# memwb_pipe_stage

**memwb_pipe_stage: I/O nets highlighted**

Scale: 3 px per um.
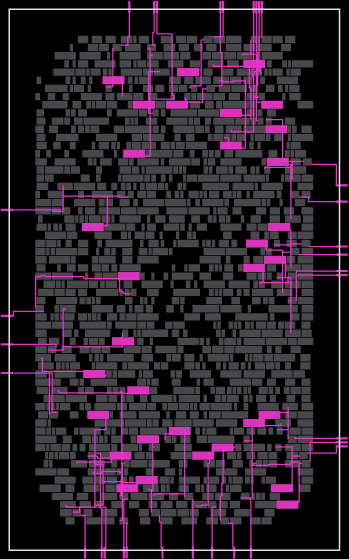
**memwb_pipe_stage: clock routing**

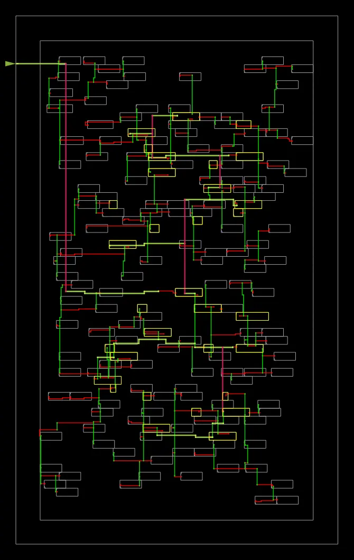
<file path="config.mk">
export PLATFORM = sky130hd
export DESIGN_NAME = memwb_pipe_stage
export DESIGN_NICKNAME = d
export VERILOG_FILES = /design/src/rtl/memwb_pipe_stage.sv
export SDC_FILE = /design/constraint.sdc
export NUM_CORES = 1
export LEC_CHECK = 0
export CAP_MARGIN = 10
export CORE_ASPECT_RATIO = 1.75
export CORE_MARGIN = 8
export CORE_UTILIZATION = 48
export CTS_CLUSTER_DIAMETER = 40
export DETAILED_ROUTE_END_ITERATION = 10
export GPL_TIMING_DRIVEN = 0
export PLACE_DENSITY_LB_ADDON = 0.12
export SLEW_MARGIN = 20
export SYNTH_ARGS = -nofsm -noshare
export SYNTH_HDL_FRONTEND = slang
export SYNTH_SLANG_ARGS = --single-unit
</file>
<file path="constraint.sdc">
create_clock -name clk -period 2.3 [get_ports clk]
set_clock_uncertainty 0.2 [all_clocks]
set_input_delay 0.69 -clock clk [delete_from_list [all_inputs] [get_ports clk]]
set_output_delay 0.69 -clock clk [all_outputs]
set_load 0.05 [all_outputs]
</file>
<file path="src/rtl/memwb_pipe_stage.sv">
// MEM/WB elastic pipeline stage: head register plus one skid register behind a
// valid/ready handshake, with flush, MemtoReg write-back mux and forwarding tap.
module memwb_pipe_stage #(
   parameter int DATA_W = 32,
   parameter int REG_W  = 5,
   parameter int WB_W   = 2
) (
   input  logic              clk,
   input  logic              rst,
   input  logic              flush,
   input  logic              in_valid,
   output logic              in_ready,
   input  logic [WB_W-1:0]   in_wb,
   input  logic [DATA_W-1:0] in_alu,
   input  logic [DATA_W-1:0] in_dm,
   input  logic [REG_W-1:0]  in_rd,
   output logic              out_valid,
   input  logic              out_ready,
   output logic [WB_W-1:0]   out_wb,
   output logic [DATA_W-1:0] out_alu,
   output logic [DATA_W-1:0] out_dm,
   output logic [REG_W-1:0]  out_rd,
   output logic [DATA_W-1:0] out_wdata,
   output logic              out_we,
   output logic              fwd_valid,
   output logic [REG_W-1:0]  fwd_rd,
   output logic [DATA_W-1:0] fwd_data
);

   // Packed beat layout: {wb, alu, dm, rd}
   localparam int P_W = WB_W + 2*DATA_W + REG_W;

   localparam logic [1:0] ST_EMPTY = 2'd0;
   localparam logic [1:0] ST_ONE   = 2'd1;
   localparam logic [1:0] ST_TWO   = 2'd2;

   logic [1:0]     state, state_nx;
   logic [P_W-1:0] h_q, h_nx;
   logic [P_W-1:0] s_q, s_nx;
   logic [P_W-1:0] in_pkt;
   logic           accept, pop;

   assign in_pkt = {in_wb, in_alu, in_dm, in_rd};

   // Handshake decode; in_ready depends only on registered state
   assign in_ready  = (state != ST_TWO);
   assign out_valid = (state != ST_EMPTY);
   assign accept    = in_valid & in_ready & ~flush;
   assign pop       = out_valid & out_ready;

   // Next-state and payload steering; flush wins over any accept
   always_comb begin
      state_nx = state;
      h_nx     = h_q;
      s_nx     = s_q;
      if (flush) begin
         state_nx = ST_EMPTY;
      end else begin
         case (state)
            ST_EMPTY: begin
               if (accept) begin
                  state_nx = ST_ONE;
                  h_nx     = in_pkt;
               end
            end
            ST_ONE: begin
               if (accept && pop) begin
                  h_nx = in_pkt;
               end else if (accept) begin
                  state_nx = ST_TWO;
                  s_nx     = in_pkt;
               end else if (pop) begin
                  state_nx = ST_EMPTY;
               end
            end
            ST_TWO: begin
               if (pop) begin
                  state_nx = ST_ONE;
                  h_nx     = s_q;
               end
            end
            default: state_nx = ST_EMPTY;
         endcase
      end
   end

   // State and payload registers with synchronous reset
   always_ff @(posedge clk) begin
      if (rst) begin
         state <= ST_EMPTY;
         h_q   <= '0;
         s_q   <= '0;
      end else begin
         state <= state_nx;
         h_q   <= h_nx;
         s_q   <= s_nx;
      end
   end

   assign out_wb  = h_q[P_W-1 -: WB_W];
   assign out_alu = h_q[REG_W+DATA_W +: DATA_W];
   assign out_dm  = h_q[REG_W +: DATA_W];
   assign out_rd  = h_q[REG_W-1:0];

   // Write-back value and register-0-suppressed write enable
   assign out_wdata = out_wb[1] ? out_dm : out_alu;
   assign out_we    = out_valid & out_wb[0] & (out_rd != '0);

   assign fwd_valid = out_we;
   assign fwd_rd    = out_rd;
   assign fwd_data  = out_wdata;

endmodule

</file>
==> reports/summary.txt <==
CP Depth: 4
Row count: 60
Synth top area share: 0.3916
Worst slack, placed: -0.6139 ns
Status: finished with violations
Postcts setup bufs: 0
I/O pin cnt: 220
Met1 Use GR: 0.2684
Worst Hold End: s_q[47]
Failing checks: negative setup slack
Final Worst Setup Slack: -0.3946 ns
R2R setup slack: 0.42 ns
Final setup fails: 66
Most frequent CP cell: buf_8
DRT antenna net count: 0
Total Nets Final: 1,143
Post-synthesis cell area: 7361 um^2
M1 WL: 9217 um
Hold Buf Count CTS: 0
Worst flop-to-flop path endpoint: h_q[62]
Overflow after GRT: 0
Notes on 'I/O nets highlighted' of memwb_pipe_stage above:
[out_dm] magenta | direction: output | edge: 10 bottom, 9 top, 9 right, 4 left | end cells: 32 | buffers: 32 | wire: 1,620 um

Notes on 'clock routing' of memwb_pipe_stage above:
CLK BUF: 18
Clock Latency Late Sink: 0.42 ns
Flop Count: 144
Sink Count: 144
Clk. pwr: 2690 uW

[final cells by class]
| type | count | area (um^2) | share of cell area |
|---|---|---|---|
| Antenna cell | 1 | 2.502 | 0.0002271 |
| Buffer | 119 | 1026 | 0.09313 |
| Clock buffer | 18 | 439.2 | 0.03986 |
| Clock inverter | 14 | 131.4 | 0.01193 |
| Multi-Input combinational cell | 548 | 3785 | 0.3436 |
| Sequential cell | 144 | 2898 | 0.2630 |
| Tap cell | 186 | 232.7 | 0.02112 |
| Timing Repair Buffer | 237 | 2502 | 0.2271 |

# perceptron_trainer

**perceptron_trainer: cell classes on the final placement**

Scale: 1 px per um. Fill, decap, tap and diode cells in gray.
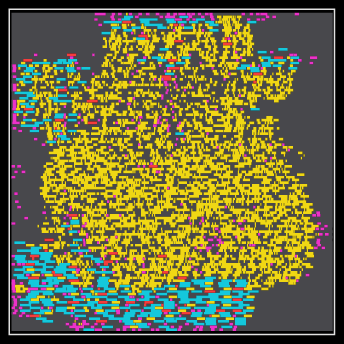
**perceptron_trainer: clock routing**

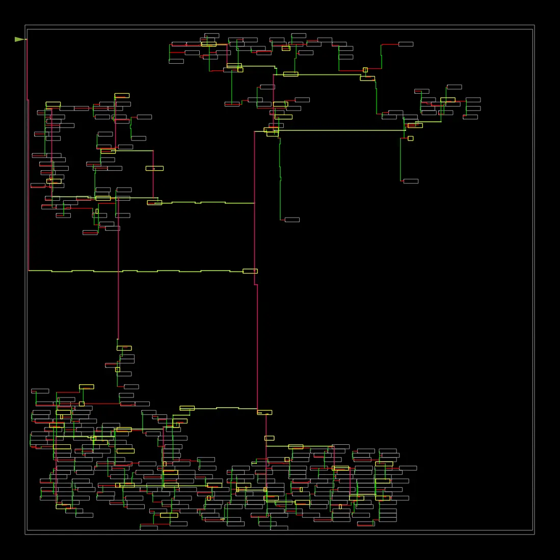
**perceptron_trainer: clock wires, drivers and flops**

Scale: 1.5 px per um.
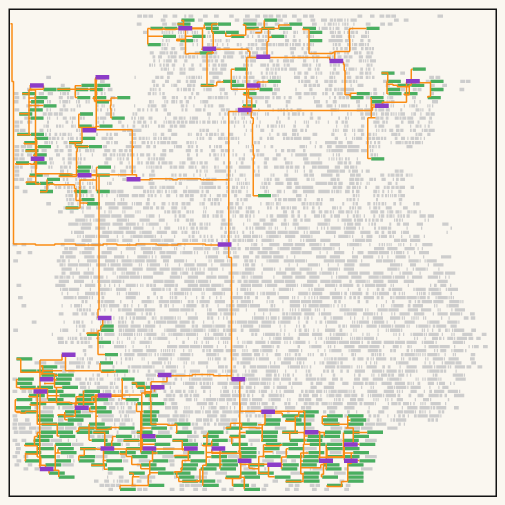
### src/rtl/perceptron_trainer.sv
// Perceptron training sequencer: holds the training set and the weight/bias
// registers, presents samples to the perceptron and applies the learning rule.
module perceptron_trainer #(
    parameter int SIZE = 2,
    parameter int NUM  = 4,
    parameter int DW   = 16,
    parameter int FRAC = 8,
    parameter int EPW  = 16
) (
    input  logic                     clk,
    input  logic                     rst_n,
    input  logic                     wr_en,
    input  logic [$clog2(NUM)-1:0]   wr_addr,
    input  logic [SIZE*DW-1:0]       wr_sample,
    input  logic [DW-1:0]            wr_expected,
    input  logic                     start,
    input  logic [EPW-1:0]           epochs,
    input  logic [3:0]               lr_shift,
    output logic [SIZE*DW-1:0]       x_out,
    output logic                     x_valid,
    input  logic                     x_ready,
    input  logic [DW-1:0]            pred_in,
    input  logic                     pred_valid,
    output logic [SIZE*DW-1:0]       weights,
    output logic [DW-1:0]            bias,
    output logic                     busy,
    output logic                     done,
    output logic [$clog2(NUM+1)-1:0] err_count
);

    localparam int AW = $clog2(NUM);
    localparam int CW = $clog2(NUM+1);
    localparam int PW = 2*DW + 1;

    localparam logic signed [PW:0] SAT_HI = {{(PW+2-DW){1'b0}}, {(DW-1){1'b1}}};
    localparam logic signed [PW:0] SAT_LO = {{(PW+2-DW){1'b1}}, {(DW-1){1'b0}}};

    localparam logic [2:0] S_IDLE   = 3'd0;
    localparam logic [2:0] S_ISSUE  = 3'd1;
    localparam logic [2:0] S_WAIT   = 3'd2;
    localparam logic [2:0] S_UPDATE = 3'd3;
    localparam logic [2:0] S_NEXT   = 3'd4;
    localparam logic [2:0] S_DONE   = 3'd5;

    logic [SIZE*DW-1:0] mem_x [NUM];
    logic [DW-1:0]      mem_e [NUM];

    logic [2:0]         state;
    logic [AW-1:0]      idx;
    logic [EPW-1:0]     ep;
    logic [EPW-1:0]     epochs_q;
    logic [3:0]         lr_q;
    logic [CW-1:0]      ep_err;
    logic signed [DW:0] err_q;
    logic [SIZE*DW-1:0] x_cur;
    logic [DW-1:0]      e_cur;
    logic [SIZE*DW-1:0] w_next;
    logic [DW-1:0]      b_next;

    // Clamp a wide intermediate to the signed DW range instead of wrapping.
    function automatic logic [DW-1:0] sat(input logic signed [PW:0] v);
        if (v > SAT_HI) return SAT_HI[DW-1:0];
        if (v < SAT_LO) return SAT_LO[DW-1:0];
        return v[DW-1:0];
    endfunction

    function automatic logic [DW-1:0] upd_weight(input logic [DW-1:0] w,
                                                 input logic signed [DW:0] e,
                                                 input logic [DW-1:0] x,
                                                 input logic [3:0] lr);
        logic signed [PW-1:0] ea;
        logic signed [PW-1:0] xa;
        logic signed [PW-1:0] step;
        logic [PW:0]          sum;
        ea   = PW'(e);
        xa   = PW'($signed(x));
        step = (ea * xa) >>> (FRAC + int'(lr));
        sum  = {step[PW-1], step} + {{(PW+1-DW){w[DW-1]}}, w};
        return sat(sum);
    endfunction

    function automatic logic [DW-1:0] upd_bias(input logic [DW-1:0] b,
                                               input logic signed [DW:0] e,
                                               input logic [3:0] lr);
        logic signed [DW:0] step;
        logic [PW:0]        sum;
        step = e >>> lr;
        sum  = {{(PW-DW){step[DW]}}, step} + {{(PW+1-DW){b[DW-1]}}, b};
        return sat(sum);
    endfunction

    // NOTE: the sample memory has no reset; it is plain storage and a reset would prevent RAM mapping.
    always_ff @(posedge clk) begin
        if (wr_en && !busy) begin
            mem_x[wr_addr] <= wr_sample;
            mem_e[wr_addr] <= wr_expected;
        end
    end

    assign x_cur = mem_x[idx];
    assign e_cur = mem_e[idx];
    assign x_out = x_cur;

    always_comb begin
        // NOTE: defaults first so every path assigns each output and no latch is inferred.
        w_next = weights;
        b_next = bias;
        for (int j = 0; j < SIZE; j++) begin
            w_next[j*DW +: DW] = upd_weight(weights[j*DW +: DW], err_q, x_cur[j*DW +: DW], lr_q);
        end
        b_next = upd_bias(bias, err_q, lr_q);
    end

    // NOTE: sequential state uses <= so every register updates from pre-edge values together.
    always_ff @(posedge clk or negedge rst_n) begin
        if (!rst_n) begin
            state     <= S_IDLE;
            idx       <= '0;
            ep        <= '0;
            epochs_q  <= '0;
            lr_q      <= '0;
            ep_err    <= '0;
            err_q     <= '0;
            weights   <= '0;
            bias      <= '0;
            x_valid   <= 1'b0;
            busy      <= 1'b0;
            done      <= 1'b0;
            err_count <= '0;
        end else begin
            done <= 1'b0;
            case (state)
                S_IDLE: begin
                    if (start) begin
                        if (epochs != '0) begin
                            epochs_q <= epochs;
                            lr_q     <= lr_shift;
                            idx      <= '0;
                            ep       <= '0;
                            ep_err   <= '0;
                            busy     <= 1'b1;
                            x_valid  <= 1'b1;
                            state    <= S_ISSUE;
                        end else begin
                            done  <= 1'b1;
                            state <= S_DONE;
                        end
                    end
                end
                S_ISSUE: begin
                    if (x_ready) begin
                        x_valid <= 1'b0;
                        state   <= S_WAIT;
                    end
                end
                S_WAIT: begin
                    if (pred_valid) begin
                        err_q <= {e_cur[DW-1], e_cur} - {pred_in[DW-1], pred_in};
                        state <= S_UPDATE;
                    end
                end
                S_UPDATE: begin
                    weights <= w_next;
                    bias    <= b_next;
                    if (err_q != '0) ep_err <= ep_err + CW'(1);
                    state <= S_NEXT;
                end
                S_NEXT: begin
                    if (idx != AW'(NUM-1)) begin
                        idx     <= idx + AW'(1);
                        x_valid <= 1'b1;
                        state   <= S_ISSUE;
                    end else begin
                        err_count <= ep_err;
                        ep        <= ep + EPW'(1);
                        idx       <= '0;
                        ep_err    <= '0;
                        // Stop on a clean epoch or when the epoch budget is spent.
                        if (ep_err == '0 || (ep + EPW'(1)) == epochs_q) begin
                            busy  <= 1'b0;
                            done  <= 1'b1;
                            state <= S_DONE;
                        end else begin
                            x_valid <= 1'b1;
                            state   <= S_ISSUE;
                        end
                    end
                end
                S_DONE:  state <= S_IDLE;
                default: state <= S_IDLE;
            endcase
        end
    end

endmodule

### config.mk
export PLATFORM = sky130hd
export DESIGN_NAME = perceptron_trainer
export DESIGN_NICKNAME = d
export VERILOG_FILES = /design/src/rtl/perceptron_trainer.sv
export SDC_FILE = /design/constraint.sdc
export NUM_CORES = 2
export LEC_CHECK = 0
export CORE_MARGIN = 1
export CORE_UTILIZATION = 40
export CTS_CLUSTER_DIAMETER = 200
export DETAILED_ROUTE_END_ITERATION = 7
export GPL_TIMING_DRIVEN = 0
export SLEW_MARGIN = 10
export SYNTH_ARGS = -nofsm -noshare
export SYNTH_HDL_FRONTEND = slang
export SYNTH_SLANG_ARGS = --single-unit
### constraint.sdc
create_clock -name clk -period 13.79 [get_ports clk]
set_clock_uncertainty 0.2 [all_clocks]
set_input_delay 2.758 -clock clk [delete_from_list [all_inputs] [get_ports clk]]
set_output_delay 2.758 -clock clk [all_outputs]
set_load 0.05 [all_outputs]
==> reports/summary.txt <==
H-tree lvl count: 2
Comb area: 29,420 um^2
Layout inverter count without the clock tree: 693
Final Non-Filler Cells: 5,953
Ys cells: 4,328
First-pass DRT Iterations: 6
Post-Place Cells: 5,891
Final Worst Setup Slack: 0.6396 ns
DRT antenna net count: 0
N_diodes: 2
Status: completed
Post-synthesis cell area: 41,380 um^2
Count of pins over their slew limit: 0
First-pass GRT wire length: 199,900 um
Root cell of the clock tree: clkbuf_16
Worst slack, placed: -1.017 ns
Overflow after GRT: 0
Met1 Use GR: 0.3269
CP arrival: 13.44 ns
Crit-path max cell delay: 0.60 ns
MaxCap Viol Count: 0
Top cell family by delay on the critical path: AND-OR/OR-AND gates
Signal buffers: 410
Critical Path End: weights[21]
Mux contribution to synthesized area: 0.06059
Post-synth top cells: 691 x inv_1, 554 x fa_1, 433 x nand2_1, 265 x ha_1, 263 x and2_1
About 'cell classes on the final placement' of perceptron_trainer:
[clock drivers and dummy loads] red | cells: 64
[other buffers and delay cells] magenta | cells: 410
[flops] cyan | cells: 307
[combinational and other logic] yellow | cells: 3,802
Core Box Area: 102,200 um^2
final instance area: 46,500 um^2
Seq/total area: 0.1859
post-layout util: 0.4551
row count: 117

About 'clock routing' of perceptron_trainer:
Clock Latency Late Sink: 0.58 ns
TritonCTS Buffers: 37
Sink Count: 307

About 'clock wires, drivers and flops' of perceptron_trainer:
[flip-flops] green | count: 307
[clock wires] orange | length: 4,540 um
[clock drivers] purple | count: 37
routed clock nets: 38

==> flip-flops by register name (all words and copies together), names as in the netlist <==
name	flops
mem_x	128
mem_e	64
weights	32
err_q	17
bias	16
ep	16
epochs_q	16
lr_q	4
ep_err	3
err_count	3
state	3
idx	2
busy	1
done	1
x_valid	1
==> worst min-delay path, stage by stage (launching register included) <==
cell	delay [ns]
dfrtp_1	0.34
nand2_1	0.04
o21ai_0	0.06

# systolic_matmul_flat

**systolic_matmul_flat: I/O nets highlighted**

Scale: 1 px per um.
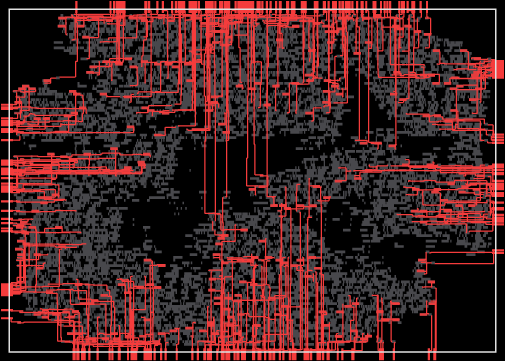
**systolic_matmul_flat: clock routing**

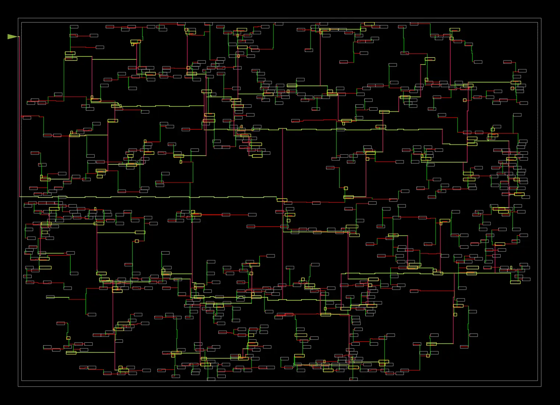
**systolic_matmul_flat: cell classes on the final placement**

Scale: 1 px per um. Fill, decap, tap and diode cells in gray.
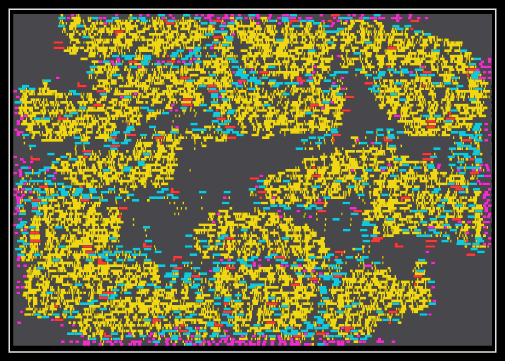
File: src/rtl/systolic_pkg.sv
// Shared types and sizing helpers for the systolic matrix multiplier.
// FSM state enum plus the default accumulator width rule.
package systolic_pkg;

   typedef enum logic [1:0] {
      IDLE  = 2'd0,
      LOAD  = 2'd1,
      DRAIN = 2'd2,
      DONE  = 2'd3
   } state_t;

   // Wide enough that N full-scale products can never overflow.
   function automatic int acc_width(input int n, input int data_w);
      return 2 * data_w + $clog2(n);
   endfunction

endpackage

File: src/rtl/systolic_matmul_if.sv
// Handshake and data bundle for systolic_matmul; master drives beats, slave is the array.
interface systolic_matmul_if
   import systolic_pkg::*;
#(
   parameter int N      = 4,
   parameter int DATA_W = 8,
   parameter int ACC_W  = acc_width(N, DATA_W)
);
   logic                   start;
   logic                   in_valid;
   logic                   in_ready;
   logic [N*DATA_W-1:0]    a_col;
   logic [N*DATA_W-1:0]    b_row;
   logic                   busy;
   logic                   done;
   logic [N*N*ACC_W-1:0]   c_flat;

   modport master (
      output start, in_valid, a_col, b_row,
      input  in_ready, busy, done, c_flat
   );

   modport slave (
      input  start, in_valid, a_col, b_row,
      output in_ready, busy, done, c_flat
   );
endinterface

File: src/rtl/systolic_pe.sv
// Output-stationary processing element: forwards A right and B down, accumulates A*B.
// SYSTOLIC_SIGNED_EN selects two's-complement products instead of unsigned ones.
module systolic_pe #(
   parameter int DATA_W = 8,
   parameter int ACC_W  = 18
) (
   input  logic              clk,
   input  logic              reset,
   input  logic              clr,
   input  logic [DATA_W-1:0] in_a,
   input  logic [DATA_W-1:0] in_b,
   output logic [DATA_W-1:0] out_a,
   output logic [DATA_W-1:0] out_b,
   output logic [ACC_W-1:0]  acc
);

   logic [ACC_W-1:0] prod;

`ifdef SYSTOLIC_SIGNED_EN
   logic signed [2*DATA_W-1:0] prod_full;
   assign prod_full = $signed({{DATA_W{in_a[DATA_W-1]}}, in_a}) *
                      $signed({{DATA_W{in_b[DATA_W-1]}}, in_b});
   assign prod = ACC_W'(prod_full);
`else
   logic [2*DATA_W-1:0] prod_full;
   assign prod_full = {{DATA_W{1'b0}}, in_a} * {{DATA_W{1'b0}}, in_b};
   assign prod = ACC_W'(prod_full);
`endif

   // Accumulation wraps modulo 2^ACC_W when ACC_W is narrowed.
   always_ff @(posedge clk) begin
      if (reset || clr) begin
         out_a <= '0;
         out_b <= '0;
         acc   <= '0;
      end else begin
         out_a <= in_a;
         out_b <= in_b;
         acc   <= acc + prod;
      end
   end

endmodule

File: src/rtl/systolic_matmul.sv
// NxN output-stationary systolic multiplier C = A x B fed one A column / B row per beat.
// Define SYSTOLIC_SIGNED_EN for two's-complement operands (handled inside systolic_pe).
module systolic_matmul
   import systolic_pkg::*;
#(
   parameter int N      = 4,
   parameter int DATA_W = 8,
   parameter int ACC_W  = acc_width(N, DATA_W)
) (
   input  logic             clk,
   input  logic             reset,
   systolic_matmul_if.slave bus
);

   localparam int KW = $clog2(N);
   localparam int DW = $clog2(2 * N);

   state_t          state, state_nx;
   logic [KW-1:0]   beat_cnt;
   logic [DW-1:0]   drain_cnt;
   logic            accept;
   logic            last_beat;
   logic            clr;

   logic [DATA_W-1:0] a_h [N][N+1];
   logic [DATA_W-1:0] b_v [N+1][N];

   assign accept    = (state == LOAD) && bus.in_valid;
   assign last_beat = accept && (beat_cnt == KW'(N - 1));
   assign clr       = (state == IDLE) && bus.start;

   always_ff @(posedge clk) begin
      if (reset) begin
         state <= IDLE;
      end else begin
         state <= state_nx;
      end
   end

   always_comb begin
      state_nx = state;
      case (state)
         IDLE:    if (bus.start) state_nx = LOAD;
         LOAD:    if (last_beat) state_nx = DRAIN;
         DRAIN:   if (drain_cnt == '0) state_nx = DONE;
         DONE:    state_nx = IDLE;
         default: state_nx = IDLE;
      endcase
   end

   assign bus.in_ready = (state == LOAD);
   assign bus.busy     = (state == LOAD) || (state == DRAIN);
   assign bus.done     = (state == DONE);

   // Drain runs 2N-1 cycles so the last beat reaches PE(N-1,N-1) before DONE.
   always_ff @(posedge clk) begin
      if (reset || clr) begin
         beat_cnt  <= '0;
         drain_cnt <= '0;
      end else begin
         if (last_beat) begin
            beat_cnt  <= '0;
            drain_cnt <= DW'(2 * N - 1);
         end else if (accept) begin
            beat_cnt <= beat_cnt + 1'b1;
         end else if ((state == DRAIN) && (drain_cnt != '0)) begin
            drain_cnt <= drain_cnt - 1'b1;
         end
      end
   end

   // Row/column i gets i+1 registers: capture stage plus i cycles of skew.
   for (genvar i = 0; i < N; i++) begin : g_skew
      logic [DATA_W-1:0] a_sk [i+1];
      logic [DATA_W-1:0] b_sk [i+1];

      always_ff @(posedge clk) begin
         if (reset || clr) begin
            for (int s = 0; s <= i; s++) begin
               a_sk[s] <= '0;
               b_sk[s] <= '0;
            end
         end else begin
            a_sk[0] <= accept ? bus.a_col[i*DATA_W +: DATA_W] : '0;
            b_sk[0] <= accept ? bus.b_row[i*DATA_W +: DATA_W] : '0;
            for (int s = 1; s <= i; s++) begin
               a_sk[s] <= a_sk[s-1];
               b_sk[s] <= b_sk[s-1];
            end
         end
      end

      assign a_h[i][0] = a_sk[i];
      assign b_v[0][i] = b_sk[i];
   end

   for (genvar i = 0; i < N; i++) begin : g_row
      for (genvar j = 0; j < N; j++) begin : g_col
         logic [ACC_W-1:0] acc_ij;

         systolic_pe #(
            .DATA_W (DATA_W),
            .ACC_W  (ACC_W)
         ) u_pe (
            .clk   (clk),
            .reset (reset),
            .clr   (clr),
            .in_a  (a_h[i][j]),
            .in_b  (b_v[i][j]),
            .out_a (a_h[i][j+1]),
            .out_b (b_v[i+1][j]),
            .acc   (acc_ij)
         );

         assign bus.c_flat[(i*N+j)*ACC_W +: ACC_W] = acc_ij;
      end
   end

endmodule

File: src/flat_wrapper.sv
// flat-port wrapper written by rule: the top's interface ports become plain ports
module systolic_matmul_flat import systolic_pkg::*;
#(
   parameter int N      = 4,
   parameter int DATA_W = 8,
   parameter int ACC_W  = acc_width(N, DATA_W)
)
  (clk, reset, bus_start, bus_in_valid, bus_a_col, bus_b_row, bus_in_ready, bus_busy, bus_done, bus_c_flat);
  systolic_matmul_if #(.N(N), .DATA_W(DATA_W), .ACC_W(ACC_W)) bus_i ();
  input  logic clk;
  input  logic reset;
  input wire logic [$bits(bus_i.start)-1:0] bus_start;
  input wire logic [$bits(bus_i.in_valid)-1:0] bus_in_valid;
  input wire logic [$bits(bus_i.a_col)-1:0] bus_a_col;
  input wire logic [$bits(bus_i.b_row)-1:0] bus_b_row;
  output wire logic [$bits(bus_i.in_ready)-1:0] bus_in_ready;
  output wire logic [$bits(bus_i.busy)-1:0] bus_busy;
  output wire logic [$bits(bus_i.done)-1:0] bus_done;
  output wire logic [$bits(bus_i.c_flat)-1:0] bus_c_flat;
  assign bus_i.start = bus_start;
  assign bus_i.in_valid = bus_in_valid;
  assign bus_i.a_col = bus_a_col;
  assign bus_i.b_row = bus_b_row;
  assign bus_in_ready = bus_i.in_ready;
  assign bus_busy = bus_i.busy;
  assign bus_done = bus_i.done;
  assign bus_c_flat = bus_i.c_flat;
  systolic_matmul #(.N(N), .DATA_W(DATA_W), .ACC_W(ACC_W)) u_core (.clk(clk), .reset(reset), .bus(bus_i));
endmodule
File: config.mk
export PLATFORM = sky130hd
export DESIGN_NAME = systolic_matmul_flat
export DESIGN_NICKNAME = d
export VERILOG_FILES = /design/src/rtl/systolic_pkg.sv /design/src/rtl/systolic_matmul_if.sv /design/src/rtl/systolic_pe.sv /design/src/rtl/systolic_matmul.sv /design/src/flat_wrapper.sv
export SDC_FILE = /design/constraint.sdc
export NUM_CORES = 2
export LEC_CHECK = 0
export ABC_AREA = 1
export CORE_ASPECT_RATIO = 0.7
export CORE_MARGIN = 3
export CORE_UTILIZATION = 40
export DETAILED_ROUTE_END_ITERATION = 8
export GPL_ROUTABILITY_DRIVEN = 0
export PLACE_DENSITY_LB_ADDON = 0.25
export SLEW_MARGIN = 20
export SYNTH_ARGS = -nofsm -noshare
export SYNTH_HDL_FRONTEND = slang
export SYNTH_SLANG_ARGS = --single-unit
File: constraint.sdc
create_clock -name clk -period 5.65 [get_ports clk]
set_input_delay 1.13 -clock clk [delete_from_list [all_inputs] [get_ports clk]]
set_output_delay 1.13 -clock clk [all_outputs]
set_load 0.03 [all_outputs]
==> reports/summary.txt <==
Status: completed
Worst-path cell chain: nand2_1, fa_1, inv_1, ha_1, ha_1, inv_1, fa_1, inv_1, ha_1, inv_1, fa_1, inv_1, nand2_1, o21ai_0, nand2_1, nand3_1, nand2_1, nand2_1, nor2_1
Final setup fails: 0
H-tree lvl count: 3
Area reported by Yosys stat: 64,210 um^2
Layout inverter count without the clock tree: 3,053
Main logic family: adder cells
Syn avg cell area: 7.084 um^2
GR Util met2: 0.3123
CP Depth: 19
Most common cell in the netlist: inv_1
Highest-delay cell along the critical path: dfxtp_1
Crit-path max cell delay: 0.61 ns
Worst Hold End: u_core.g_skew[2].a_sk[0][11]
Non-clock buffers, area share: 0.05115
FILL cells: 16,260
Fin crit period: 4.355 ns
Actual slew at the worst max-slew pin: 0.9483 ns
Met1 Use GR: 0.2975
Notes on 'I/O nets highlighted' of systolic_matmul_flat above:
[bus_c_flat] red | direction: output | edge: 111 top, 89 bottom, 45 left, 43 right | end cells: 288 | buffers: 288 | wire: 24.2 mm

Notes on 'clock routing' of systolic_matmul_flat above:
Worst Skew: 0.03027 ns
TritonCTS Buffers: 83
Sink Count: 647

Notes on 'cell classes on the final placement' of systolic_matmul_flat above:
[clock drivers and dummy loads] red | cells: 153
[other buffers and delay cells] magenta | cells: 366
[flops] cyan | cells: 647
[combinational and other logic] yellow | cells: 8,092
row count: 122
Core Box Area: 158,800 um^2
Seq/total area: 0.1794
post-layout util: 0.4548

==> report_power, final <==
group | switching (uW) | internal, uW
Sequential | 72.4 | 4610
Clock | 2350 | 3500
Combinational | 423 | 160
Total | 2840 | 8280
==> tightest hold or removal path, cell delays in order (launching register included) <==
cell	delay, ns
dfxtp_1	0.29
inv_1	0.04
nor2_1	0.03
==> through the flow <==
step / setup WS, ns / instances
finish: 1.295 / 11370
global route: 0.9891 / 11370
CTS: 1.292 / 11370
detailed placement: 1.340 / 11210
global placement: 1.407 / 11210
floorplan: 1.862 / 9065

# rvee_clint_flat

**rvee_clint_flat: met2 routing**

Scale: 2 px per um. Cells faint in the background.
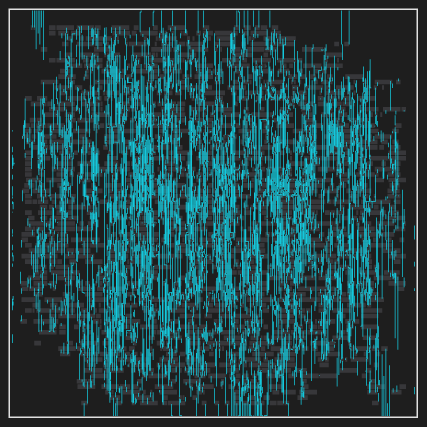
**rvee_clint_flat: I/O nets highlighted**

Scale: 2 px per um.
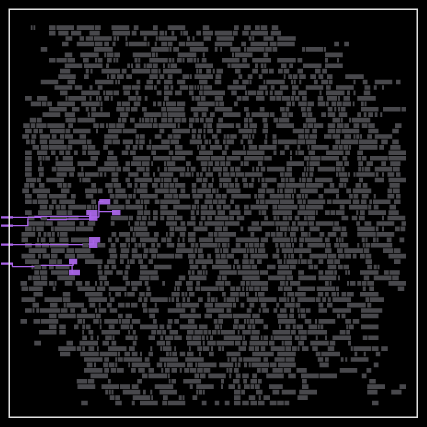
--- config.mk ---
export PLATFORM = sky130hd
export DESIGN_NAME = rvee_clint_flat
export DESIGN_NICKNAME = d
export VERILOG_FILES = /design/src/rtl/rvee_clint_if.sv /design/src/rtl/rvee_clint.sv /design/src/flat_wrapper.sv
export SDC_FILE = /design/constraint.sdc
export NUM_CORES = 1
export LEC_CHECK = 0
export CAP_MARGIN = 20
export CORE_MARGIN = 5
export CORE_UTILIZATION = 35
export DETAILED_ROUTE_END_ITERATION = 12
export PLACE_DENSITY_LB_ADDON = 0.12
export SYNTH_ARGS = -nofsm -noshare
export SYNTH_HDL_FRONTEND = slang
export SYNTH_SLANG_ARGS = --single-unit
--- constraint.sdc ---
create_clock -name clk -period 2 [get_ports clk]
set_clock_uncertainty 0.1 [all_clocks]
set_input_delay 0.3 -clock clk [delete_from_list [all_inputs] [get_ports clk]]
set_output_delay 0.3 -clock clk [all_outputs]
set_load 0.1 [all_outputs]
--- src/rtl/rvee_clint_if.sv ---
// AXI4-Lite bus bundle shared by the rvee data-memory bus and its responders.
interface axi4lite_if #(
    parameter int AWIDTH = 32,
    parameter int DWIDTH = 32
) ();
    logic [AWIDTH-1:0]   awaddr;
    logic                awvalid;
    logic                awready;
    logic [DWIDTH-1:0]   wdata;
    logic [DWIDTH/8-1:0] wstrb;
    logic                wvalid;
    logic                wready;
    logic [1:0]          bresp;
    logic                bvalid;
    logic                bready;
    logic [AWIDTH-1:0]   araddr;
    logic                arvalid;
    logic                arready;
    logic [DWIDTH-1:0]   rdata;
    logic [1:0]          rresp;
    logic                rvalid;
    logic                rready;

    modport slave_port (
        input  awaddr, awvalid, wdata, wstrb, wvalid, bready, araddr, arvalid, rready,
        output awready, wready, bresp, bvalid, arready, rdata, rresp, rvalid
    );

    modport master_port (
        output awaddr, awvalid, wdata, wstrb, wvalid, bready, araddr, arvalid, rready,
        input  awready, wready, bresp, bvalid, arready, rdata, rresp, rvalid
    );
endinterface

--- src/rtl/rvee_clint.sv ---
// Core-local interruptor: mtime/mtimecmp/msip behind an AXI4-Lite responder.
// Optional mtime prescaler enabled by defining RVEE_CLINT_PRESCALE_EN.
module rvee_clint #(
    parameter int AWIDTH   = 32,
    parameter int DWIDTH   = 32,
    parameter int PRESCALE = 1
) (
    input  logic           clk,
    input  logic           rst,
    axi4lite_if.slave_port axi_if,
    output logic           mtip,
    output logic           msip
);

    localparam logic [13:0] IDX_MSIP    = 14'h0000;
    localparam logic [13:0] IDX_CMP_LO  = 14'h1000;
    localparam logic [13:0] IDX_CMP_HI  = 14'h1001;
    localparam logic [13:0] IDX_TIME_LO = 14'h2FFE;
    localparam logic [13:0] IDX_TIME_HI = 14'h2FFF;
    localparam logic [1:0]  RESP_OKAY   = 2'b00;
    localparam logic [1:0]  RESP_SLVERR = 2'b10;

    logic                alive;
    logic                aw_held, w_held;
    logic [13:0]         aw_idx_q;
    logic [DWIDTH-1:0]   w_data_q;
    logic [DWIDTH/8-1:0] w_strb_q;
    logic                bvalid_q, rvalid_q;
    logic [1:0]          bresp_q, rresp_q;
    logic [DWIDTH-1:0]   rdata_q;
    logic [63:0]         mtime, mtimecmp;
    logic                msip_q, mtip_q, tick;

    logic                awready, wready, arready;
    logic                aw_fire, w_fire, ar_fire, b_fire, r_fire, do_write;
    logic [13:0]         wr_idx, rd_idx;
    logic [DWIDTH-1:0]   wr_data, rd_data;
    logic [DWIDTH/8-1:0] wr_strb;
    logic [1:0]          rd_resp;
    logic                wr_mapped;
    logic                we_msip, we_cmp_lo, we_cmp_hi, we_time_lo, we_time_hi;

    function automatic logic [31:0] merge(input logic [31:0] old, input logic [31:0] data,
                                          input logic [3:0] strb);
        logic [31:0] r;
        r = old;
        for (int unsigned i = 0; i < 4; i++)
            if (strb[i]) r[8*i +: 8] = data[8*i +: 8];
        return r;
    endfunction

    // alive keeps every ready low while in reset and for the first edge after it
    assign awready  = alive & ~aw_held & ~bvalid_q;
    assign wready   = alive & ~w_held & ~bvalid_q;
    assign arready  = alive & ~rvalid_q;
    assign aw_fire  = axi_if.awvalid & awready;
    assign w_fire   = axi_if.wvalid & wready;
    assign ar_fire  = axi_if.arvalid & arready;
    assign b_fire   = bvalid_q & axi_if.bready;
    assign r_fire   = rvalid_q & axi_if.rready;
    assign do_write = (aw_held | aw_fire) & (w_held | w_fire) & ~bvalid_q;

    assign wr_idx  = aw_held ? aw_idx_q : axi_if.awaddr[15:2];
    assign wr_data = w_held ? w_data_q : axi_if.wdata;
    assign wr_strb = w_held ? w_strb_q : axi_if.wstrb;
    assign rd_idx  = axi_if.araddr[15:2];

    always_comb begin
        we_msip    = 1'b0;
        we_cmp_lo  = 1'b0;
        we_cmp_hi  = 1'b0;
        we_time_lo = 1'b0;
        we_time_hi = 1'b0;
        wr_mapped  = 1'b1;
        case (wr_idx)
            IDX_MSIP:    we_msip    = do_write;
            IDX_CMP_LO:  we_cmp_lo  = do_write;
            IDX_CMP_HI:  we_cmp_hi  = do_write;
            IDX_TIME_LO: we_time_lo = do_write;
            IDX_TIME_HI: we_time_hi = do_write;
            default:     wr_mapped  = 1'b0;
        endcase
    end

    always_comb begin
        rd_data = '0;
        rd_resp = RESP_OKAY;
        case (rd_idx)
            IDX_MSIP:    rd_data[0] = msip_q;
            IDX_CMP_LO:  rd_data = mtimecmp[31:0];
            IDX_CMP_HI:  rd_data = mtimecmp[63:32];
            IDX_TIME_LO: rd_data = mtime[31:0];
            IDX_TIME_HI: rd_data = mtime[63:32];
            default:     rd_resp = RESP_SLVERR;
        endcase
    end

    always_ff @(posedge clk or negedge rst) begin
        if (!rst) begin
            alive    <= 1'b0;
            aw_held  <= 1'b0;
            w_held   <= 1'b0;
            aw_idx_q <= '0;
            w_data_q <= '0;
            w_strb_q <= '0;
            bvalid_q <= 1'b0;
            bresp_q  <= RESP_OKAY;
            rvalid_q <= 1'b0;
            rresp_q  <= RESP_OKAY;
            rdata_q  <= '0;
        end else begin
            alive <= 1'b1;
            if (b_fire) begin
                aw_held <= 1'b0;
                w_held  <= 1'b0;
            end else begin
                if (aw_fire) begin
                    aw_held  <= 1'b1;
                    aw_idx_q <= axi_if.awaddr[15:2];
                end
                if (w_fire) begin
                    w_held   <= 1'b1;
                    w_data_q <= axi_if.wdata;
                    w_strb_q <= axi_if.wstrb;
                end
            end
            if (do_write) begin
                bvalid_q <= 1'b1;
                bresp_q  <= wr_mapped ? RESP_OKAY : RESP_SLVERR;
            end else if (b_fire) begin
                bvalid_q <= 1'b0;
            end
            if (ar_fire) begin
                rvalid_q <= 1'b1;
                rdata_q  <= rd_data;
                rresp_q  <= rd_resp;
            end else if (r_fire) begin
                rvalid_q <= 1'b0;
            end
        end
    end

`ifdef RVEE_CLINT_PRESCALE_EN
    localparam logic [15:0] RELOAD = 16'(PRESCALE - 1);
    logic [15:0] pre_cnt;

    always_ff @(posedge clk or negedge rst) begin
        if (!rst)                                        pre_cnt <= RELOAD;
        else if (we_time_lo | we_time_hi | tick)         pre_cnt <= RELOAD;
        else                                             pre_cnt <= pre_cnt - 16'd1;
    end

    assign tick = (pre_cnt == '0);
`else
    logic unused_prescale;
    assign unused_prescale = ^32'(PRESCALE);
    assign tick = 1'b1;
`endif

    always_ff @(posedge clk or negedge rst) begin
        if (!rst) begin
            mtime    <= '0;
            mtimecmp <= '1;
            msip_q   <= 1'b0;
            mtip_q   <= 1'b0;
        end else begin
            mtip_q <= (mtime >= mtimecmp);
            if (we_msip && wr_strb[0]) msip_q <= wr_data[0];
            if (we_cmp_lo) mtimecmp[31:0]  <= merge(mtimecmp[31:0], wr_data, wr_strb);
            if (we_cmp_hi) mtimecmp[63:32] <= merge(mtimecmp[63:32], wr_data, wr_strb);
            // a write to either half replaces this cycle's tick
            if (we_time_lo || we_time_hi) begin
                if (we_time_lo) mtime[31:0]  <= merge(mtime[31:0], wr_data, wr_strb);
                if (we_time_hi) mtime[63:32] <= merge(mtime[63:32], wr_data, wr_strb);
            end else if (tick) begin
                mtime <= mtime + 64'd1;
            end
        end
    end

    logic unused_addr;
    assign unused_addr = ^{axi_if.awaddr[AWIDTH-1:16], axi_if.awaddr[1:0],
                           axi_if.araddr[AWIDTH-1:16], axi_if.araddr[1:0]};

    assign axi_if.awready = awready;
    assign axi_if.wready  = wready;
    assign axi_if.arready = arready;
    assign axi_if.bvalid  = bvalid_q;
    assign axi_if.bresp   = bresp_q;
    assign axi_if.rvalid  = rvalid_q;
    assign axi_if.rresp   = rresp_q;
    assign axi_if.rdata   = rdata_q;
    assign mtip           = mtip_q;
    assign msip           = msip_q;

endmodule
--- src/flat_wrapper.sv ---
// flat-port wrapper written by rule: the top's interface ports become plain ports
module rvee_clint_flat 
#(
    parameter int AWIDTH   = 32,
    parameter int DWIDTH   = 32,
    parameter int PRESCALE = 1
)
  (clk, rst, mtip, msip, axi_if_awaddr, axi_if_awvalid, axi_if_wdata, axi_if_wstrb, axi_if_wvalid, axi_if_bready, axi_if_araddr, axi_if_arvalid, axi_if_rready, axi_if_awready, axi_if_wready, axi_if_bresp, axi_if_bvalid, axi_if_arready, axi_if_rdata, axi_if_rresp, axi_if_rvalid);
  axi4lite_if #(.AWIDTH(AWIDTH), .DWIDTH(DWIDTH)) axi_if_i ();
  input  logic clk;
  input  logic rst;
  output logic mtip;
  output logic msip;
  input wire logic [$bits(axi_if_i.awaddr)-1:0] axi_if_awaddr;
  input wire logic [$bits(axi_if_i.awvalid)-1:0] axi_if_awvalid;
  input wire logic [$bits(axi_if_i.wdata)-1:0] axi_if_wdata;
  input wire logic [$bits(axi_if_i.wstrb)-1:0] axi_if_wstrb;
  input wire logic [$bits(axi_if_i.wvalid)-1:0] axi_if_wvalid;
  input wire logic [$bits(axi_if_i.bready)-1:0] axi_if_bready;
  input wire logic [$bits(axi_if_i.araddr)-1:0] axi_if_araddr;
  input wire logic [$bits(axi_if_i.arvalid)-1:0] axi_if_arvalid;
  input wire logic [$bits(axi_if_i.rready)-1:0] axi_if_rready;
  output wire logic [$bits(axi_if_i.awready)-1:0] axi_if_awready;
  output wire logic [$bits(axi_if_i.wready)-1:0] axi_if_wready;
  output wire logic [$bits(axi_if_i.bresp)-1:0] axi_if_bresp;
  output wire logic [$bits(axi_if_i.bvalid)-1:0] axi_if_bvalid;
  output wire logic [$bits(axi_if_i.arready)-1:0] axi_if_arready;
  output wire logic [$bits(axi_if_i.rdata)-1:0] axi_if_rdata;
  output wire logic [$bits(axi_if_i.rresp)-1:0] axi_if_rresp;
  output wire logic [$bits(axi_if_i.rvalid)-1:0] axi_if_rvalid;
  assign axi_if_i.awaddr = axi_if_awaddr;
  assign axi_if_i.awvalid = axi_if_awvalid;
  assign axi_if_i.wdata = axi_if_wdata;
  assign axi_if_i.wstrb = axi_if_wstrb;
  assign axi_if_i.wvalid = axi_if_wvalid;
  assign axi_if_i.bready = axi_if_bready;
  assign axi_if_i.araddr = axi_if_araddr;
  assign axi_if_i.arvalid = axi_if_arvalid;
  assign axi_if_i.rready = axi_if_rready;
  assign axi_if_awready = axi_if_i.awready;
  assign axi_if_wready = axi_if_i.wready;
  assign axi_if_bresp = axi_if_i.bresp;
  assign axi_if_bvalid = axi_if_i.bvalid;
  assign axi_if_arready = axi_if_i.arready;
  assign axi_if_rdata = axi_if_i.rdata;
  assign axi_if_rresp = axi_if_i.rresp;
  assign axi_if_rvalid = axi_if_i.rvalid;
  rvee_clint #(.AWIDTH(AWIDTH), .DWIDTH(DWIDTH), .PRESCALE(PRESCALE)) u_core (.clk(clk), .rst(rst), .axi_if(axi_if_i), .mtip(mtip), .msip(msip));
endmodule
==> reports/summary.txt <==
Clock transition at the registers of the reported paths: 0.06 ns
I/O pin cnt: 150
Yosys warns: 0
Clock Latency Late Sink: 0.56 ns
CLK BUF: 37
Status: finished with violations
Distinct lib cells used: 74
Non-clock buffers, area share: 0.2343
Postcts setup bufs: 39
Actual slew at the worst max-slew pin: 0.4943 ns
Failing checks: negative setup slack
Worst Path Max Fanout: 8
Post-DP HPWL: 34,410 um
Final setup fails: 131
Comb_multi_in: 1,001
Yosys simple share: 0.1592
Clock Tree Buf Depth: 3
Ao+oa area frac: 0.1748
Final hold slack: 0.1527 ns
Total net switching power: 5619 uW
DP Area: 18,090 um^2
Final Worst Setup Slack: -0.4485 ns
DRC violations left: 0
Notes on 'met2 routing' of rvee_clint_flat above:
nets with wire on the layer: 1,749
share of all routed wire: 48%
main direction: vertical
wire length on this layer: 23.5 mm
longest straight run: 67.3 um

Notes on 'I/O nets highlighted' of rvee_clint_flat above:
[axi_if_wstrb] purple | direction: input | edge: left | end cells: 8 | buffers: 4 | wire: 181 um

-- worst max-delay path, cell delays in order, from the launching register on --
cell	delay, ns
dfrtp_1	0.41
buf_12	0.15
mux2_4	0.30
a221o_1	0.34
a211o_4	0.40
buf_4	0.18
clkbuf_16	0.15
nand2_1	0.07
nor4_1	0.05
a211oi_1	0.20
-- per-layer routing --
metal | part of all wire | track usage | vias up
met5 | 0 | 0 | -
met4 | 0.029 | 0.06938 | 0
met3 | 0.042 | 0.03212 | 85
met2 | 0.48 | 0.3917 | 316
met1 | 0.45 | 0.3149 | 6357
li1 | - | - | 6061

# oh2b_pipe

### src/rtl/oh2b_pipe.sv
// One-hot to binary encoder with one output register and valid/ready handshake.
// Optional saturating error counter is enabled by defining OH2B_ERRCNT_EN.
module oh2b_pipe #(
    parameter int N = 3
) (
    input  logic             clk,
    input  logic             rst_n,
    input  logic [2**N-1:0]  positional,
    input  logic             in_valid,
    output logic             in_ready,
    output logic [N-1:0]     binary,
    output logic             out_valid,
    input  logic             out_ready,
    output logic             err,
    output logic             err_sticky,
    input  logic             clr_err,
    output logic [7:0]       err_cnt
);
    localparam int W = 2**N;

    logic [W-1:0] low_mask;
    logic [N-1:0] enc_bin;
    logic         enc_err;
    logic         xfer;

    logic [N-1:0] binary_reg;
    logic         err_reg;
    logic         valid_reg;
    logic         sticky_reg;

    // Isolate the lowest set bit; any other set bit makes the code invalid.
    genvar gi;
    generate
        for (gi = 0; gi < W; gi++) begin : g_low
            if (gi == 0) begin : g_first
                assign low_mask[gi] = positional[gi];
            end else begin : g_rest
                assign low_mask[gi] = positional[gi] & ~(|positional[gi-1:0]);
            end
        end
    endgenerate

    generate
        for (gi = 0; gi < N; gi++) begin : g_enc
            logic [W-1:0] sel;
            always_comb begin
                sel = '0;
                for (int i = 0; i < W; i++) begin
                    sel[i] = ((i >> gi) & 1) == 1;
                end
            end
            assign enc_bin[gi] = |(low_mask & sel);
        end
    endgenerate

    assign enc_err  = (positional == '0) || (low_mask != positional);
    assign in_ready = !valid_reg || out_ready;
    assign xfer     = in_valid && in_ready;

    always_ff @(posedge clk) begin
        if (!rst_n) begin
            valid_reg  <= 1'b0;
            binary_reg <= '0;
            err_reg    <= 1'b0;
            sticky_reg <= 1'b0;
        end else begin
            if (xfer) begin
                valid_reg  <= 1'b1;
                binary_reg <= enc_bin;
                err_reg    <= enc_err;
            end else if (out_ready) begin
                valid_reg  <= 1'b0;
            end
            // Clearing wins over a simultaneous erroneous transfer.
            if (clr_err) begin
                sticky_reg <= 1'b0;
            end else if (xfer && enc_err) begin
                sticky_reg <= 1'b1;
            end
        end
    end

`ifdef OH2B_ERRCNT_EN
    logic [7:0] err_cnt_reg;

    always_ff @(posedge clk) begin
        if (!rst_n) begin
            err_cnt_reg <= 8'd0;
        end else if (clr_err) begin
            err_cnt_reg <= 8'd0;
        end else if (xfer && enc_err && err_cnt_reg != 8'hFF) begin
            err_cnt_reg <= err_cnt_reg + 8'd1;
        end
    end

    assign err_cnt = err_cnt_reg;
`else
    assign err_cnt = 8'd0;
`endif

    assign binary     = binary_reg;
    assign err        = err_reg;
    assign out_valid  = valid_reg;
    assign err_sticky = sticky_reg;

endmodule
### config.mk
export PLATFORM = sky130hd
export DESIGN_NAME = oh2b_pipe
export DESIGN_NICKNAME = d
export VERILOG_FILES = /design/src/rtl/oh2b_pipe.sv
export SDC_FILE = /design/constraint.sdc
export NUM_CORES = 1
export LEC_CHECK = 0
export ABC_AREA = 1
export CORE_AREA = 2 2 39 41
export CTS_BUF_LIST = sky130_fd_sc_hd__clkbuf_4
export CTS_CLUSTER_DIAMETER = 30
export DETAILED_ROUTE_END_ITERATION = 6
export DIE_AREA = 0 0 41 43
export PLACE_DENSITY = 0.75
export SLEW_MARGIN = 20
export SYNTH_ARGS = -nofsm -noshare
export SYNTH_HDL_FRONTEND = slang
export SYNTH_SLANG_ARGS = --single-unit
export TNS_END_PERCENT = 10
### constraint.sdc
create_clock -name clk -period 2.3 [get_ports clk]
set_input_delay 0.23 -clock clk [delete_from_list [all_inputs] [get_ports clk]]
set_output_delay 0.23 -clock clk [all_outputs]
set_load 0.1 [all_outputs]
**oh2b_pipe: clock wires, drivers and flops**

Scale: 12 px per um.
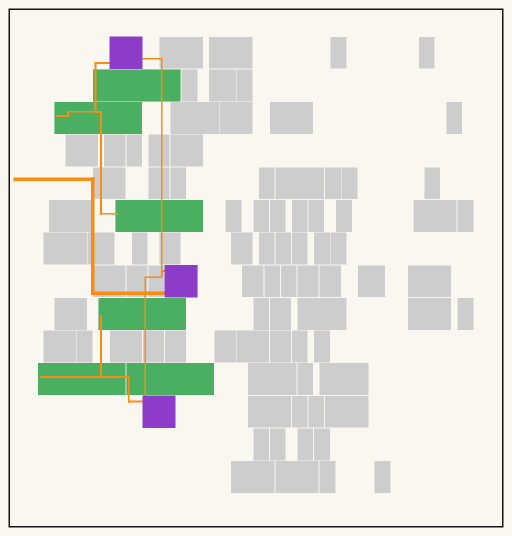
[flip-flops] green | count: 6
[clock drivers] purple | count: 3
[clock wires] orange | length: 98.1 um
routed clock nets: 4
Clk. pwr: 94.8 uW
Clock Power Share: 0.236
Clock Latency Late Sink: 0.24 ns
Worst Skew: 0.001554 ns

**oh2b_pipe: met2 routing**

Scale: 12 px per um. Cells faint in the background.
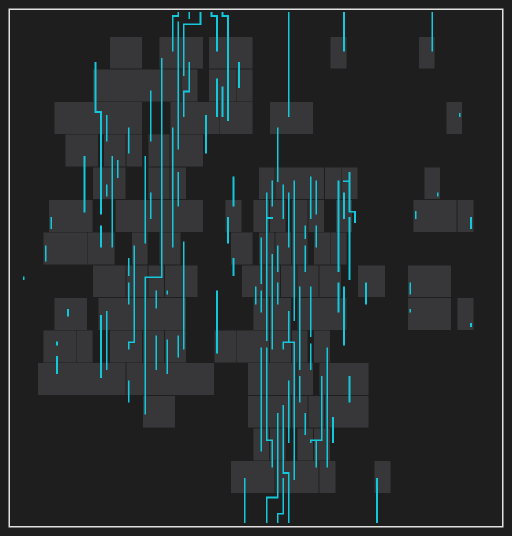
nets with wire on the layer: 88
longest straight run: 18.2 um
wire length on this layer: 419 um
share of all routed wire: 47%
DRT Wirelength: 881 um
GR Util met2: 0.1906

**oh2b_pipe: clock routing**

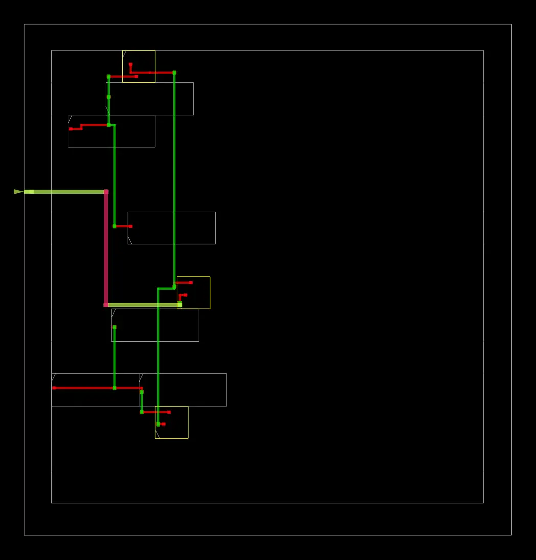
TritonCTS Buffers: 3
Sink Count: 6

==> reports/summary.txt <==
TritonCTS clock tree: yes
Setup TNS Final: 0 ns
Total number of vias: 462
Fin crit period: 1.347 ns
Register area share after synthesis: 0.2581
Final Worst Setup Slack: 0.9534 ns
Mux contribution to synthesized area: 0
Hold WC Path Type: flop to flop
Worst Path Max Fanout: 3
Layout area overhead: 39.52%
Ys cells: 72
MaxCap Viol Count: 0
Final clock-cell share: 0.03468
Area reported by Yosys stat: 465.4 um^2
Final instance area: 649.4 um^2
Critical register-to-register path startpoint: out_valid
Power, Total: 402.5 uW
Syn avg cell area: 6.465 um^2
Count of pins over their slew limit: 0
Seq/total area: 0.1850
Clock Tree Buf Depth: 2
Share of cells above drive strength 1: 0.2151
I/O Buffers: 19
Post-Syn Instances: 72
Comb_multi_in: 53
Post-DP HPWL: 741.2 um
Postcts setup bufs: 0
Critical Path End: in_ready
Status: completed
-- per-layer routing --
metal,GRT usage,vias up,wire (um)
li1,-,248,-
met1,0.1543,197,379
met2,0.1906,15,418
met3,0.03665,2,73
met4,0.1200,0,9
met5,0,-,0
-- synth_stat cells, drive strengths merged --
master / instances
or2: 1
dfxtp: 6
nand3: 5
o21a: 1
o21ai: 2
clkinv: 2
nor2: 10
buf: 8
o211ai: 1
o21bai: 1
conb: 1
inv: 10
a21oi: 6
nand2: 18
-- worst max-delay path, cell delays in order --
cell	delay, ns
clkdlybuf4s50_1	0.47
inv_2	0.03
nand2_2	0.08
buf_4	0.30

# iiitb_sfifo_wr_arbiter

**iiitb_sfifo_wr_arbiter: clock routing**

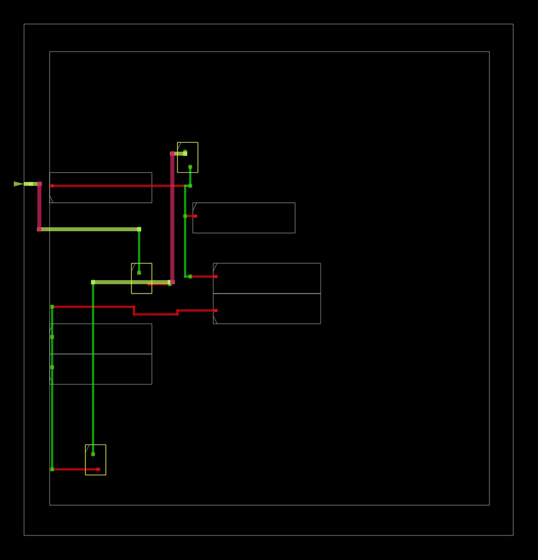
**iiitb_sfifo_wr_arbiter: I/O nets highlighted**

Scale: 8 px per um.
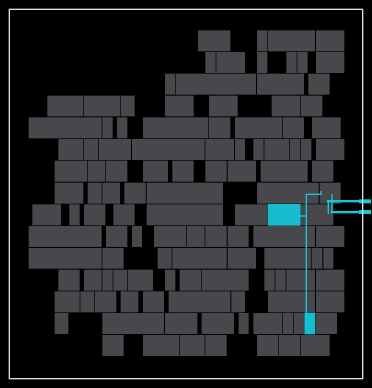
--- config.mk ---
export PLATFORM = sky130hd
export DESIGN_NAME = iiitb_sfifo_wr_arbiter
export DESIGN_NICKNAME = d
export VERILOG_FILES = /design/src/rtl/iiitb_sfifo_wr_arbiter.sv
export SDC_FILE = /design/constraint.sdc
export NUM_CORES = 1
export LEC_CHECK = 0
export CORE_AREA = 2 2 42 44
export CTS_BUF_LIST = sky130_fd_sc_hd__clkbuf_2
export CTS_CLUSTER_SIZE = 30
export DETAILED_ROUTE_END_ITERATION = 8
export DIE_AREA = 0 0 44 46
export HOLD_SLACK_MARGIN = 0.05
export PLACE_DENSITY = 0.82
export SYNTH_ARGS = -nofsm -noshare
export SYNTH_HDL_FRONTEND = slang
export SYNTH_SLANG_ARGS = --single-unit
--- constraint.sdc ---
create_clock -name CLK -period 1.33 [get_ports CLK]
set_input_delay 0.133 -clock CLK [delete_from_list [all_inputs] [get_ports CLK]]
set_output_delay 0.133 -clock CLK [all_outputs]
set_load 0.02 [all_outputs]
--- src/rtl/iiitb_sfifo_wr_arbiter.sv ---
// Round-robin arbiter that shares one sync-FIFO write port among N_REQ producers.
// Grants are combinational (zero latency); an owner may hold the port for up to MAX_BURST beats.
module iiitb_sfifo_wr_arbiter #(
  parameter int N_REQ     = 2,
  parameter int DATA_W    = 8,
  parameter int MAX_BURST = 4,
  localparam int OW = (N_REQ > 1) ? $clog2(N_REQ) : 1,
  localparam int CW = $clog2(MAX_BURST + 1)
) (
  input  logic                      CLK,
  input  logic                      RST,
  input  logic [N_REQ-1:0]          req,
  input  logic [N_REQ*DATA_W-1:0]   data,
  output logic [N_REQ-1:0]          gnt,
  input  logic                      fifo_full,
  output logic                      fifo_write,
  output logic [DATA_W-1:0]         fifo_data,
  output logic [OW-1:0]             owner_id,
  output logic                      busy
);

  typedef enum logic {IDLE, BURST} state_t;

  state_t        state, state_nxt;
  logic [OW-1:0] ptr, ptr_nxt;
  logic [OW-1:0] owner, owner_nxt;
  logic [CW-1:0] cnt, cnt_nxt;
  logic [OW:0]   pick_res;
  logic          found;
  logic [OW-1:0] sel;

  function automatic logic [OW-1:0] inc_mod(input logic [OW-1:0] p);
    if (int'(p) + 1 >= N_REQ) return '0;
    return p + 1'b1;
  endfunction

  // Walk from the highest offset down so the last hit is the one closest to ptr.
  function automatic logic [OW:0] pick(input logic [OW-1:0] p, input logic [N_REQ-1:0] r);
    logic [OW:0] res;
    int          idx;
    res = '0;
    for (int k = N_REQ - 1; k >= 0; k--) begin
      idx = int'(p) + k;
      if (idx >= N_REQ) idx = idx - N_REQ;
      if (r[idx]) res = {1'b1, OW'(idx)};
    end
    return res;
  endfunction

  assign pick_res = pick(ptr, req);
  assign found    = pick_res[OW];
  assign sel      = pick_res[OW-1:0];

  always_ff @(posedge CLK or posedge RST) begin
    if (RST) begin
      state <= IDLE;
      ptr   <= '0;
      owner <= '0;
      cnt   <= '0;
    end else begin
      state <= state_nxt;
      ptr   <= ptr_nxt;
      owner <= owner_nxt;
      cnt   <= cnt_nxt;
    end
  end

  always_comb begin
    state_nxt = state;
    ptr_nxt   = ptr;
    owner_nxt = owner;
    cnt_nxt   = cnt;
    gnt       = '0;
    case (state)
      IDLE: begin
        if (!fifo_full && found) begin
          gnt[sel]  = 1'b1;
          owner_nxt = sel;
          if (MAX_BURST > 1) begin
            state_nxt = BURST;
            cnt_nxt   = CW'(1);
          end else begin
            ptr_nxt = inc_mod(sel);
          end
        end
      end
      BURST: begin
        if (!req[owner]) begin
          state_nxt = IDLE;
          ptr_nxt   = inc_mod(owner);
          cnt_nxt   = '0;
        end else if (!fifo_full) begin
          gnt[owner] = 1'b1;
          if (cnt == CW'(MAX_BURST - 1)) begin
            state_nxt = IDLE;
            ptr_nxt   = inc_mod(owner);
            cnt_nxt   = '0;
          end else begin
            cnt_nxt = cnt + 1'b1;
          end
        end
      end
      default: state_nxt = IDLE;
    endcase
    if (RST) gnt = '0;
  end

  always_comb begin
    fifo_data = '0;
    for (int i = 0; i < N_REQ; i++) begin
      if (req[i] && gnt[i]) fifo_data = data[i*DATA_W +: DATA_W];
    end
  end

  assign fifo_write = |(req & gnt);
  assign owner_id   = owner;
  assign busy       = (state == BURST);

endmodule
==> reports/summary.txt <==
Vias in the first global route: 687
Clock transition at the registers of the reported paths: 0.06 ns
Worst flop-to-flop path endpoint: cnt[1]
DRT antenna net count: 0
Top Layout Cells: 23 x buf_4, 18 x clkdlybuf4s50_1, 10 x nand2_1
Failing checks: negative setup slack
Worst Path Max Fanout: 5
Register area share after synthesis: 0.2685
Status: finished with violations
CP Class: flop to primary output
Core Box Area: 1614 um^2
Largest net degree at the start of global routing: 12
TritonCTS clock tree: yes
Die height: 46 um
Ao+oa area frac: 0.3512
Gates resized, CTS repair: 70
Worst Setup Start Kind: flop
Final Worst Setup Slack: -0.3198 ns
Final setup fails: 15
Die Wd: 44 um
Layout inverter count without the clock tree: 10
Die area: 2024 um^2
Worst slack, placed: -0.7682 ns
Drt first-iter violations: 15
CP Depth: 4
Signal buffers: 50
Top cell family by delay on the critical path: AND-OR/OR-AND gates
Via/cell ratio: 5.404
Nets at Floorplan: 88
First-pass DRT Iterations: 4
About 'clock routing' of iiitb_sfifo_wr_arbiter:
Worst Skew: 0.001430 ns
CLK BUF: 3
Clock Latency Late Sink: 0.23 ns
Sink Count: 6

About 'I/O nets highlighted' of iiitb_sfifo_wr_arbiter:
[gnt] cyan | direction: output | edge: right | end cells: 2 | buffers: 2 | wire: 30.9 um

==> power breakdown <==
group / internal [uW] / switching, uW
logic: 504 / 476
clock network: 61.2 / 73.7
registers: 251 / 71.3
total: 816 / 621
==> through the flow <==
stage / hold WS (ns) / util
final: 0.2944 / 0.7264
after global routing: 0.3171 / 0.7264
after CTS: 0.3366 / 0.7031
after detailed placement: 0.4988 / 0.6566
after global placement: 0.4888 / 0.6566
after floorplan: -0.06031 / -
==> registers in the layout (all words and copies together) (netlist names) <==
signal	cells
cnt	3
busy	1
owner_id	1
ptr	1

# alu_ctrl_seq

**alu_ctrl_seq: I/O nets highlighted**

Scale: 6 px per um.
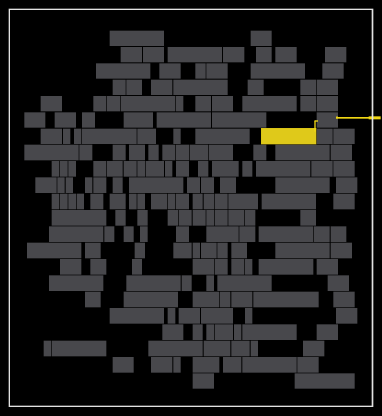
**alu_ctrl_seq: cell classes on the final placement**

Scale: 6 px per um. Fill, decap, tap and diode cells in gray.
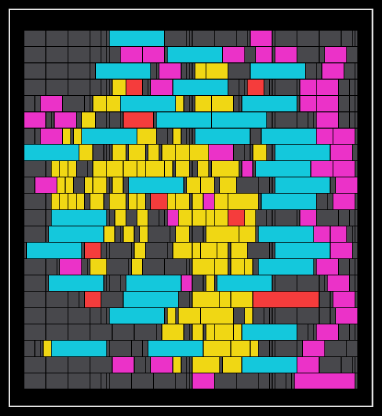
[src/rtl/ctrl_pkg.sv]
// Shared opcodes, state encoding and strobe bundle for the ALU instruction sequencer.
package ctrl_pkg;

  localparam int unsigned OPW         = 5;
  localparam int unsigned RSW         = 4;
  localparam int unsigned MEM_TIMEOUT = 15;

  localparam logic [OPW-1:0] OP_ADD  = 5'b00011;
  localparam logic [OPW-1:0] OP_SUB  = 5'b00100;
  localparam logic [OPW-1:0] OP_AND  = 5'b00101;
  localparam logic [OPW-1:0] OP_OR   = 5'b00110;
  localparam logic [OPW-1:0] OP_ROR  = 5'b00111;
  localparam logic [OPW-1:0] OP_ROL  = 5'b01000;
  localparam logic [OPW-1:0] OP_SHR  = 5'b01001;
  localparam logic [OPW-1:0] OP_SHL  = 5'b01011;
  localparam logic [OPW-1:0] OP_MUL  = 5'b01111;
  localparam logic [OPW-1:0] OP_NOP  = 5'b11001;
  localparam logic [OPW-1:0] OP_HALT = 5'b11011;

  typedef enum logic [3:0] {
    ST_IDLE = 4'd0,
    ST_T0   = 4'd1,
    ST_T1   = 4'd2,
    ST_T2   = 4'd3,
    ST_T3   = 4'd4,
    ST_T4   = 4'd5,
    ST_T5   = 4'd6,
    ST_T6   = 4'd7,
    ST_HALT = 4'd8
  } state_e;

  // Datapath control strobes, one bit per port.
  typedef struct packed {
    logic pcout;
    logic zhiout;
    logic zlowout;
    logic mdrout;
    logic marin;
    logic pcin;
    logic mdrin;
    logic irin;
    logic yin;
    logic zin;
    logic hiin;
    logic loin;
    logic gra;
    logic grb;
    logic grc;
    logic rin;
    logic rout;
    logic incpc;
    logic read;
  } ctrl_strb_t;

  function automatic logic is_alu_op(input logic [OPW-1:0] op);
    case (op)
      OP_ADD, OP_SUB, OP_AND, OP_OR, OP_ROR,
      OP_ROL, OP_SHR, OP_SHL, OP_MUL: is_alu_op = 1'b1;
      default:                        is_alu_op = 1'b0;
    endcase
  endfunction

endpackage

[src/rtl/ctrl_wait_cnt.sv]
// Loadable saturating wait counter; term_c flags that the next increment reaches MAX.
module ctrl_wait_cnt #(
  parameter int unsigned MAX = 15,
  localparam int unsigned CW = $clog2(MAX + 1)
) (
  input  logic clk,
  input  logic rst_n,
  input  logic load,
  input  logic inc,
  output logic term_c
);

  logic [CW-1:0] count;

  always_ff @(posedge clk or negedge rst_n) begin
    if (!rst_n) begin
      count <= '0;
    end else if (load) begin
      count <= '0;
    end else if (inc && (count != CW'(MAX))) begin
      count <= count + CW'(1);
    end
  end

  assign term_c = (count == CW'(MAX - 1));

endmodule

[src/rtl/alu_ctrl_seq.sv]
// Hardwired fetch/decode/execute sequencer for register-register ALU instructions.
module alu_ctrl_seq
  import ctrl_pkg::*;
#(
  parameter int unsigned TIMEOUT = MEM_TIMEOUT
) (
  input  logic           Clock,
  input  logic           Clear,
  input  logic           run,
  input  logic [31:0]    IR,
  input  logic           mem_ack,
  output logic           PCout,
  output logic           Zhiout,
  output logic           Zlowout,
  output logic           MDRout,
  output logic           MARin,
  output logic           PCin,
  output logic           MDRin,
  output logic           IRin,
  output logic           Yin,
  output logic           Zin,
  output logic           HIin,
  output logic           LOin,
  output logic           Gra,
  output logic           Grb,
  output logic           Grc,
  output logic           Rin,
  output logic           Rout,
  output logic           IncPC,
  output logic           Read,
  output logic [OPW-1:0] alu_op,
  output logic           busy,
  output logic           halted,
  output logic           fault
);

  state_e           state_q, state_d;
  logic [OPW-1:0]   op_q;
  logic [OPW-1:0]   opcode_c;
  ctrl_strb_t       strb_q, strb_d;
  logic [OPW-1:0]   alu_op_d;
  logic             busy_d, halted_d, fault_d;
  logic             cnt_load, cnt_inc, cnt_term_c;
  logic             unused_ir_c;

  assign opcode_c    = IR[31:31-OPW+1];
  assign unused_ir_c = ^IR[31-OPW:0];

  ctrl_wait_cnt #(.MAX(TIMEOUT)) u_wait_cnt (
    .clk    (Clock),
    .rst_n  (Clear),
    .load   (cnt_load),
    .inc    (cnt_inc),
    .term_c (cnt_term_c)
  );

  // Next state, sticky fault and wait-counter control.
  always_comb begin
    state_d  = state_q;
    fault_d  = fault;
    cnt_load = 1'b0;
    cnt_inc  = 1'b0;
    case (state_q)
      ST_IDLE: if (run) state_d = ST_T0;
      ST_T0: begin
        state_d  = ST_T1;
        cnt_load = 1'b1;
      end
      ST_T1: begin
        if (mem_ack) begin
          state_d = ST_T2;
        end else if (cnt_term_c) begin
          state_d = ST_HALT;
          fault_d = 1'b1;
        end else begin
          cnt_inc = 1'b1;
        end
      end
      ST_T2: state_d = ST_T3;
      ST_T3: begin
        if (is_alu_op(opcode_c)) begin
          state_d = ST_T4;
        end else if (opcode_c == OP_NOP) begin
          state_d = run ? ST_T0 : ST_IDLE;
        end else if (opcode_c == OP_HALT) begin
          state_d = ST_HALT;
        end else begin
          state_d = ST_HALT;
          fault_d = 1'b1;
        end
      end
      ST_T4: state_d = ST_T5;
      ST_T5: begin
        if (op_q == OP_MUL) state_d = ST_T6;
        else                state_d = run ? ST_T0 : ST_IDLE;
      end
      ST_T6:   state_d = run ? ST_T0 : ST_IDLE;
      ST_HALT: state_d = ST_HALT;
      default: state_d = ST_IDLE;
    endcase
  end

  // Output decode of the upcoming state so every output is a clean register.
  always_comb begin
    strb_d   = '0;
    alu_op_d = '0;
    case (state_d)
      ST_T0: begin
        strb_d.pcout = 1'b1;
        strb_d.marin = 1'b1;
        strb_d.incpc = 1'b1;
        strb_d.zin   = 1'b1;
      end
      ST_T1: begin
        strb_d.read  = 1'b1;
        strb_d.mdrin = 1'b1;
        if (state_q != ST_T1) begin
          strb_d.zlowout = 1'b1;
          strb_d.pcin    = 1'b1;
        end
      end
      ST_T2: begin
        strb_d.mdrout = 1'b1;
        strb_d.irin   = 1'b1;
      end
      ST_T3: begin
        strb_d.grb  = 1'b1;
        strb_d.rout = 1'b1;
        strb_d.yin  = 1'b1;
      end
      ST_T4: begin
        strb_d.grc  = 1'b1;
        strb_d.rout = 1'b1;
        strb_d.zin  = 1'b1;
        alu_op_d    = opcode_c;
      end
      ST_T5: begin
        strb_d.zlowout = 1'b1;
        if (op_q == OP_MUL) begin
          strb_d.loin = 1'b1;
        end else begin
          strb_d.gra = 1'b1;
          strb_d.rin = 1'b1;
        end
      end
      ST_T6: begin
        strb_d.zhiout = 1'b1;
        strb_d.hiin   = 1'b1;
      end
      default: strb_d = '0;
    endcase
    busy_d   = (state_d != ST_IDLE) && (state_d != ST_HALT);
    halted_d = (state_d == ST_HALT);
  end

  always_ff @(posedge Clock or negedge Clear) begin
    if (!Clear) begin
      state_q <= ST_IDLE;
      op_q    <= '0;
      strb_q  <= '0;
      alu_op  <= '0;
      busy    <= 1'b0;
      halted  <= 1'b0;
      fault   <= 1'b0;
    end else begin
      state_q <= state_d;
      if (state_q == ST_T3) op_q <= opcode_c;
      strb_q  <= strb_d;
      alu_op  <= alu_op_d;
      busy    <= busy_d;
      halted  <= halted_d;
      fault   <= fault_d;
    end
  end

  assign PCout   = strb_q.pcout;
  assign Zhiout  = strb_q.zhiout;
  assign Zlowout = strb_q.zlowout;
  assign MDRout  = strb_q.mdrout;
  assign MARin   = strb_q.marin;
  assign PCin    = strb_q.pcin;
  assign MDRin   = strb_q.mdrin;
  assign IRin    = strb_q.irin;
  assign Yin     = strb_q.yin;
  assign Zin     = strb_q.zin;
  assign HIin    = strb_q.hiin;
  assign LOin    = strb_q.loin;
  assign Gra     = strb_q.gra;
  assign Grb     = strb_q.grb;
  assign Grc     = strb_q.grc;
  assign Rin     = strb_q.rin;
  assign Rout    = strb_q.rout;
  assign IncPC   = strb_q.incpc;
  assign Read    = strb_q.read;

endmodule
[config.mk]
export PLATFORM = sky130hd
export DESIGN_NAME = alu_ctrl_seq
export DESIGN_NICKNAME = d
export VERILOG_FILES = /design/src/rtl/ctrl_pkg.sv /design/src/rtl/ctrl_wait_cnt.sv /design/src/rtl/alu_ctrl_seq.sv
export SDC_FILE = /design/constraint.sdc
export NUM_CORES = 1
export LEC_CHECK = 0
export CAP_MARGIN = 20
export CORE_ASPECT_RATIO = 1.1
export CORE_MARGIN = 2
export CORE_UTILIZATION = 44
export CTS_BUF_LIST = sky130_fd_sc_hd__clkbuf_4 sky130_fd_sc_hd__clkbuf_8
export DETAILED_ROUTE_END_ITERATION = 6
export GPL_TIMING_DRIVEN = 0
export PLACE_DENSITY = 0.82
export SYNTH_ARGS = -nofsm -noshare
export SYNTH_HDL_FRONTEND = slang
export SYNTH_SLANG_ARGS = --single-unit
[constraint.sdc]
create_clock -name Clock -period 2.8 [get_ports Clock]
set_clock_uncertainty 0.2 [all_clocks]
set_input_delay 0.56 -clock Clock [delete_from_list [all_inputs] [get_ports Clock]]
set_output_delay 0.56 -clock Clock [all_outputs]
set_load 0.02 [all_outputs]
==> reports/summary.txt <==
Drt first-iter violations: 24
Flops after synth: 33
FILL cells: 278
Clock Tree Buf Depth: 2
R2R setup slack: 0.59 ns
Postcts setup bufs: 0
Grt met3 use: 0.06262
Fin crit share: 0.8623
Die area: 3975 um^2
Syn avg cell area: 10.65 um^2
CLK BUF: 7
Max layer used: met4
Main logic family: simple AND/OR/NAND/NOR gates
Fin crit period: 2.414 ns
Met3 wire len: 173 um
CP Class: input port to flop
Combinational share of power: 0.426
M1 WL: 1177 um
FP Core Util: 0.4606
Clock Latency Late Sink: 0.33 ns
Critical path endpoint category: flop
Status: completed
## Picture notes: 'I/O nets highlighted' of alu_ctrl_seq
[Grc] yellow | direction: output | edge: right | end cells: 1 | buffers: 1 | wire: 7.70 um
I/O pin cnt: 63
I/O Buffers: 35

## Picture notes: 'cell classes on the final placement' of alu_ctrl_seq
[combinational and other logic] yellow | cells: 99
[other buffers and delay cells] magenta | cells: 48
[clock drivers and dummy loads] red | cells: 8
[flops] cyan | cells: 33
final instance area: 2061 um^2
Core Box Area: 3331 um^2

-- metrics by stage --
step / instances / utilization / hold WS (ns) / setup WS, ns
2_1_floorplan: 144 / - / 0.06441 / 0.7215
3_3_place_gp: 227 / 0.5838 / 0.2580 / 0.06767
3_5_place_dp: 228 / 0.5920 / 0.2634 / 0.05405
4_1_cts: 236 / 0.6187 / 0.2958 / 0.4163
5_1_grt: 236 / 0.6187 / 0.3361 / 0.2527
6_report: 236 / 0.6187 / 0.2838 / 0.3857

# ccc_lock_supervisor_flat

**ccc_lock_supervisor_flat: cell classes on the final placement**

Scale: 3 px per um. Fill, decap, tap and diode cells in gray.
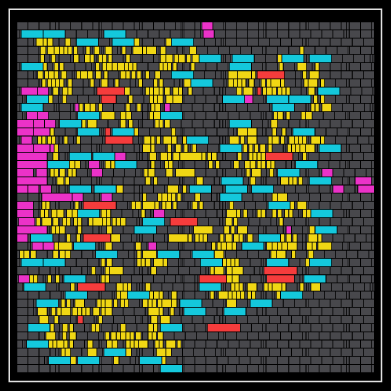
**ccc_lock_supervisor_flat: met2 routing**

Scale: 4 px per um. Cells faint in the background.
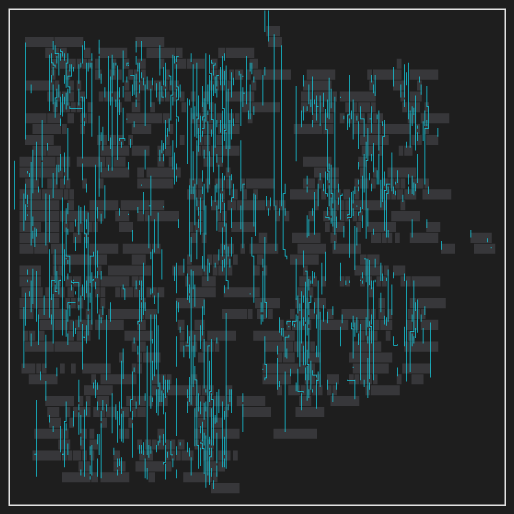
**src/rtl/ccc_lock_supervisor_if.sv**
```systemverilog
// Control/status bundle between the CCC lock supervisor, the CCC instance and the fabric reset tree.
interface ccc_lock_supervisor_if #(
    parameter int unsigned NUM_CH = 4
);
    logic              LOCK_IN;
    logic [NUM_CH-1:0] CH_EN;
    logic              FORCE_RELOCK;
    logic              PLL_ARST_N;
    logic [NUM_CH-1:0] CH_RESET_N;
    logic              LOCK_STABLE;
    logic [7:0]        LOSS_COUNT;
    logic [2:0]        STATE;

    // Supervisor side
    modport master (
        input  LOCK_IN, CH_EN, FORCE_RELOCK,
        output PLL_ARST_N, CH_RESET_N, LOCK_STABLE, LOSS_COUNT, STATE
    );

    // CCC / fabric / software side
    modport slave (
        output LOCK_IN, CH_EN, FORCE_RELOCK,
        input  PLL_ARST_N, CH_RESET_N, LOCK_STABLE, LOSS_COUNT, STATE
    );
endinterface

```
**src/rtl/ccc_lock_supervisor.sv**
```systemverilog
// Qualifies CCC LOCK, releases per-channel fabric resets in staggered order,
// and forces a PLL relock on lock loss, WAIT_LOCK timeout or software request.
module ccc_lock_supervisor #(
    parameter int unsigned NUM_CH             = 4,
    parameter int unsigned LOCK_STABLE_CYCLES = 16,
    parameter int unsigned LOSS_FILTER        = 3,
    parameter int unsigned RELEASE_STAGGER    = 4,
    parameter int unsigned ARST_CYCLES        = 8,
    parameter int unsigned LOCK_TIMEOUT       = 1024,
    parameter int unsigned CNT_W              = 16
) (
    input  logic                  CLK_BASE,
    input  logic                  RESET_N,
    ccc_lock_supervisor_if.master bus
);

    typedef enum logic [2:0] {
        PLL_RST   = 3'd0,
        WAIT_LOCK = 3'd1,
        RELEASE   = 3'd2,
        RUN       = 3'd3,
        LOSS      = 3'd4
    } state_t;

    localparam logic [CNT_W-1:0] ARST_LAST = CNT_W'(ARST_CYCLES - 1);
    localparam logic [CNT_W-1:0] STAB_LAST = CNT_W'(LOCK_STABLE_CYCLES - 1);
    localparam logic [CNT_W-1:0] TMO_LAST  = CNT_W'(LOCK_TIMEOUT - 1);
    localparam logic [CNT_W-1:0] LOSS_LAST = CNT_W'(LOSS_FILTER - 1);
    localparam logic [CNT_W-1:0] REL_LAST  = CNT_W'(NUM_CH * RELEASE_STAGGER - 1);

    state_t            state, state_n;
    logic              sync1, lock_s;
    logic [CNT_W-1:0]  cnt, cnt_n;
    logic [CNT_W-1:0]  stab_cnt, stab_n;
    logic [CNT_W-1:0]  tmo_cnt, tmo_n;
    logic [CNT_W-1:0]  lose_cnt, lose_n;
    logic [NUM_CH-1:0] ch_reset_n, ch_reset_n_n;
    logic              pll_arst_n;
    logic              lock_stable;
    logic [7:0]        loss_count;

    function automatic logic [CNT_W-1:0] sat_inc(input logic [CNT_W-1:0] v);
        return (v == {CNT_W{1'b1}}) ? v : v + CNT_W'(1);
    endfunction

    // Next-state and next-output logic
    always_comb begin
        state_n      = state;
        cnt_n        = sat_inc(cnt);
        stab_n       = '0;
        tmo_n        = '0;
        lose_n       = '0;
        ch_reset_n_n = '0;

        case (state)
            PLL_RST: begin
                if (cnt == ARST_LAST) state_n = WAIT_LOCK;
            end
            WAIT_LOCK: begin
                stab_n = lock_s ? sat_inc(stab_cnt) : '0;
                tmo_n  = sat_inc(tmo_cnt);
                if (bus.FORCE_RELOCK)                      state_n = PLL_RST;
                else if (lock_s && (stab_cnt == STAB_LAST)) state_n = RELEASE;
                else if (tmo_cnt == TMO_LAST)               state_n = PLL_RST;
            end
            RELEASE, RUN: begin
                lose_n = lock_s ? '0 : sat_inc(lose_cnt);
                if (!lock_s && (lose_cnt == LOSS_LAST))        state_n = LOSS;
                else if (bus.FORCE_RELOCK)                     state_n = PLL_RST;
                else if ((state == RELEASE) && (cnt == REL_LAST)) state_n = RUN;
            end
            LOSS:    state_n = PLL_RST;
            default: state_n = PLL_RST;
        endcase

        // Every state entry starts all counters from zero
        if (state_n != state) begin
            cnt_n  = '0;
            stab_n = '0;
            tmo_n  = '0;
            lose_n = '0;
        end

        if (state_n == RUN) begin
            ch_reset_n_n = bus.CH_EN;
        end else if (state_n == RELEASE) begin
            for (int i = 0; i < int'(NUM_CH); i++) begin
                ch_reset_n_n[i] = bus.CH_EN[i] && (cnt_n >= CNT_W'(i * int'(RELEASE_STAGGER)));
            end
        end
    end

    // State, counters, synchroniser and registered outputs
    always_ff @(posedge CLK_BASE) begin
        if (!RESET_N) begin
            state       <= PLL_RST;
            sync1       <= 1'b0;
            lock_s      <= 1'b0;
            cnt         <= '0;
            stab_cnt    <= '0;
            tmo_cnt     <= '0;
            lose_cnt    <= '0;
            ch_reset_n  <= '0;
            pll_arst_n  <= 1'b0;
            lock_stable <= 1'b0;
            loss_count  <= '0;
        end else begin
            state       <= state_n;
            sync1       <= bus.LOCK_IN;
            lock_s      <= sync1;
            cnt         <= cnt_n;
            stab_cnt    <= stab_n;
            tmo_cnt     <= tmo_n;
            lose_cnt    <= lose_n;
            ch_reset_n  <= ch_reset_n_n;
            pll_arst_n  <= (state_n != PLL_RST);
            lock_stable <= (state_n == RUN);
            if ((state_n == LOSS) && (state != LOSS) && (loss_count != 8'hFF)) begin
                loss_count <= loss_count + 8'd1;
            end
        end
    end

    assign bus.PLL_ARST_N  = pll_arst_n;
    assign bus.CH_RESET_N  = ch_reset_n;
    assign bus.LOCK_STABLE = lock_stable;
    assign bus.LOSS_COUNT  = loss_count;
    assign bus.STATE       = state;

endmodule

```
**src/flat_wrapper.sv**
```systemverilog
// flat-port wrapper written by rule: the top's interface ports become plain ports
module ccc_lock_supervisor_flat 
#(
    parameter int unsigned NUM_CH             = 4,
    parameter int unsigned LOCK_STABLE_CYCLES = 16,
    parameter int unsigned LOSS_FILTER        = 3,
    parameter int unsigned RELEASE_STAGGER    = 4,
    parameter int unsigned ARST_CYCLES        = 8,
    parameter int unsigned LOCK_TIMEOUT       = 1024,
    parameter int unsigned CNT_W              = 16
)
  (CLK_BASE, RESET_N, bus_LOCK_IN, bus_CH_EN, bus_FORCE_RELOCK, bus_PLL_ARST_N, bus_CH_RESET_N, bus_LOCK_STABLE, bus_LOSS_COUNT, bus_STATE);
  ccc_lock_supervisor_if #(.NUM_CH(NUM_CH)) bus_i ();
  input  logic CLK_BASE;
  input  logic RESET_N;
  input wire logic [$bits(bus_i.LOCK_IN)-1:0] bus_LOCK_IN;
  input wire logic [$bits(bus_i.CH_EN)-1:0] bus_CH_EN;
  input wire logic [$bits(bus_i.FORCE_RELOCK)-1:0] bus_FORCE_RELOCK;
  output wire logic [$bits(bus_i.PLL_ARST_N)-1:0] bus_PLL_ARST_N;
  output wire logic [$bits(bus_i.CH_RESET_N)-1:0] bus_CH_RESET_N;
  output wire logic [$bits(bus_i.LOCK_STABLE)-1:0] bus_LOCK_STABLE;
  output wire logic [$bits(bus_i.LOSS_COUNT)-1:0] bus_LOSS_COUNT;
  output wire logic [$bits(bus_i.STATE)-1:0] bus_STATE;
  assign bus_i.LOCK_IN = bus_LOCK_IN;
  assign bus_i.CH_EN = bus_CH_EN;
  assign bus_i.FORCE_RELOCK = bus_FORCE_RELOCK;
  assign bus_PLL_ARST_N = bus_i.PLL_ARST_N;
  assign bus_CH_RESET_N = bus_i.CH_RESET_N;
  assign bus_LOCK_STABLE = bus_i.LOCK_STABLE;
  assign bus_LOSS_COUNT = bus_i.LOSS_COUNT;
  assign bus_STATE = bus_i.STATE;
  ccc_lock_supervisor #(.NUM_CH(NUM_CH), .LOCK_STABLE_CYCLES(LOCK_STABLE_CYCLES), .LOSS_FILTER(LOSS_FILTER), .RELEASE_STAGGER(RELEASE_STAGGER), .ARST_CYCLES(ARST_CYCLES), .LOCK_TIMEOUT(LOCK_TIMEOUT), .CNT_W(CNT_W)) u_core (.CLK_BASE(CLK_BASE), .RESET_N(RESET_N), .bus(bus_i));
endmodule
```
**config.mk**
```make
export PLATFORM = sky130hd
export DESIGN_NAME = ccc_lock_supervisor_flat
export DESIGN_NICKNAME = d
export VERILOG_FILES = /design/src/rtl/ccc_lock_supervisor_if.sv /design/src/rtl/ccc_lock_supervisor.sv /design/src/flat_wrapper.sv
export SDC_FILE = /design/constraint.sdc
export NUM_CORES = 1
export LEC_CHECK = 0
export ABC_AREA = 1
export CAP_MARGIN = 40
export CORE_MARGIN = 2
export CORE_UTILIZATION = 30
export DETAILED_ROUTE_END_ITERATION = 10
export GPL_TIMING_DRIVEN = 0
export PLACE_DENSITY = 0.46
export SYNTH_ARGS = -nofsm -noshare
export SYNTH_HDL_FRONTEND = slang
export SYNTH_SLANG_ARGS = --single-unit
```
**constraint.sdc**
```tcl
create_clock -name CLK_BASE -period 3 [get_ports CLK_BASE]
set_clock_uncertainty 0.1 [all_clocks]
set_input_delay 0.9 -clock CLK_BASE [delete_from_list [all_inputs] [get_ports CLK_BASE]]
set_output_delay 0.9 -clock CLK_BASE [all_outputs]
set_load 0.1 [all_outputs]
```
==> reports/summary.txt <==
Status: completed
Area reported by Yosys stat: 4292 um^2
DRC violations left: 0
Crit-path max cell delay: 0.67 ns
N_diodes: 0
Row count: 43
Postcts setup bufs: 0
Fin crit period: 2.749 ns
I/O Buffers: 24
Comb area: 2323 um^2
Fa+ha+maj area frac: 0.01749
Primary FF master, synth: dfxtp_1
Hold Buf Count CTS: 0
Post-layout util: 0.3888
DP Area: 5075 um^2
Hold WC Path Type: flop to flop
Nets at Floorplan: 629
Total Nets Final: 681
Final setup fails: 0
Layout area overhead: 26.24%
Vias in the first global route: 3,670
Initial antenna violation count: 0
Count of pins over their slew limit: 0
Flop area: 1662 um^2
FILL cells: 1,448
WHS Path Cells: 2
Clock Tree Buf Depth: 2
Total net switching power: 479.1 uW
Critical Path End: bus_STATE[2]
Worst Setup Start Kind: flop
About 'cell classes on the final placement' of ccc_lock_supervisor_flat:
[other buffers and delay cells] magenta | cells: 47
[flops] cyan | cells: 83
[combinational and other logic] yellow | cells: 526
[clock drivers and dummy loads] red | cells: 16

About 'met2 routing' of ccc_lock_supervisor_flat:
wire length on this layer: 4,380 um
share of all routed wire: 42%
longest straight run: 42.8 um
nets with wire on the layer: 541

layer usage:
layer | track usage | routed length (um) | vias up | share of wire
li1 | - | - | 2098 | -
met1 | 0.2072 | 5343 | 1781 | 0.52
met4 | 0.05966 | 174 | 0 | 0.017
met5 | 0 | 0 | - | 0
met2 | 0.2253 | 4376 | 59 | 0.42
met3 | 0.02930 | 433 | 11 | 0.042
cell type report:
cell class	instances	area share
buffer	6	0.006005
clock buffer	11	0.04480
clock inverter	5	0.01848
inverter	73	0.05058
multi-input combinational	453	0.4289
sequential	83	0.3067
tap	180	0.04157
timing repair buffer	41	0.1030

# uart_tx_arbiter

## config.mk

```make
export PLATFORM = sky130hd
export DESIGN_NAME = uart_tx_arbiter
export DESIGN_NICKNAME = d
export VERILOG_FILES = /design/src/rtl/uart_tx_arbiter.sv
export SDC_FILE = /design/constraint.sdc
export NUM_CORES = 1
export LEC_CHECK = 0
export CORE_ASPECT_RATIO = 1.4
export CORE_MARGIN = 4
export CORE_UTILIZATION = 35
export DETAILED_ROUTE_END_ITERATION = 8
export HOLD_SLACK_MARGIN = 0.12
export PLACE_DENSITY_LB_ADDON = 0.05
export SETUP_SLACK_MARGIN = 0.05
export SYNTH_ARGS = -nofsm -noshare
export SYNTH_HDL_FRONTEND = slang
export SYNTH_SLANG_ARGS = --single-unit
export TNS_END_PERCENT = 100
```

## constraint.sdc

```tcl
create_clock -name clk -period 2.35 [get_ports clk]
set_clock_uncertainty 0.2 [all_clocks]
set_input_delay 0.5875 -clock clk [delete_from_list [all_inputs] [get_ports clk]]
set_output_delay 0.5875 -clock clk [all_outputs]
set_load 0.005 [all_outputs]
```

## src/rtl/uart_tx_arbiter.sv

```systemverilog
// Round-robin arbiter sharing one UART transmitter among N_REQ byte requesters.
// Each grant is held until packet end, the burst cap, or a stall timeout.
module uart_tx_arbiter #(
  parameter int unsigned N_REQ         = 4,
  parameter int unsigned MAX_BURST     = 16,
  parameter int unsigned STALL_TIMEOUT = 1024
) (
  input  logic               clk,
  input  logic               rst,
  input  logic [N_REQ-1:0]   req_valid,
  input  logic [8*N_REQ-1:0] req_data,
  input  logic [N_REQ-1:0]   req_last,
  output logic [N_REQ-1:0]   req_ready,
  output logic [N_REQ-1:0]   grant,
  output logic               tx_start,
  output logic [7:0]         tx_data,
  input  logic               tx_busy,
  output logic               arb_busy
);

  localparam int unsigned IdxW   = $clog2(N_REQ);
  localparam int unsigned BurstW = $clog2(MAX_BURST + 1);
  localparam int unsigned StallW = $clog2(STALL_TIMEOUT);

  typedef enum logic [1:0] {StIdle, StSend, StWaitAck, StWaitDone} state_e;

  state_e              state_q, state_d;
  logic [N_REQ-1:0]    grant_q, grant_d;
  logic [IdxW-1:0]     grant_idx_q, grant_idx_d;
  logic [IdxW-1:0]     rr_ptr_q, rr_ptr_d;
  logic [BurstW-1:0]   burst_cnt_q, burst_cnt_d;
  logic [StallW-1:0]   stall_cnt_q, stall_cnt_d;
  logic                last_flag_q, last_flag_d;
  logic [7:0]          tx_data_q, tx_data_d;
  logic                tx_start_q, tx_start_d;

  logic                pick_found;
  logic [IdxW-1:0]     pick_idx;
  logic [IdxW-1:0]     cand;
  logic [IdxW-1:0]     next_ptr;
  logic [7:0]          sel_byte;
  logic                accept;
  logic                release_grant;

  // First valid requester at or above rr_ptr, wrapping.
  always_comb begin
    pick_found = 1'b0;
    pick_idx   = '0;
    cand       = '0;
    for (int unsigned k = 0; k < N_REQ; k++) begin
      cand = IdxW'((32'(rr_ptr_q) + k) % N_REQ);
      if (!pick_found && req_valid[cand]) begin
        pick_found = 1'b1;
        pick_idx   = cand;
      end
    end
  end

  assign sel_byte = req_data[{grant_idx_q, 3'b000} +: 8];
  assign next_ptr = (grant_idx_q == IdxW'(N_REQ - 1)) ? '0 : grant_idx_q + IdxW'(1);
  assign accept   = (state_q == StSend) && req_valid[grant_idx_q] && !tx_busy;

  always_comb begin
    req_ready = '0;
    if (!rst && state_q == StSend) begin
      req_ready[grant_idx_q] = accept;
    end
  end

  always_comb begin
    state_d       = state_q;
    grant_d       = grant_q;
    grant_idx_d   = grant_idx_q;
    rr_ptr_d      = rr_ptr_q;
    burst_cnt_d   = burst_cnt_q;
    stall_cnt_d   = stall_cnt_q;
    last_flag_d   = last_flag_q;
    tx_data_d     = tx_data_q;
    tx_start_d    = 1'b0;
    release_grant = 1'b0;

    unique case (state_q)
      StIdle: begin
        if (pick_found) begin
          grant_idx_d = pick_idx;
          grant_d     = N_REQ'(1) << pick_idx;
          state_d     = StSend;
        end
      end
      StSend: begin
        if (accept) begin
          tx_data_d   = sel_byte;
          tx_start_d  = 1'b1;
          burst_cnt_d = burst_cnt_q + BurstW'(1);
          last_flag_d = req_last[grant_idx_q];
          stall_cnt_d = '0;
          state_d     = StWaitAck;
        end else if (!req_valid[grant_idx_q]) begin
          // Release on the idle cycle that brings the count to STALL_TIMEOUT-1.
          if (stall_cnt_q == StallW'(STALL_TIMEOUT - 2)) begin
            release_grant = 1'b1;
          end else begin
            stall_cnt_d = stall_cnt_q + StallW'(1);
          end
        end
      end
      StWaitAck: begin
        if (tx_busy) begin
          state_d = StWaitDone;
        end
      end
      StWaitDone: begin
        if (!tx_busy) begin
          if (last_flag_q || burst_cnt_q == BurstW'(MAX_BURST)) begin
            release_grant = 1'b1;
          end else begin
            state_d = StSend;
          end
        end
      end
      default: state_d = StIdle;
    endcase

    if (release_grant) begin
      grant_d     = '0;
      rr_ptr_d    = next_ptr;
      burst_cnt_d = '0;
      stall_cnt_d = '0;
      state_d     = StIdle;
    end
  end

  always_ff @(posedge clk) begin
    if (rst) begin
      state_q     <= StIdle;
      grant_q     <= '0;
      grant_idx_q <= '0;
      rr_ptr_q    <= '0;
      burst_cnt_q <= '0;
      stall_cnt_q <= '0;
      last_flag_q <= 1'b0;
      tx_data_q   <= 8'h00;
      tx_start_q  <= 1'b0;
    end else begin
      state_q     <= state_d;
      grant_q     <= grant_d;
      grant_idx_q <= grant_idx_d;
      rr_ptr_q    <= rr_ptr_d;
      burst_cnt_q <= burst_cnt_d;
      stall_cnt_q <= stall_cnt_d;
      last_flag_q <= last_flag_d;
      tx_data_q   <= tx_data_d;
      tx_start_q  <= tx_start_d;
    end
  end

  assign grant    = grant_q;
  assign tx_start = tx_start_q;
  assign tx_data  = tx_data_q;
  assign arb_busy = (state_q != StIdle);

endmodule
```

==> reports/summary.txt <==
Critical Path End: req_ready[1]
Most used logic cell in the final layout: clkdlybuf4s50_1
Total net switching power: 576.7 uW
Final setup fails: 4
Final Worst Setup Slack: -0.1713 ns
Status: finished with violations
M1 WL: 1866 um
Failing checks: negative setup slack
Combinational share of power: 0.359
Critical path endpoint category: primary output
Most flop-heavy register: stall_cnt_q
FILL cells: 503
Setup TNS Final: -0.6535 ns
Postcts setup bufs: 2
Largest net degree at the start of global routing: 16
TritonCTS clock tree: yes
Critical register-to-register path startpoint: grant_idx_q[0]
Nets at Floorplan: 275
N_diodes: 0
Mux contribution to synthesized area: 0.1374
Final instance area: 2974 um^2
Power, Total: 1941 uW
[cell usage after synthesis (3+ instances only)]
| cell | n |
|---|---|
| a21oi_1 | 19 |
| ha_1 | 13 |
| nand2b_1 | 5 |
| mux2i_1 | 4 |
| nand4_1 | 9 |
| xor2_1 | 10 |
| xnor2_1 | 3 |
| buf_1 | 3 |
| nor2_1 | 21 |
| dfxtp_1 | 35 |
| clkbuf_1 | 6 |
| mux4_2 | 9 |
| nand3_1 | 3 |
| nand2_1 | 30 |
| inv_1 | 14 |
| and3_1 | 7 |
**uart_tx_arbiter: cell classes on the final placement**

Scale: 4 px per um. Fill, decap, tap and diode cells in gray.
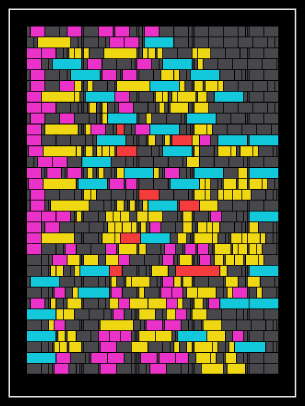
[clock drivers and dummy loads] red | cells: 8
[other buffers and delay cells] magenta | cells: 88
[flops] cyan | cells: 35
[combinational and other logic] yellow | cells: 173
post-layout util: 0.5422
row count: 32
Seq/total area: 0.2364

**uart_tx_arbiter: met2 routing**

Scale: 4 px per um. Cells faint in the background.
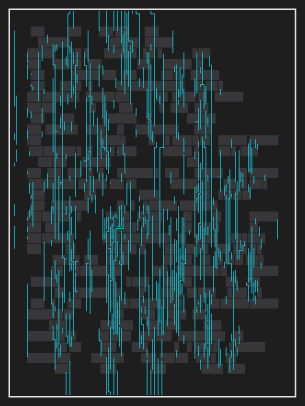
wire length on this layer: 2,580 um
main direction: vertical
share of all routed wire: 54%
longest straight run: 54.1 um
nets with wire on the layer: 291
total number of vias: 1,822
DRT Wirelength: 4821 um


# pcileech_rst_ctl

**pcileech_rst_ctl: cell classes on the final placement**

Scale: 2 px per um. Fill, decap, tap and diode cells in gray.
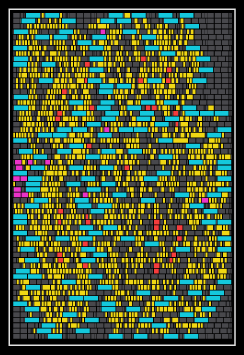
**pcileech_rst_ctl: I/O nets highlighted**

Scale: 2 px per um.
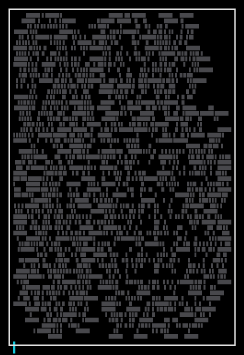
**pcileech_rst_ctl: met2 routing**

Scale: 3 px per um. Cells faint in the background.
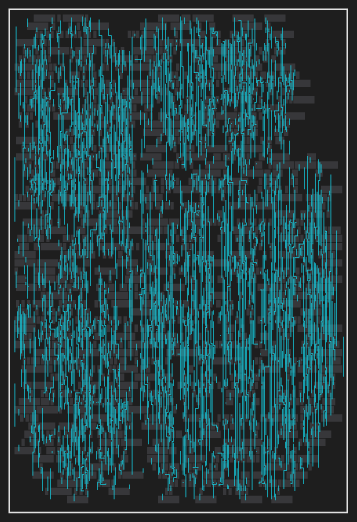
[config.mk]
export PLATFORM = sky130hd
export DESIGN_NAME = pcileech_rst_ctl
export DESIGN_NICKNAME = d
export VERILOG_FILES = /design/src/rtl/pcileech_rst_ctl.sv
export SDC_FILE = /design/constraint.sdc
export NUM_CORES = 1
export LEC_CHECK = 0
export ABC_AREA = 1
export CAP_MARGIN = 20
export CORE_ASPECT_RATIO = 1.5
export CORE_MARGIN = 1
export CORE_UTILIZATION = 55
export CTS_BUF_LIST = sky130_fd_sc_hd__clkbuf_4
export CTS_CLUSTER_SIZE = 10
export DETAILED_ROUTE_END_ITERATION = 10
export MAX_ROUTING_LAYER = met4
export PLACE_DENSITY = 0.79
export SYNTH_ARGS = -nofsm -noshare
export SYNTH_HDL_FRONTEND = slang
export SYNTH_SLANG_ARGS = --single-unit
[constraint.sdc]
create_clock -name clk -period 3.8 [get_ports clk]
set_input_delay 0.76 -clock clk [delete_from_list [all_inputs] [get_ports clk]]
set_output_delay 0.76 -clock clk [all_outputs]
set_load 0.02 [all_outputs]
[src/rtl/pcileech_rst_ctl.sv]
// Reset controller: button/PERST# synchronizers, debouncer, POR/RUN/PRESS/HELD FSM, uptime counter and power-on blink.
// Optional macro PCILEECH_RST_PERST_EN: a synchronized PERST# assertion forces the FSM back into POR.
module pcileech_rst_ctl #(
    parameter int POR_CYCLES        = 64,
    parameter int DEBOUNCE_CYCLES   = 1000000,
    parameter int LONG_PRESS_CYCLES = 500000000,
    parameter int BLINK_BIT         = 24
) (
    input  logic       clk,
    input  logic       rst,
    input  logic       user_sw_n,
    input  logic       pcie_perst_n,
    output logic       rst_sys,
    output logic       ft601_rst_n,
    output logic       rst_cfg_reload,
    output logic       led_pwronblink,
    output logic [1:0] state
);

    typedef enum logic [1:0] {
        ST_POR   = 2'd0,
        ST_RUN   = 2'd1,
        ST_PRESS = 2'd2,
        ST_HELD  = 2'd3
    } state_t;

    localparam logic [31:0] POR_LAST   = 32'(POR_CYCLES - 1);
    localparam logic [31:0] DB_LAST    = 32'(DEBOUNCE_CYCLES - 1);
    localparam logic [31:0] PRESS_LAST = 32'(LONG_PRESS_CYCLES - 1);

    logic [1:0]  r_sw_sync;
    logic        r_db_pressed;
    logic [31:0] r_db_cnt;
    state_t      r_state;
    logic [31:0] r_por_cnt;
    logic [31:0] r_press_cnt;
    logic        r_reload;
    logic        r_rst_sys;
    logic [63:0] r_uptime;
    logic        r_led;

    state_t      w_state_next;
    logic [31:0] w_por_cnt_next;
    logic [31:0] w_press_cnt_next;
    logic        w_reload_next;
    logic        w_sw_pressed;
    logic        w_perst_active;
    logic        w_blink;

    // NOTE: sequential state uses non-blocking assignments so every flop samples pre-edge values.
    always_ff @(posedge clk) begin
        if (rst) r_sw_sync <= 2'b11;
        else     r_sw_sync <= {r_sw_sync[0], user_sw_n};
    end

    assign w_sw_pressed = ~r_sw_sync[1];

`ifdef PCILEECH_RST_PERST_EN
    logic [1:0] r_perst_sync;

    always_ff @(posedge clk) begin
        if (rst) r_perst_sync <= 2'b11;
        else     r_perst_sync <= {r_perst_sync[0], pcie_perst_n};
    end

    assign w_perst_active = ~r_perst_sync[1];
`else
    logic w_unused_perst;

    assign w_unused_perst = pcie_perst_n;
    assign w_perst_active = 1'b0;
`endif

    // The debounced level only moves after DEBOUNCE_CYCLES consecutive disagreeing samples.
    always_ff @(posedge clk) begin
        if (rst) begin
            r_db_pressed <= 1'b0;
            r_db_cnt     <= '0;
        end else if (w_sw_pressed == r_db_pressed) begin
            r_db_cnt     <= '0;
        end else if (r_db_cnt == DB_LAST) begin
            r_db_pressed <= w_sw_pressed;
            r_db_cnt     <= '0;
        end else begin
            r_db_cnt     <= r_db_cnt + 32'd1;
        end
    end

    // NOTE: every output of this block gets a default first, so no path can infer a latch.
    always_comb begin
        w_state_next     = r_state;
        w_por_cnt_next   = r_por_cnt;
        w_press_cnt_next = r_press_cnt;
        w_reload_next    = 1'b0;
        case (r_state)
            ST_POR: begin
                if (r_db_pressed) begin
                    w_por_cnt_next = '0;
                end else if (r_por_cnt == POR_LAST) begin
                    w_state_next   = ST_RUN;
                    w_por_cnt_next = '0;
                end else begin
                    w_por_cnt_next = r_por_cnt + 32'd1;
                end
            end
            ST_RUN: begin
                if (r_db_pressed) begin
                    w_state_next     = ST_PRESS;
                    w_press_cnt_next = '0;
                end
            end
            ST_PRESS: begin
                // Release is checked first so it beats a same-cycle terminal count.
                if (!r_db_pressed) begin
                    w_state_next   = ST_POR;
                    w_por_cnt_next = '0;
                end else if (r_press_cnt == PRESS_LAST) begin
                    w_state_next  = ST_HELD;
                    w_reload_next = 1'b1;
                end else begin
                    w_press_cnt_next = r_press_cnt + 32'd1;
                end
            end
            ST_HELD: begin
                if (!r_db_pressed) begin
                    w_state_next   = ST_POR;
                    w_por_cnt_next = '0;
                end
            end
            default: w_state_next = ST_POR;
        endcase
        if (w_perst_active) begin
            w_state_next   = ST_POR;
            w_por_cnt_next = '0;
            w_reload_next  = 1'b0;
        end
    end

    always_ff @(posedge clk) begin
        if (rst) begin
            r_state     <= ST_POR;
            r_por_cnt   <= '0;
            r_press_cnt <= '0;
            r_reload    <= 1'b0;
            r_rst_sys   <= 1'b1;
        end else begin
            r_state     <= w_state_next;
            r_por_cnt   <= w_por_cnt_next;
            r_press_cnt <= w_press_cnt_next;
            r_reload    <= w_reload_next;
            r_rst_sys   <= (w_state_next != ST_RUN);
        end
    end

    // Blink only during the first 2^(BLINK_BIT+3) cycles of uptime.
    assign w_blink = r_uptime[BLINK_BIT] & (r_uptime[63:BLINK_BIT+3] == '0);

    always_ff @(posedge clk) begin
        if (rst) begin
            r_uptime <= '0;
            r_led    <= 1'b0;
        end else begin
            if (r_rst_sys)             r_uptime <= '0;
            else if (r_uptime != '1)   r_uptime <= r_uptime + 64'd1;
            r_led <= r_db_pressed ^ w_blink;
        end
    end

    assign rst_sys        = r_rst_sys;
    assign ft601_rst_n    = ~r_rst_sys;
    assign rst_cfg_reload = r_reload;
    assign led_pwronblink = r_led;
    assign state          = r_state;

endmodule

==> reports/summary.txt <==
Status: completed
H-tree lvl count: 4
Flops after synth: 168
First-pass DRT Iterations: 7
Overflow after GRT: 0
XOR/XNOR share of the synthesized area: 0.04635
Gates resized, CTS repair: 0
Comb area: 5727 um^2
Setup TNS Final: 0 ns
DRT antenna net count: 0
CP Class: flop to flop
Postcts setup bufs: 0
FP Core Util: 0.5605
DRT Wirelength: 25,740 um
Sink Count: 168
Register area share after synthesis: 0.3358
DP Area: 10,240 um^2
FILL cells: 1,860
## Picture notes: 'cell classes on the final placement' of pcileech_rst_ctl
[combinational and other logic] yellow | cells: 1,454
[flops] cyan | cells: 168
[clock drivers and dummy loads] red | cells: 32
[other buffers and delay cells] magenta | cells: 13

## Picture notes: 'I/O nets highlighted' of pcileech_rst_ctl
[pcie_perst_n] cyan | direction: input | edge: bottom | end cells: 0 | buffers: 0

## Picture notes: 'met2 routing' of pcileech_rst_ctl
longest straight run: 62.6 um
nets with wire on the layer: 1,308

[registers in the layout, summed over array words and instances, names as in the netlist]
register and cells:
r_db_pressed 1, led_pwronblink 1, rst_cfg_reload 1, r_db_cnt 32, state 2, r_uptime 64, r_sw_sync 2, rst_sys 1
r_por_cnt 32, r_press_cnt 32
[worst paths after layout]
check	start	slack [ns]	endpoint
max	r_uptime[0]	1.26	r_uptime[59]
min	r_sw_sync[0]	0.46	r_sw_sync[1]
max reg2reg	r_uptime[0]	1.26	r_uptime[59]
min reg2reg	r_sw_sync[0]	0.46	r_sw_sync[1]

# dcache_write_buffer

**dcache_write_buffer: met2 routing**

Scale: 2 px per um. Cells faint in the background.
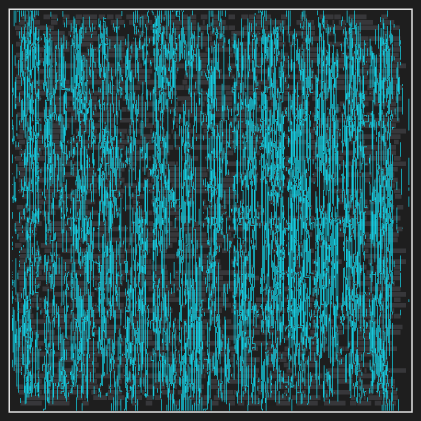
**dcache_write_buffer: I/O nets highlighted**

Scale: 2 px per um.
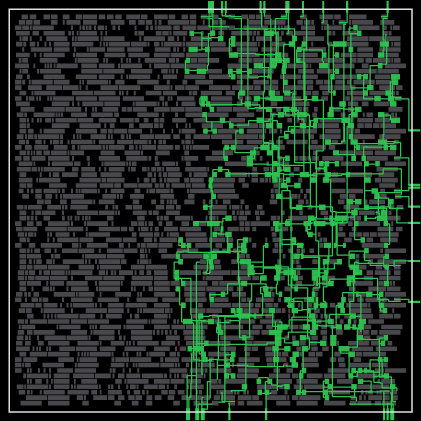
<file path="config.mk">
export PLATFORM = sky130hd
export DESIGN_NAME = dcache_write_buffer
export DESIGN_NICKNAME = d
export VERILOG_FILES = /design/src/rtl/dwb_pkg.sv /design/src/rtl/dwb_match.sv /design/src/rtl/dcache_write_buffer.sv
export SDC_FILE = /design/constraint.sdc
export NUM_CORES = 1
export LEC_CHECK = 0
export CORE_MARGIN = 2
export CORE_UTILIZATION = 55
export CTS_CLUSTER_SIZE = 16
export DETAILED_ROUTE_END_ITERATION = 6
export MAX_ROUTING_LAYER = met4
export PLACE_DENSITY_LB_ADDON = 0.05
export SLEW_MARGIN = 20
export SYNTH_ARGS = -nofsm -noshare
export SYNTH_HDL_FRONTEND = slang
export SYNTH_HIERARCHICAL = 1
export SYNTH_SLANG_ARGS = --single-unit
export TNS_END_PERCENT = 50
</file>
<file path="constraint.sdc">
create_clock -name clk -period 5.5 [get_ports clk]
set_input_delay 1.375 -clock clk [delete_from_list [all_inputs] [get_ports clk]]
set_output_delay 1.375 -clock clk [all_outputs]
set_load 0.02 [all_outputs]
</file>
<file path="src/rtl/dwb_pkg.sv">
// Shared types for the data-cache write buffer: memory-side FSM states,
// buffer entry layout and default geometry.
package dwb_pkg;

  localparam int DWB_DEPTH  = 4;
  // Entry fields are sized for the widest address/data the buffer supports.
  localparam int DWB_ADDR_W = 32;
  localparam int DWB_DATA_W = 32;

  typedef enum logic [1:0] {
    ST_IDLE,
    ST_DRAIN,
    ST_READ
  } mem_state_e;

  typedef struct packed {
    logic                  valid;
    logic [DWB_ADDR_W-1:0] addr;
    logic [DWB_DATA_W-1:0] data;
  } entry_t;

endpackage

</file>
<file path="src/rtl/dwb_match.sv">
// Age-ordered word-address compare across the write buffer entries:
// reports a hit, the youngest matching slot, and whether that slot is the head.
module dwb_match #(
  parameter int DEPTH  = 4,
  parameter int WORD_W = 30,
  parameter int PTR_W  = $clog2(DEPTH)
) (
  input  logic [DEPTH-1:0]  valid,
  input  logic [WORD_W-1:0] entry_word [DEPTH],
  input  logic [PTR_W-1:0]  head_ptr,
  input  logic [WORD_W-1:0] req_word,
  output logic              hit,
  output logic [PTR_W-1:0]  hit_idx,
  output logic              hit_is_head
);

  // Walk from the oldest slot (head) towards the youngest so the last match wins.
  always_comb begin
    logic [PTR_W-1:0] idx;
    hit     = 1'b0;
    hit_idx = '0;
    idx     = '0;
    for (int k = 0; k < DEPTH; k++) begin
      idx = head_ptr + PTR_W'(k);
      if (valid[idx] && (entry_word[idx] == req_word)) begin
        hit     = 1'b1;
        hit_idx = idx;
      end
    end
    hit_is_head = hit && (hit_idx == head_ptr);
  end

endmodule

</file>
<file path="src/rtl/dcache_write_buffer.sv">
// Write buffer between the data cache and main memory: buffers and coalesces
// writes, forwards buffered data to reads, and drains entries in FIFO order.
module dcache_write_buffer
  import dwb_pkg::*;
#(
  parameter int DEPTH  = DWB_DEPTH,
  parameter int ADDR_W = 32,
  parameter int DATA_W = 32
) (
  input  logic              clk,
  input  logic              rst,
  input  logic              c_read,
  input  logic              c_write,
  input  logic [ADDR_W-1:0] c_addr,
  input  logic [DATA_W-1:0] c_wdata,
  output logic [DATA_W-1:0] c_rdata,
  output logic              c_ready,
  output logic              m_read,
  output logic              m_write,
  output logic [ADDR_W-1:0] m_addr,
  output logic [DATA_W-1:0] m_wdata,
  input  logic [DATA_W-1:0] m_rdata,
  input  logic              m_ready,
  output logic              wb_empty
);

  localparam int PTR_W = $clog2(DEPTH);
  localparam int CNT_W = PTR_W + 1;

  entry_t           entries [DEPTH];
  logic [PTR_W-1:0] head_ptr;
  logic [PTR_W-1:0] tail_ptr;
  logic [CNT_W-1:0] count;
  mem_state_e       state;
  mem_state_e       state_next;

  logic [DEPTH-1:0]  entry_valid;
  logic [ADDR_W-3:0] entry_word [DEPTH];
  logic              hit;
  logic [PTR_W-1:0]  hit_idx;
  logic              hit_is_head;

  logic wr_req, rd_req, rd_hit, rd_miss;
  logic full, head_busy, coalesce, push, pop;
  logic start_drain, start_read, read_done;

  always_comb begin
    for (int i = 0; i < DEPTH; i++) begin
      entry_valid[i] = entries[i].valid;
      entry_word[i]  = entries[i].addr[ADDR_W-1:2];
    end
  end

  dwb_match #(
    .DEPTH  (DEPTH),
    .WORD_W (ADDR_W - 2),
    .PTR_W  (PTR_W)
  ) u_match (
    .valid       (entry_valid),
    .entry_word  (entry_word),
    .head_ptr    (head_ptr),
    .req_word    (c_addr[ADDR_W-1:2]),
    .hit         (hit),
    .hit_idx     (hit_idx),
    .hit_is_head (hit_is_head)
  );

  // The cycle carrying c_ready belongs to the previous request, so it is ignored.
  assign wr_req  = c_write && !c_ready;
  assign rd_req  = c_read && !c_write && !c_ready;
  assign rd_hit  = rd_req && hit;
  assign rd_miss = rd_req && !hit;
  assign full    = (count == CNT_W'(DEPTH));
  assign pop     = (state == ST_DRAIN) && m_ready;

  // The head is latched into m_addr/m_wdata when a drain starts, so it must not
  // be coalesced into from that cycle onwards.
  assign head_busy = (state == ST_DRAIN) || start_drain;
  assign coalesce  = wr_req && hit && !(hit_is_head && head_busy);
  assign push      = wr_req && !coalesce && (!full || pop);

  assign wb_empty = (count == '0) && (state == ST_IDLE);

  always_ff @(posedge clk) begin
    if (rst) state <= ST_IDLE;
    else     state <= state_next;
  end

  always_comb begin
    state_next  = state;
    start_drain = 1'b0;
    start_read  = 1'b0;
    read_done   = 1'b0;
    case (state)
      ST_IDLE: begin
        if (rd_miss) begin
          state_next = ST_READ;
          start_read = 1'b1;
        end else if (count != '0) begin
          state_next  = ST_DRAIN;
          start_drain = 1'b1;
        end
      end
      ST_DRAIN: begin
        if (m_ready) state_next = ST_IDLE;
      end
      ST_READ: begin
        if (m_ready) begin
          state_next = ST_IDLE;
          read_done  = 1'b1;
        end
      end
      default: state_next = ST_IDLE;
    endcase
  end

  // A pop clears the head before a push may reuse the same slot when full.
  always_ff @(posedge clk) begin
    if (rst) begin
      for (int i = 0; i < DEPTH; i++) entries[i] <= '0;
      head_ptr <= '0;
      tail_ptr <= '0;
      count    <= '0;
    end else begin
      if (pop) begin
        entries[head_ptr].valid <= 1'b0;
        head_ptr <= head_ptr + 1'b1;
      end
      if (coalesce) entries[hit_idx].data <= DWB_DATA_W'(c_wdata);
      if (push) begin
        entries[tail_ptr] <= '{valid: 1'b1, addr: DWB_ADDR_W'(c_addr), data: DWB_DATA_W'(c_wdata)};
        tail_ptr <= tail_ptr + 1'b1;
      end
      if (push && !pop)      count <= count + 1'b1;
      else if (pop && !push) count <= count - 1'b1;
    end
  end

  always_ff @(posedge clk) begin
    if (rst) begin
      c_ready <= 1'b0;
      c_rdata <= '0;
      m_read  <= 1'b0;
      m_write <= 1'b0;
      m_addr  <= '0;
      m_wdata <= '0;
    end else begin
      c_ready <= coalesce || push || rd_hit || read_done;
      if (rd_hit)         c_rdata <= entries[hit_idx].data[DATA_W-1:0];
      else if (read_done) c_rdata <= m_rdata;
      if (start_drain) begin
        m_write <= 1'b1;
        m_addr  <= entries[head_ptr].addr[ADDR_W-1:0];
        m_wdata <= entries[head_ptr].data[DATA_W-1:0];
      end else if (start_read) begin
        m_read <= 1'b1;
        m_addr <= c_addr;
      end
      if (pop)       m_write <= 1'b0;
      if (read_done) m_read  <= 1'b0;
    end
  end

endmodule

</file>
==> reports/summary.txt <==
Critical path endpoint category: flop
Num tapcells: 518
Post-layout util: 0.6767
Highest-delay cell along the critical path: clkdlybuf4s50_1
Power, Total: 9919 uW
Non-clock buffers, area share: 0.1325
Area leader, netlist: edfxtp_1
OpenROAD warnings: 28
Comb area: 10,420 um^2
Status: completed
Actual slew at the worst max-slew pin: 0.8286 ns
Clock transition at the registers of the reported paths: 0.06 ns
LEAKAGE: 0.008777 uW
FILL cells: 2,997
Worst Setup Start Kind: input port
Fmax: 199.4 MHz
Clock Latency Late Sink: 0.56 ns
## Picture notes: 'met2 routing' of dcache_write_buffer
nets with wire on the layer: 1,909
wire length on this layer: 33.3 mm
longest straight run: 96.2 um
GR Util met2: 0.5645
total number of vias: 16,470
DRT Wirelength: 67,510 um

## Picture notes: 'I/O nets highlighted' of dcache_write_buffer
[c_addr] green | direction: input | edge: 13 top, 12 bottom, 7 right | end cells: 357 | buffers: 71 | wire: 5,140 um

==> state kept, by name, summed over array words and instances (netlist names), named ones only <==
signal,flops
m_addr,32
count,3
c_ready,1
c_rdata,32
head_ptr,2
entries,260
m_read,1
tail_ptr,2
m_write,1
m_wdata,32
state,2
==> worst paths after layout <==
kind | slack (ns) | cells after the start | end | startpoint
hold reg to reg | 0.45 | 2 | m_addr[9] | m_addr[9]
setup reg to reg | 0.58 | 17 | count[2] | head_ptr[1]
hold / removal | 0.45 | 2 | m_addr[9] | m_addr[9]
setup / recovery | 0.49 | 16 | count[2] | c_addr[8]


## Gallery

Clock wires, drivers and flops.
(a)
Scale: 4 px per um.
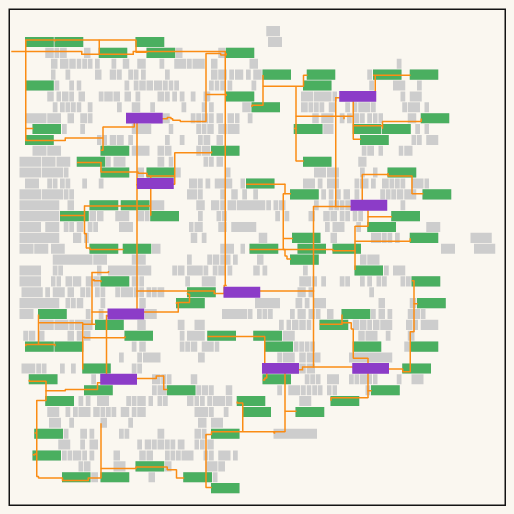
(b)
Scale: 10 px per um.
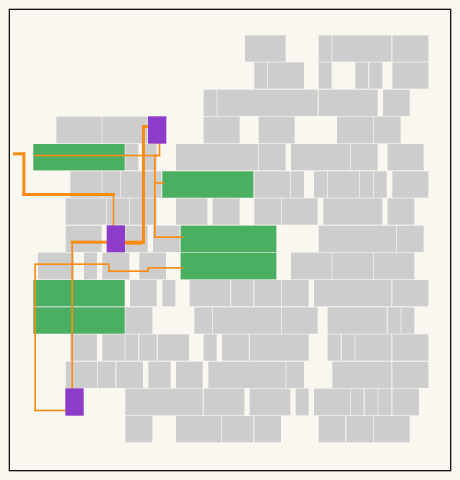
(c)
Scale: 4 px per um.
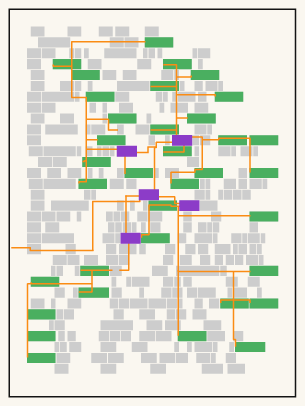
(d)
Scale: 2 px per um.
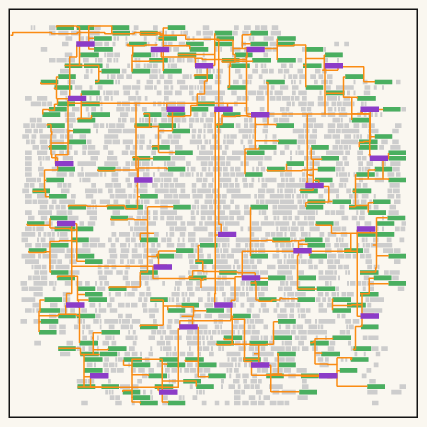
(e)
Scale: 8 px per um.
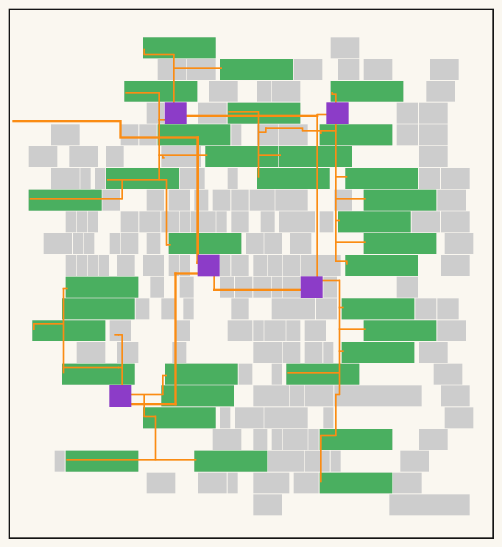
(f)
Scale: 3 px per um.
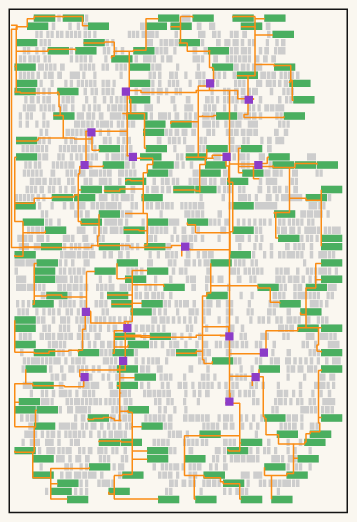
Of these, smallest die: (b)
Of these, fewest sequential cells: (b)
- (d) = rvee_clint_flat
- (c) = uart_tx_arbiter
- (e) = alu_ctrl_seq
- (a) = ccc_lock_supervisor_flat
- (b) = iiitb_sfifo_wr_arbiter
- (f) = pcileech_rst_ctl


==> layout pictures side by side <==
I/O nets highlighted.
image #1
Scale: 4 px per um.
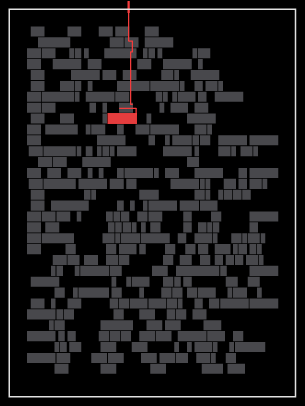
image #2
Scale: 3 px per um.
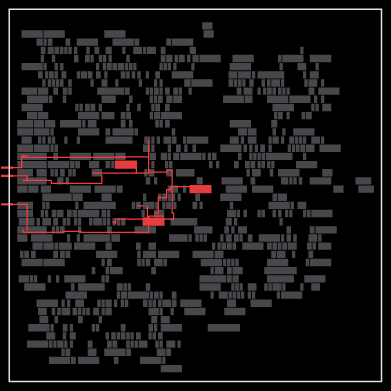
image #3
Scale: 8 px per um.
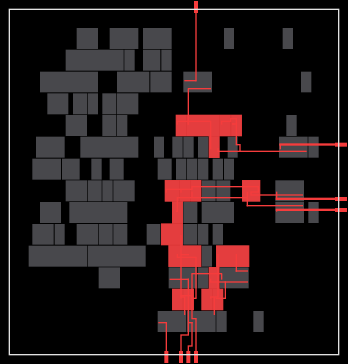
image #4
Scale: 1 px per um.
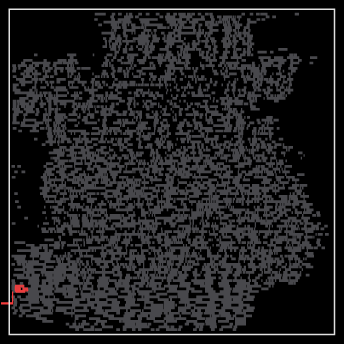
| from | picture |
|---|---|
| uart_tx_arbiter | image #1 |
| ccc_lock_supervisor_flat | image #2 |
| oh2b_pipe | image #3 |
| perceptron_trainer | image #4 |
Of these, largest die: image #4

No activity file was given, so power comes from the tool's default toggle rates.
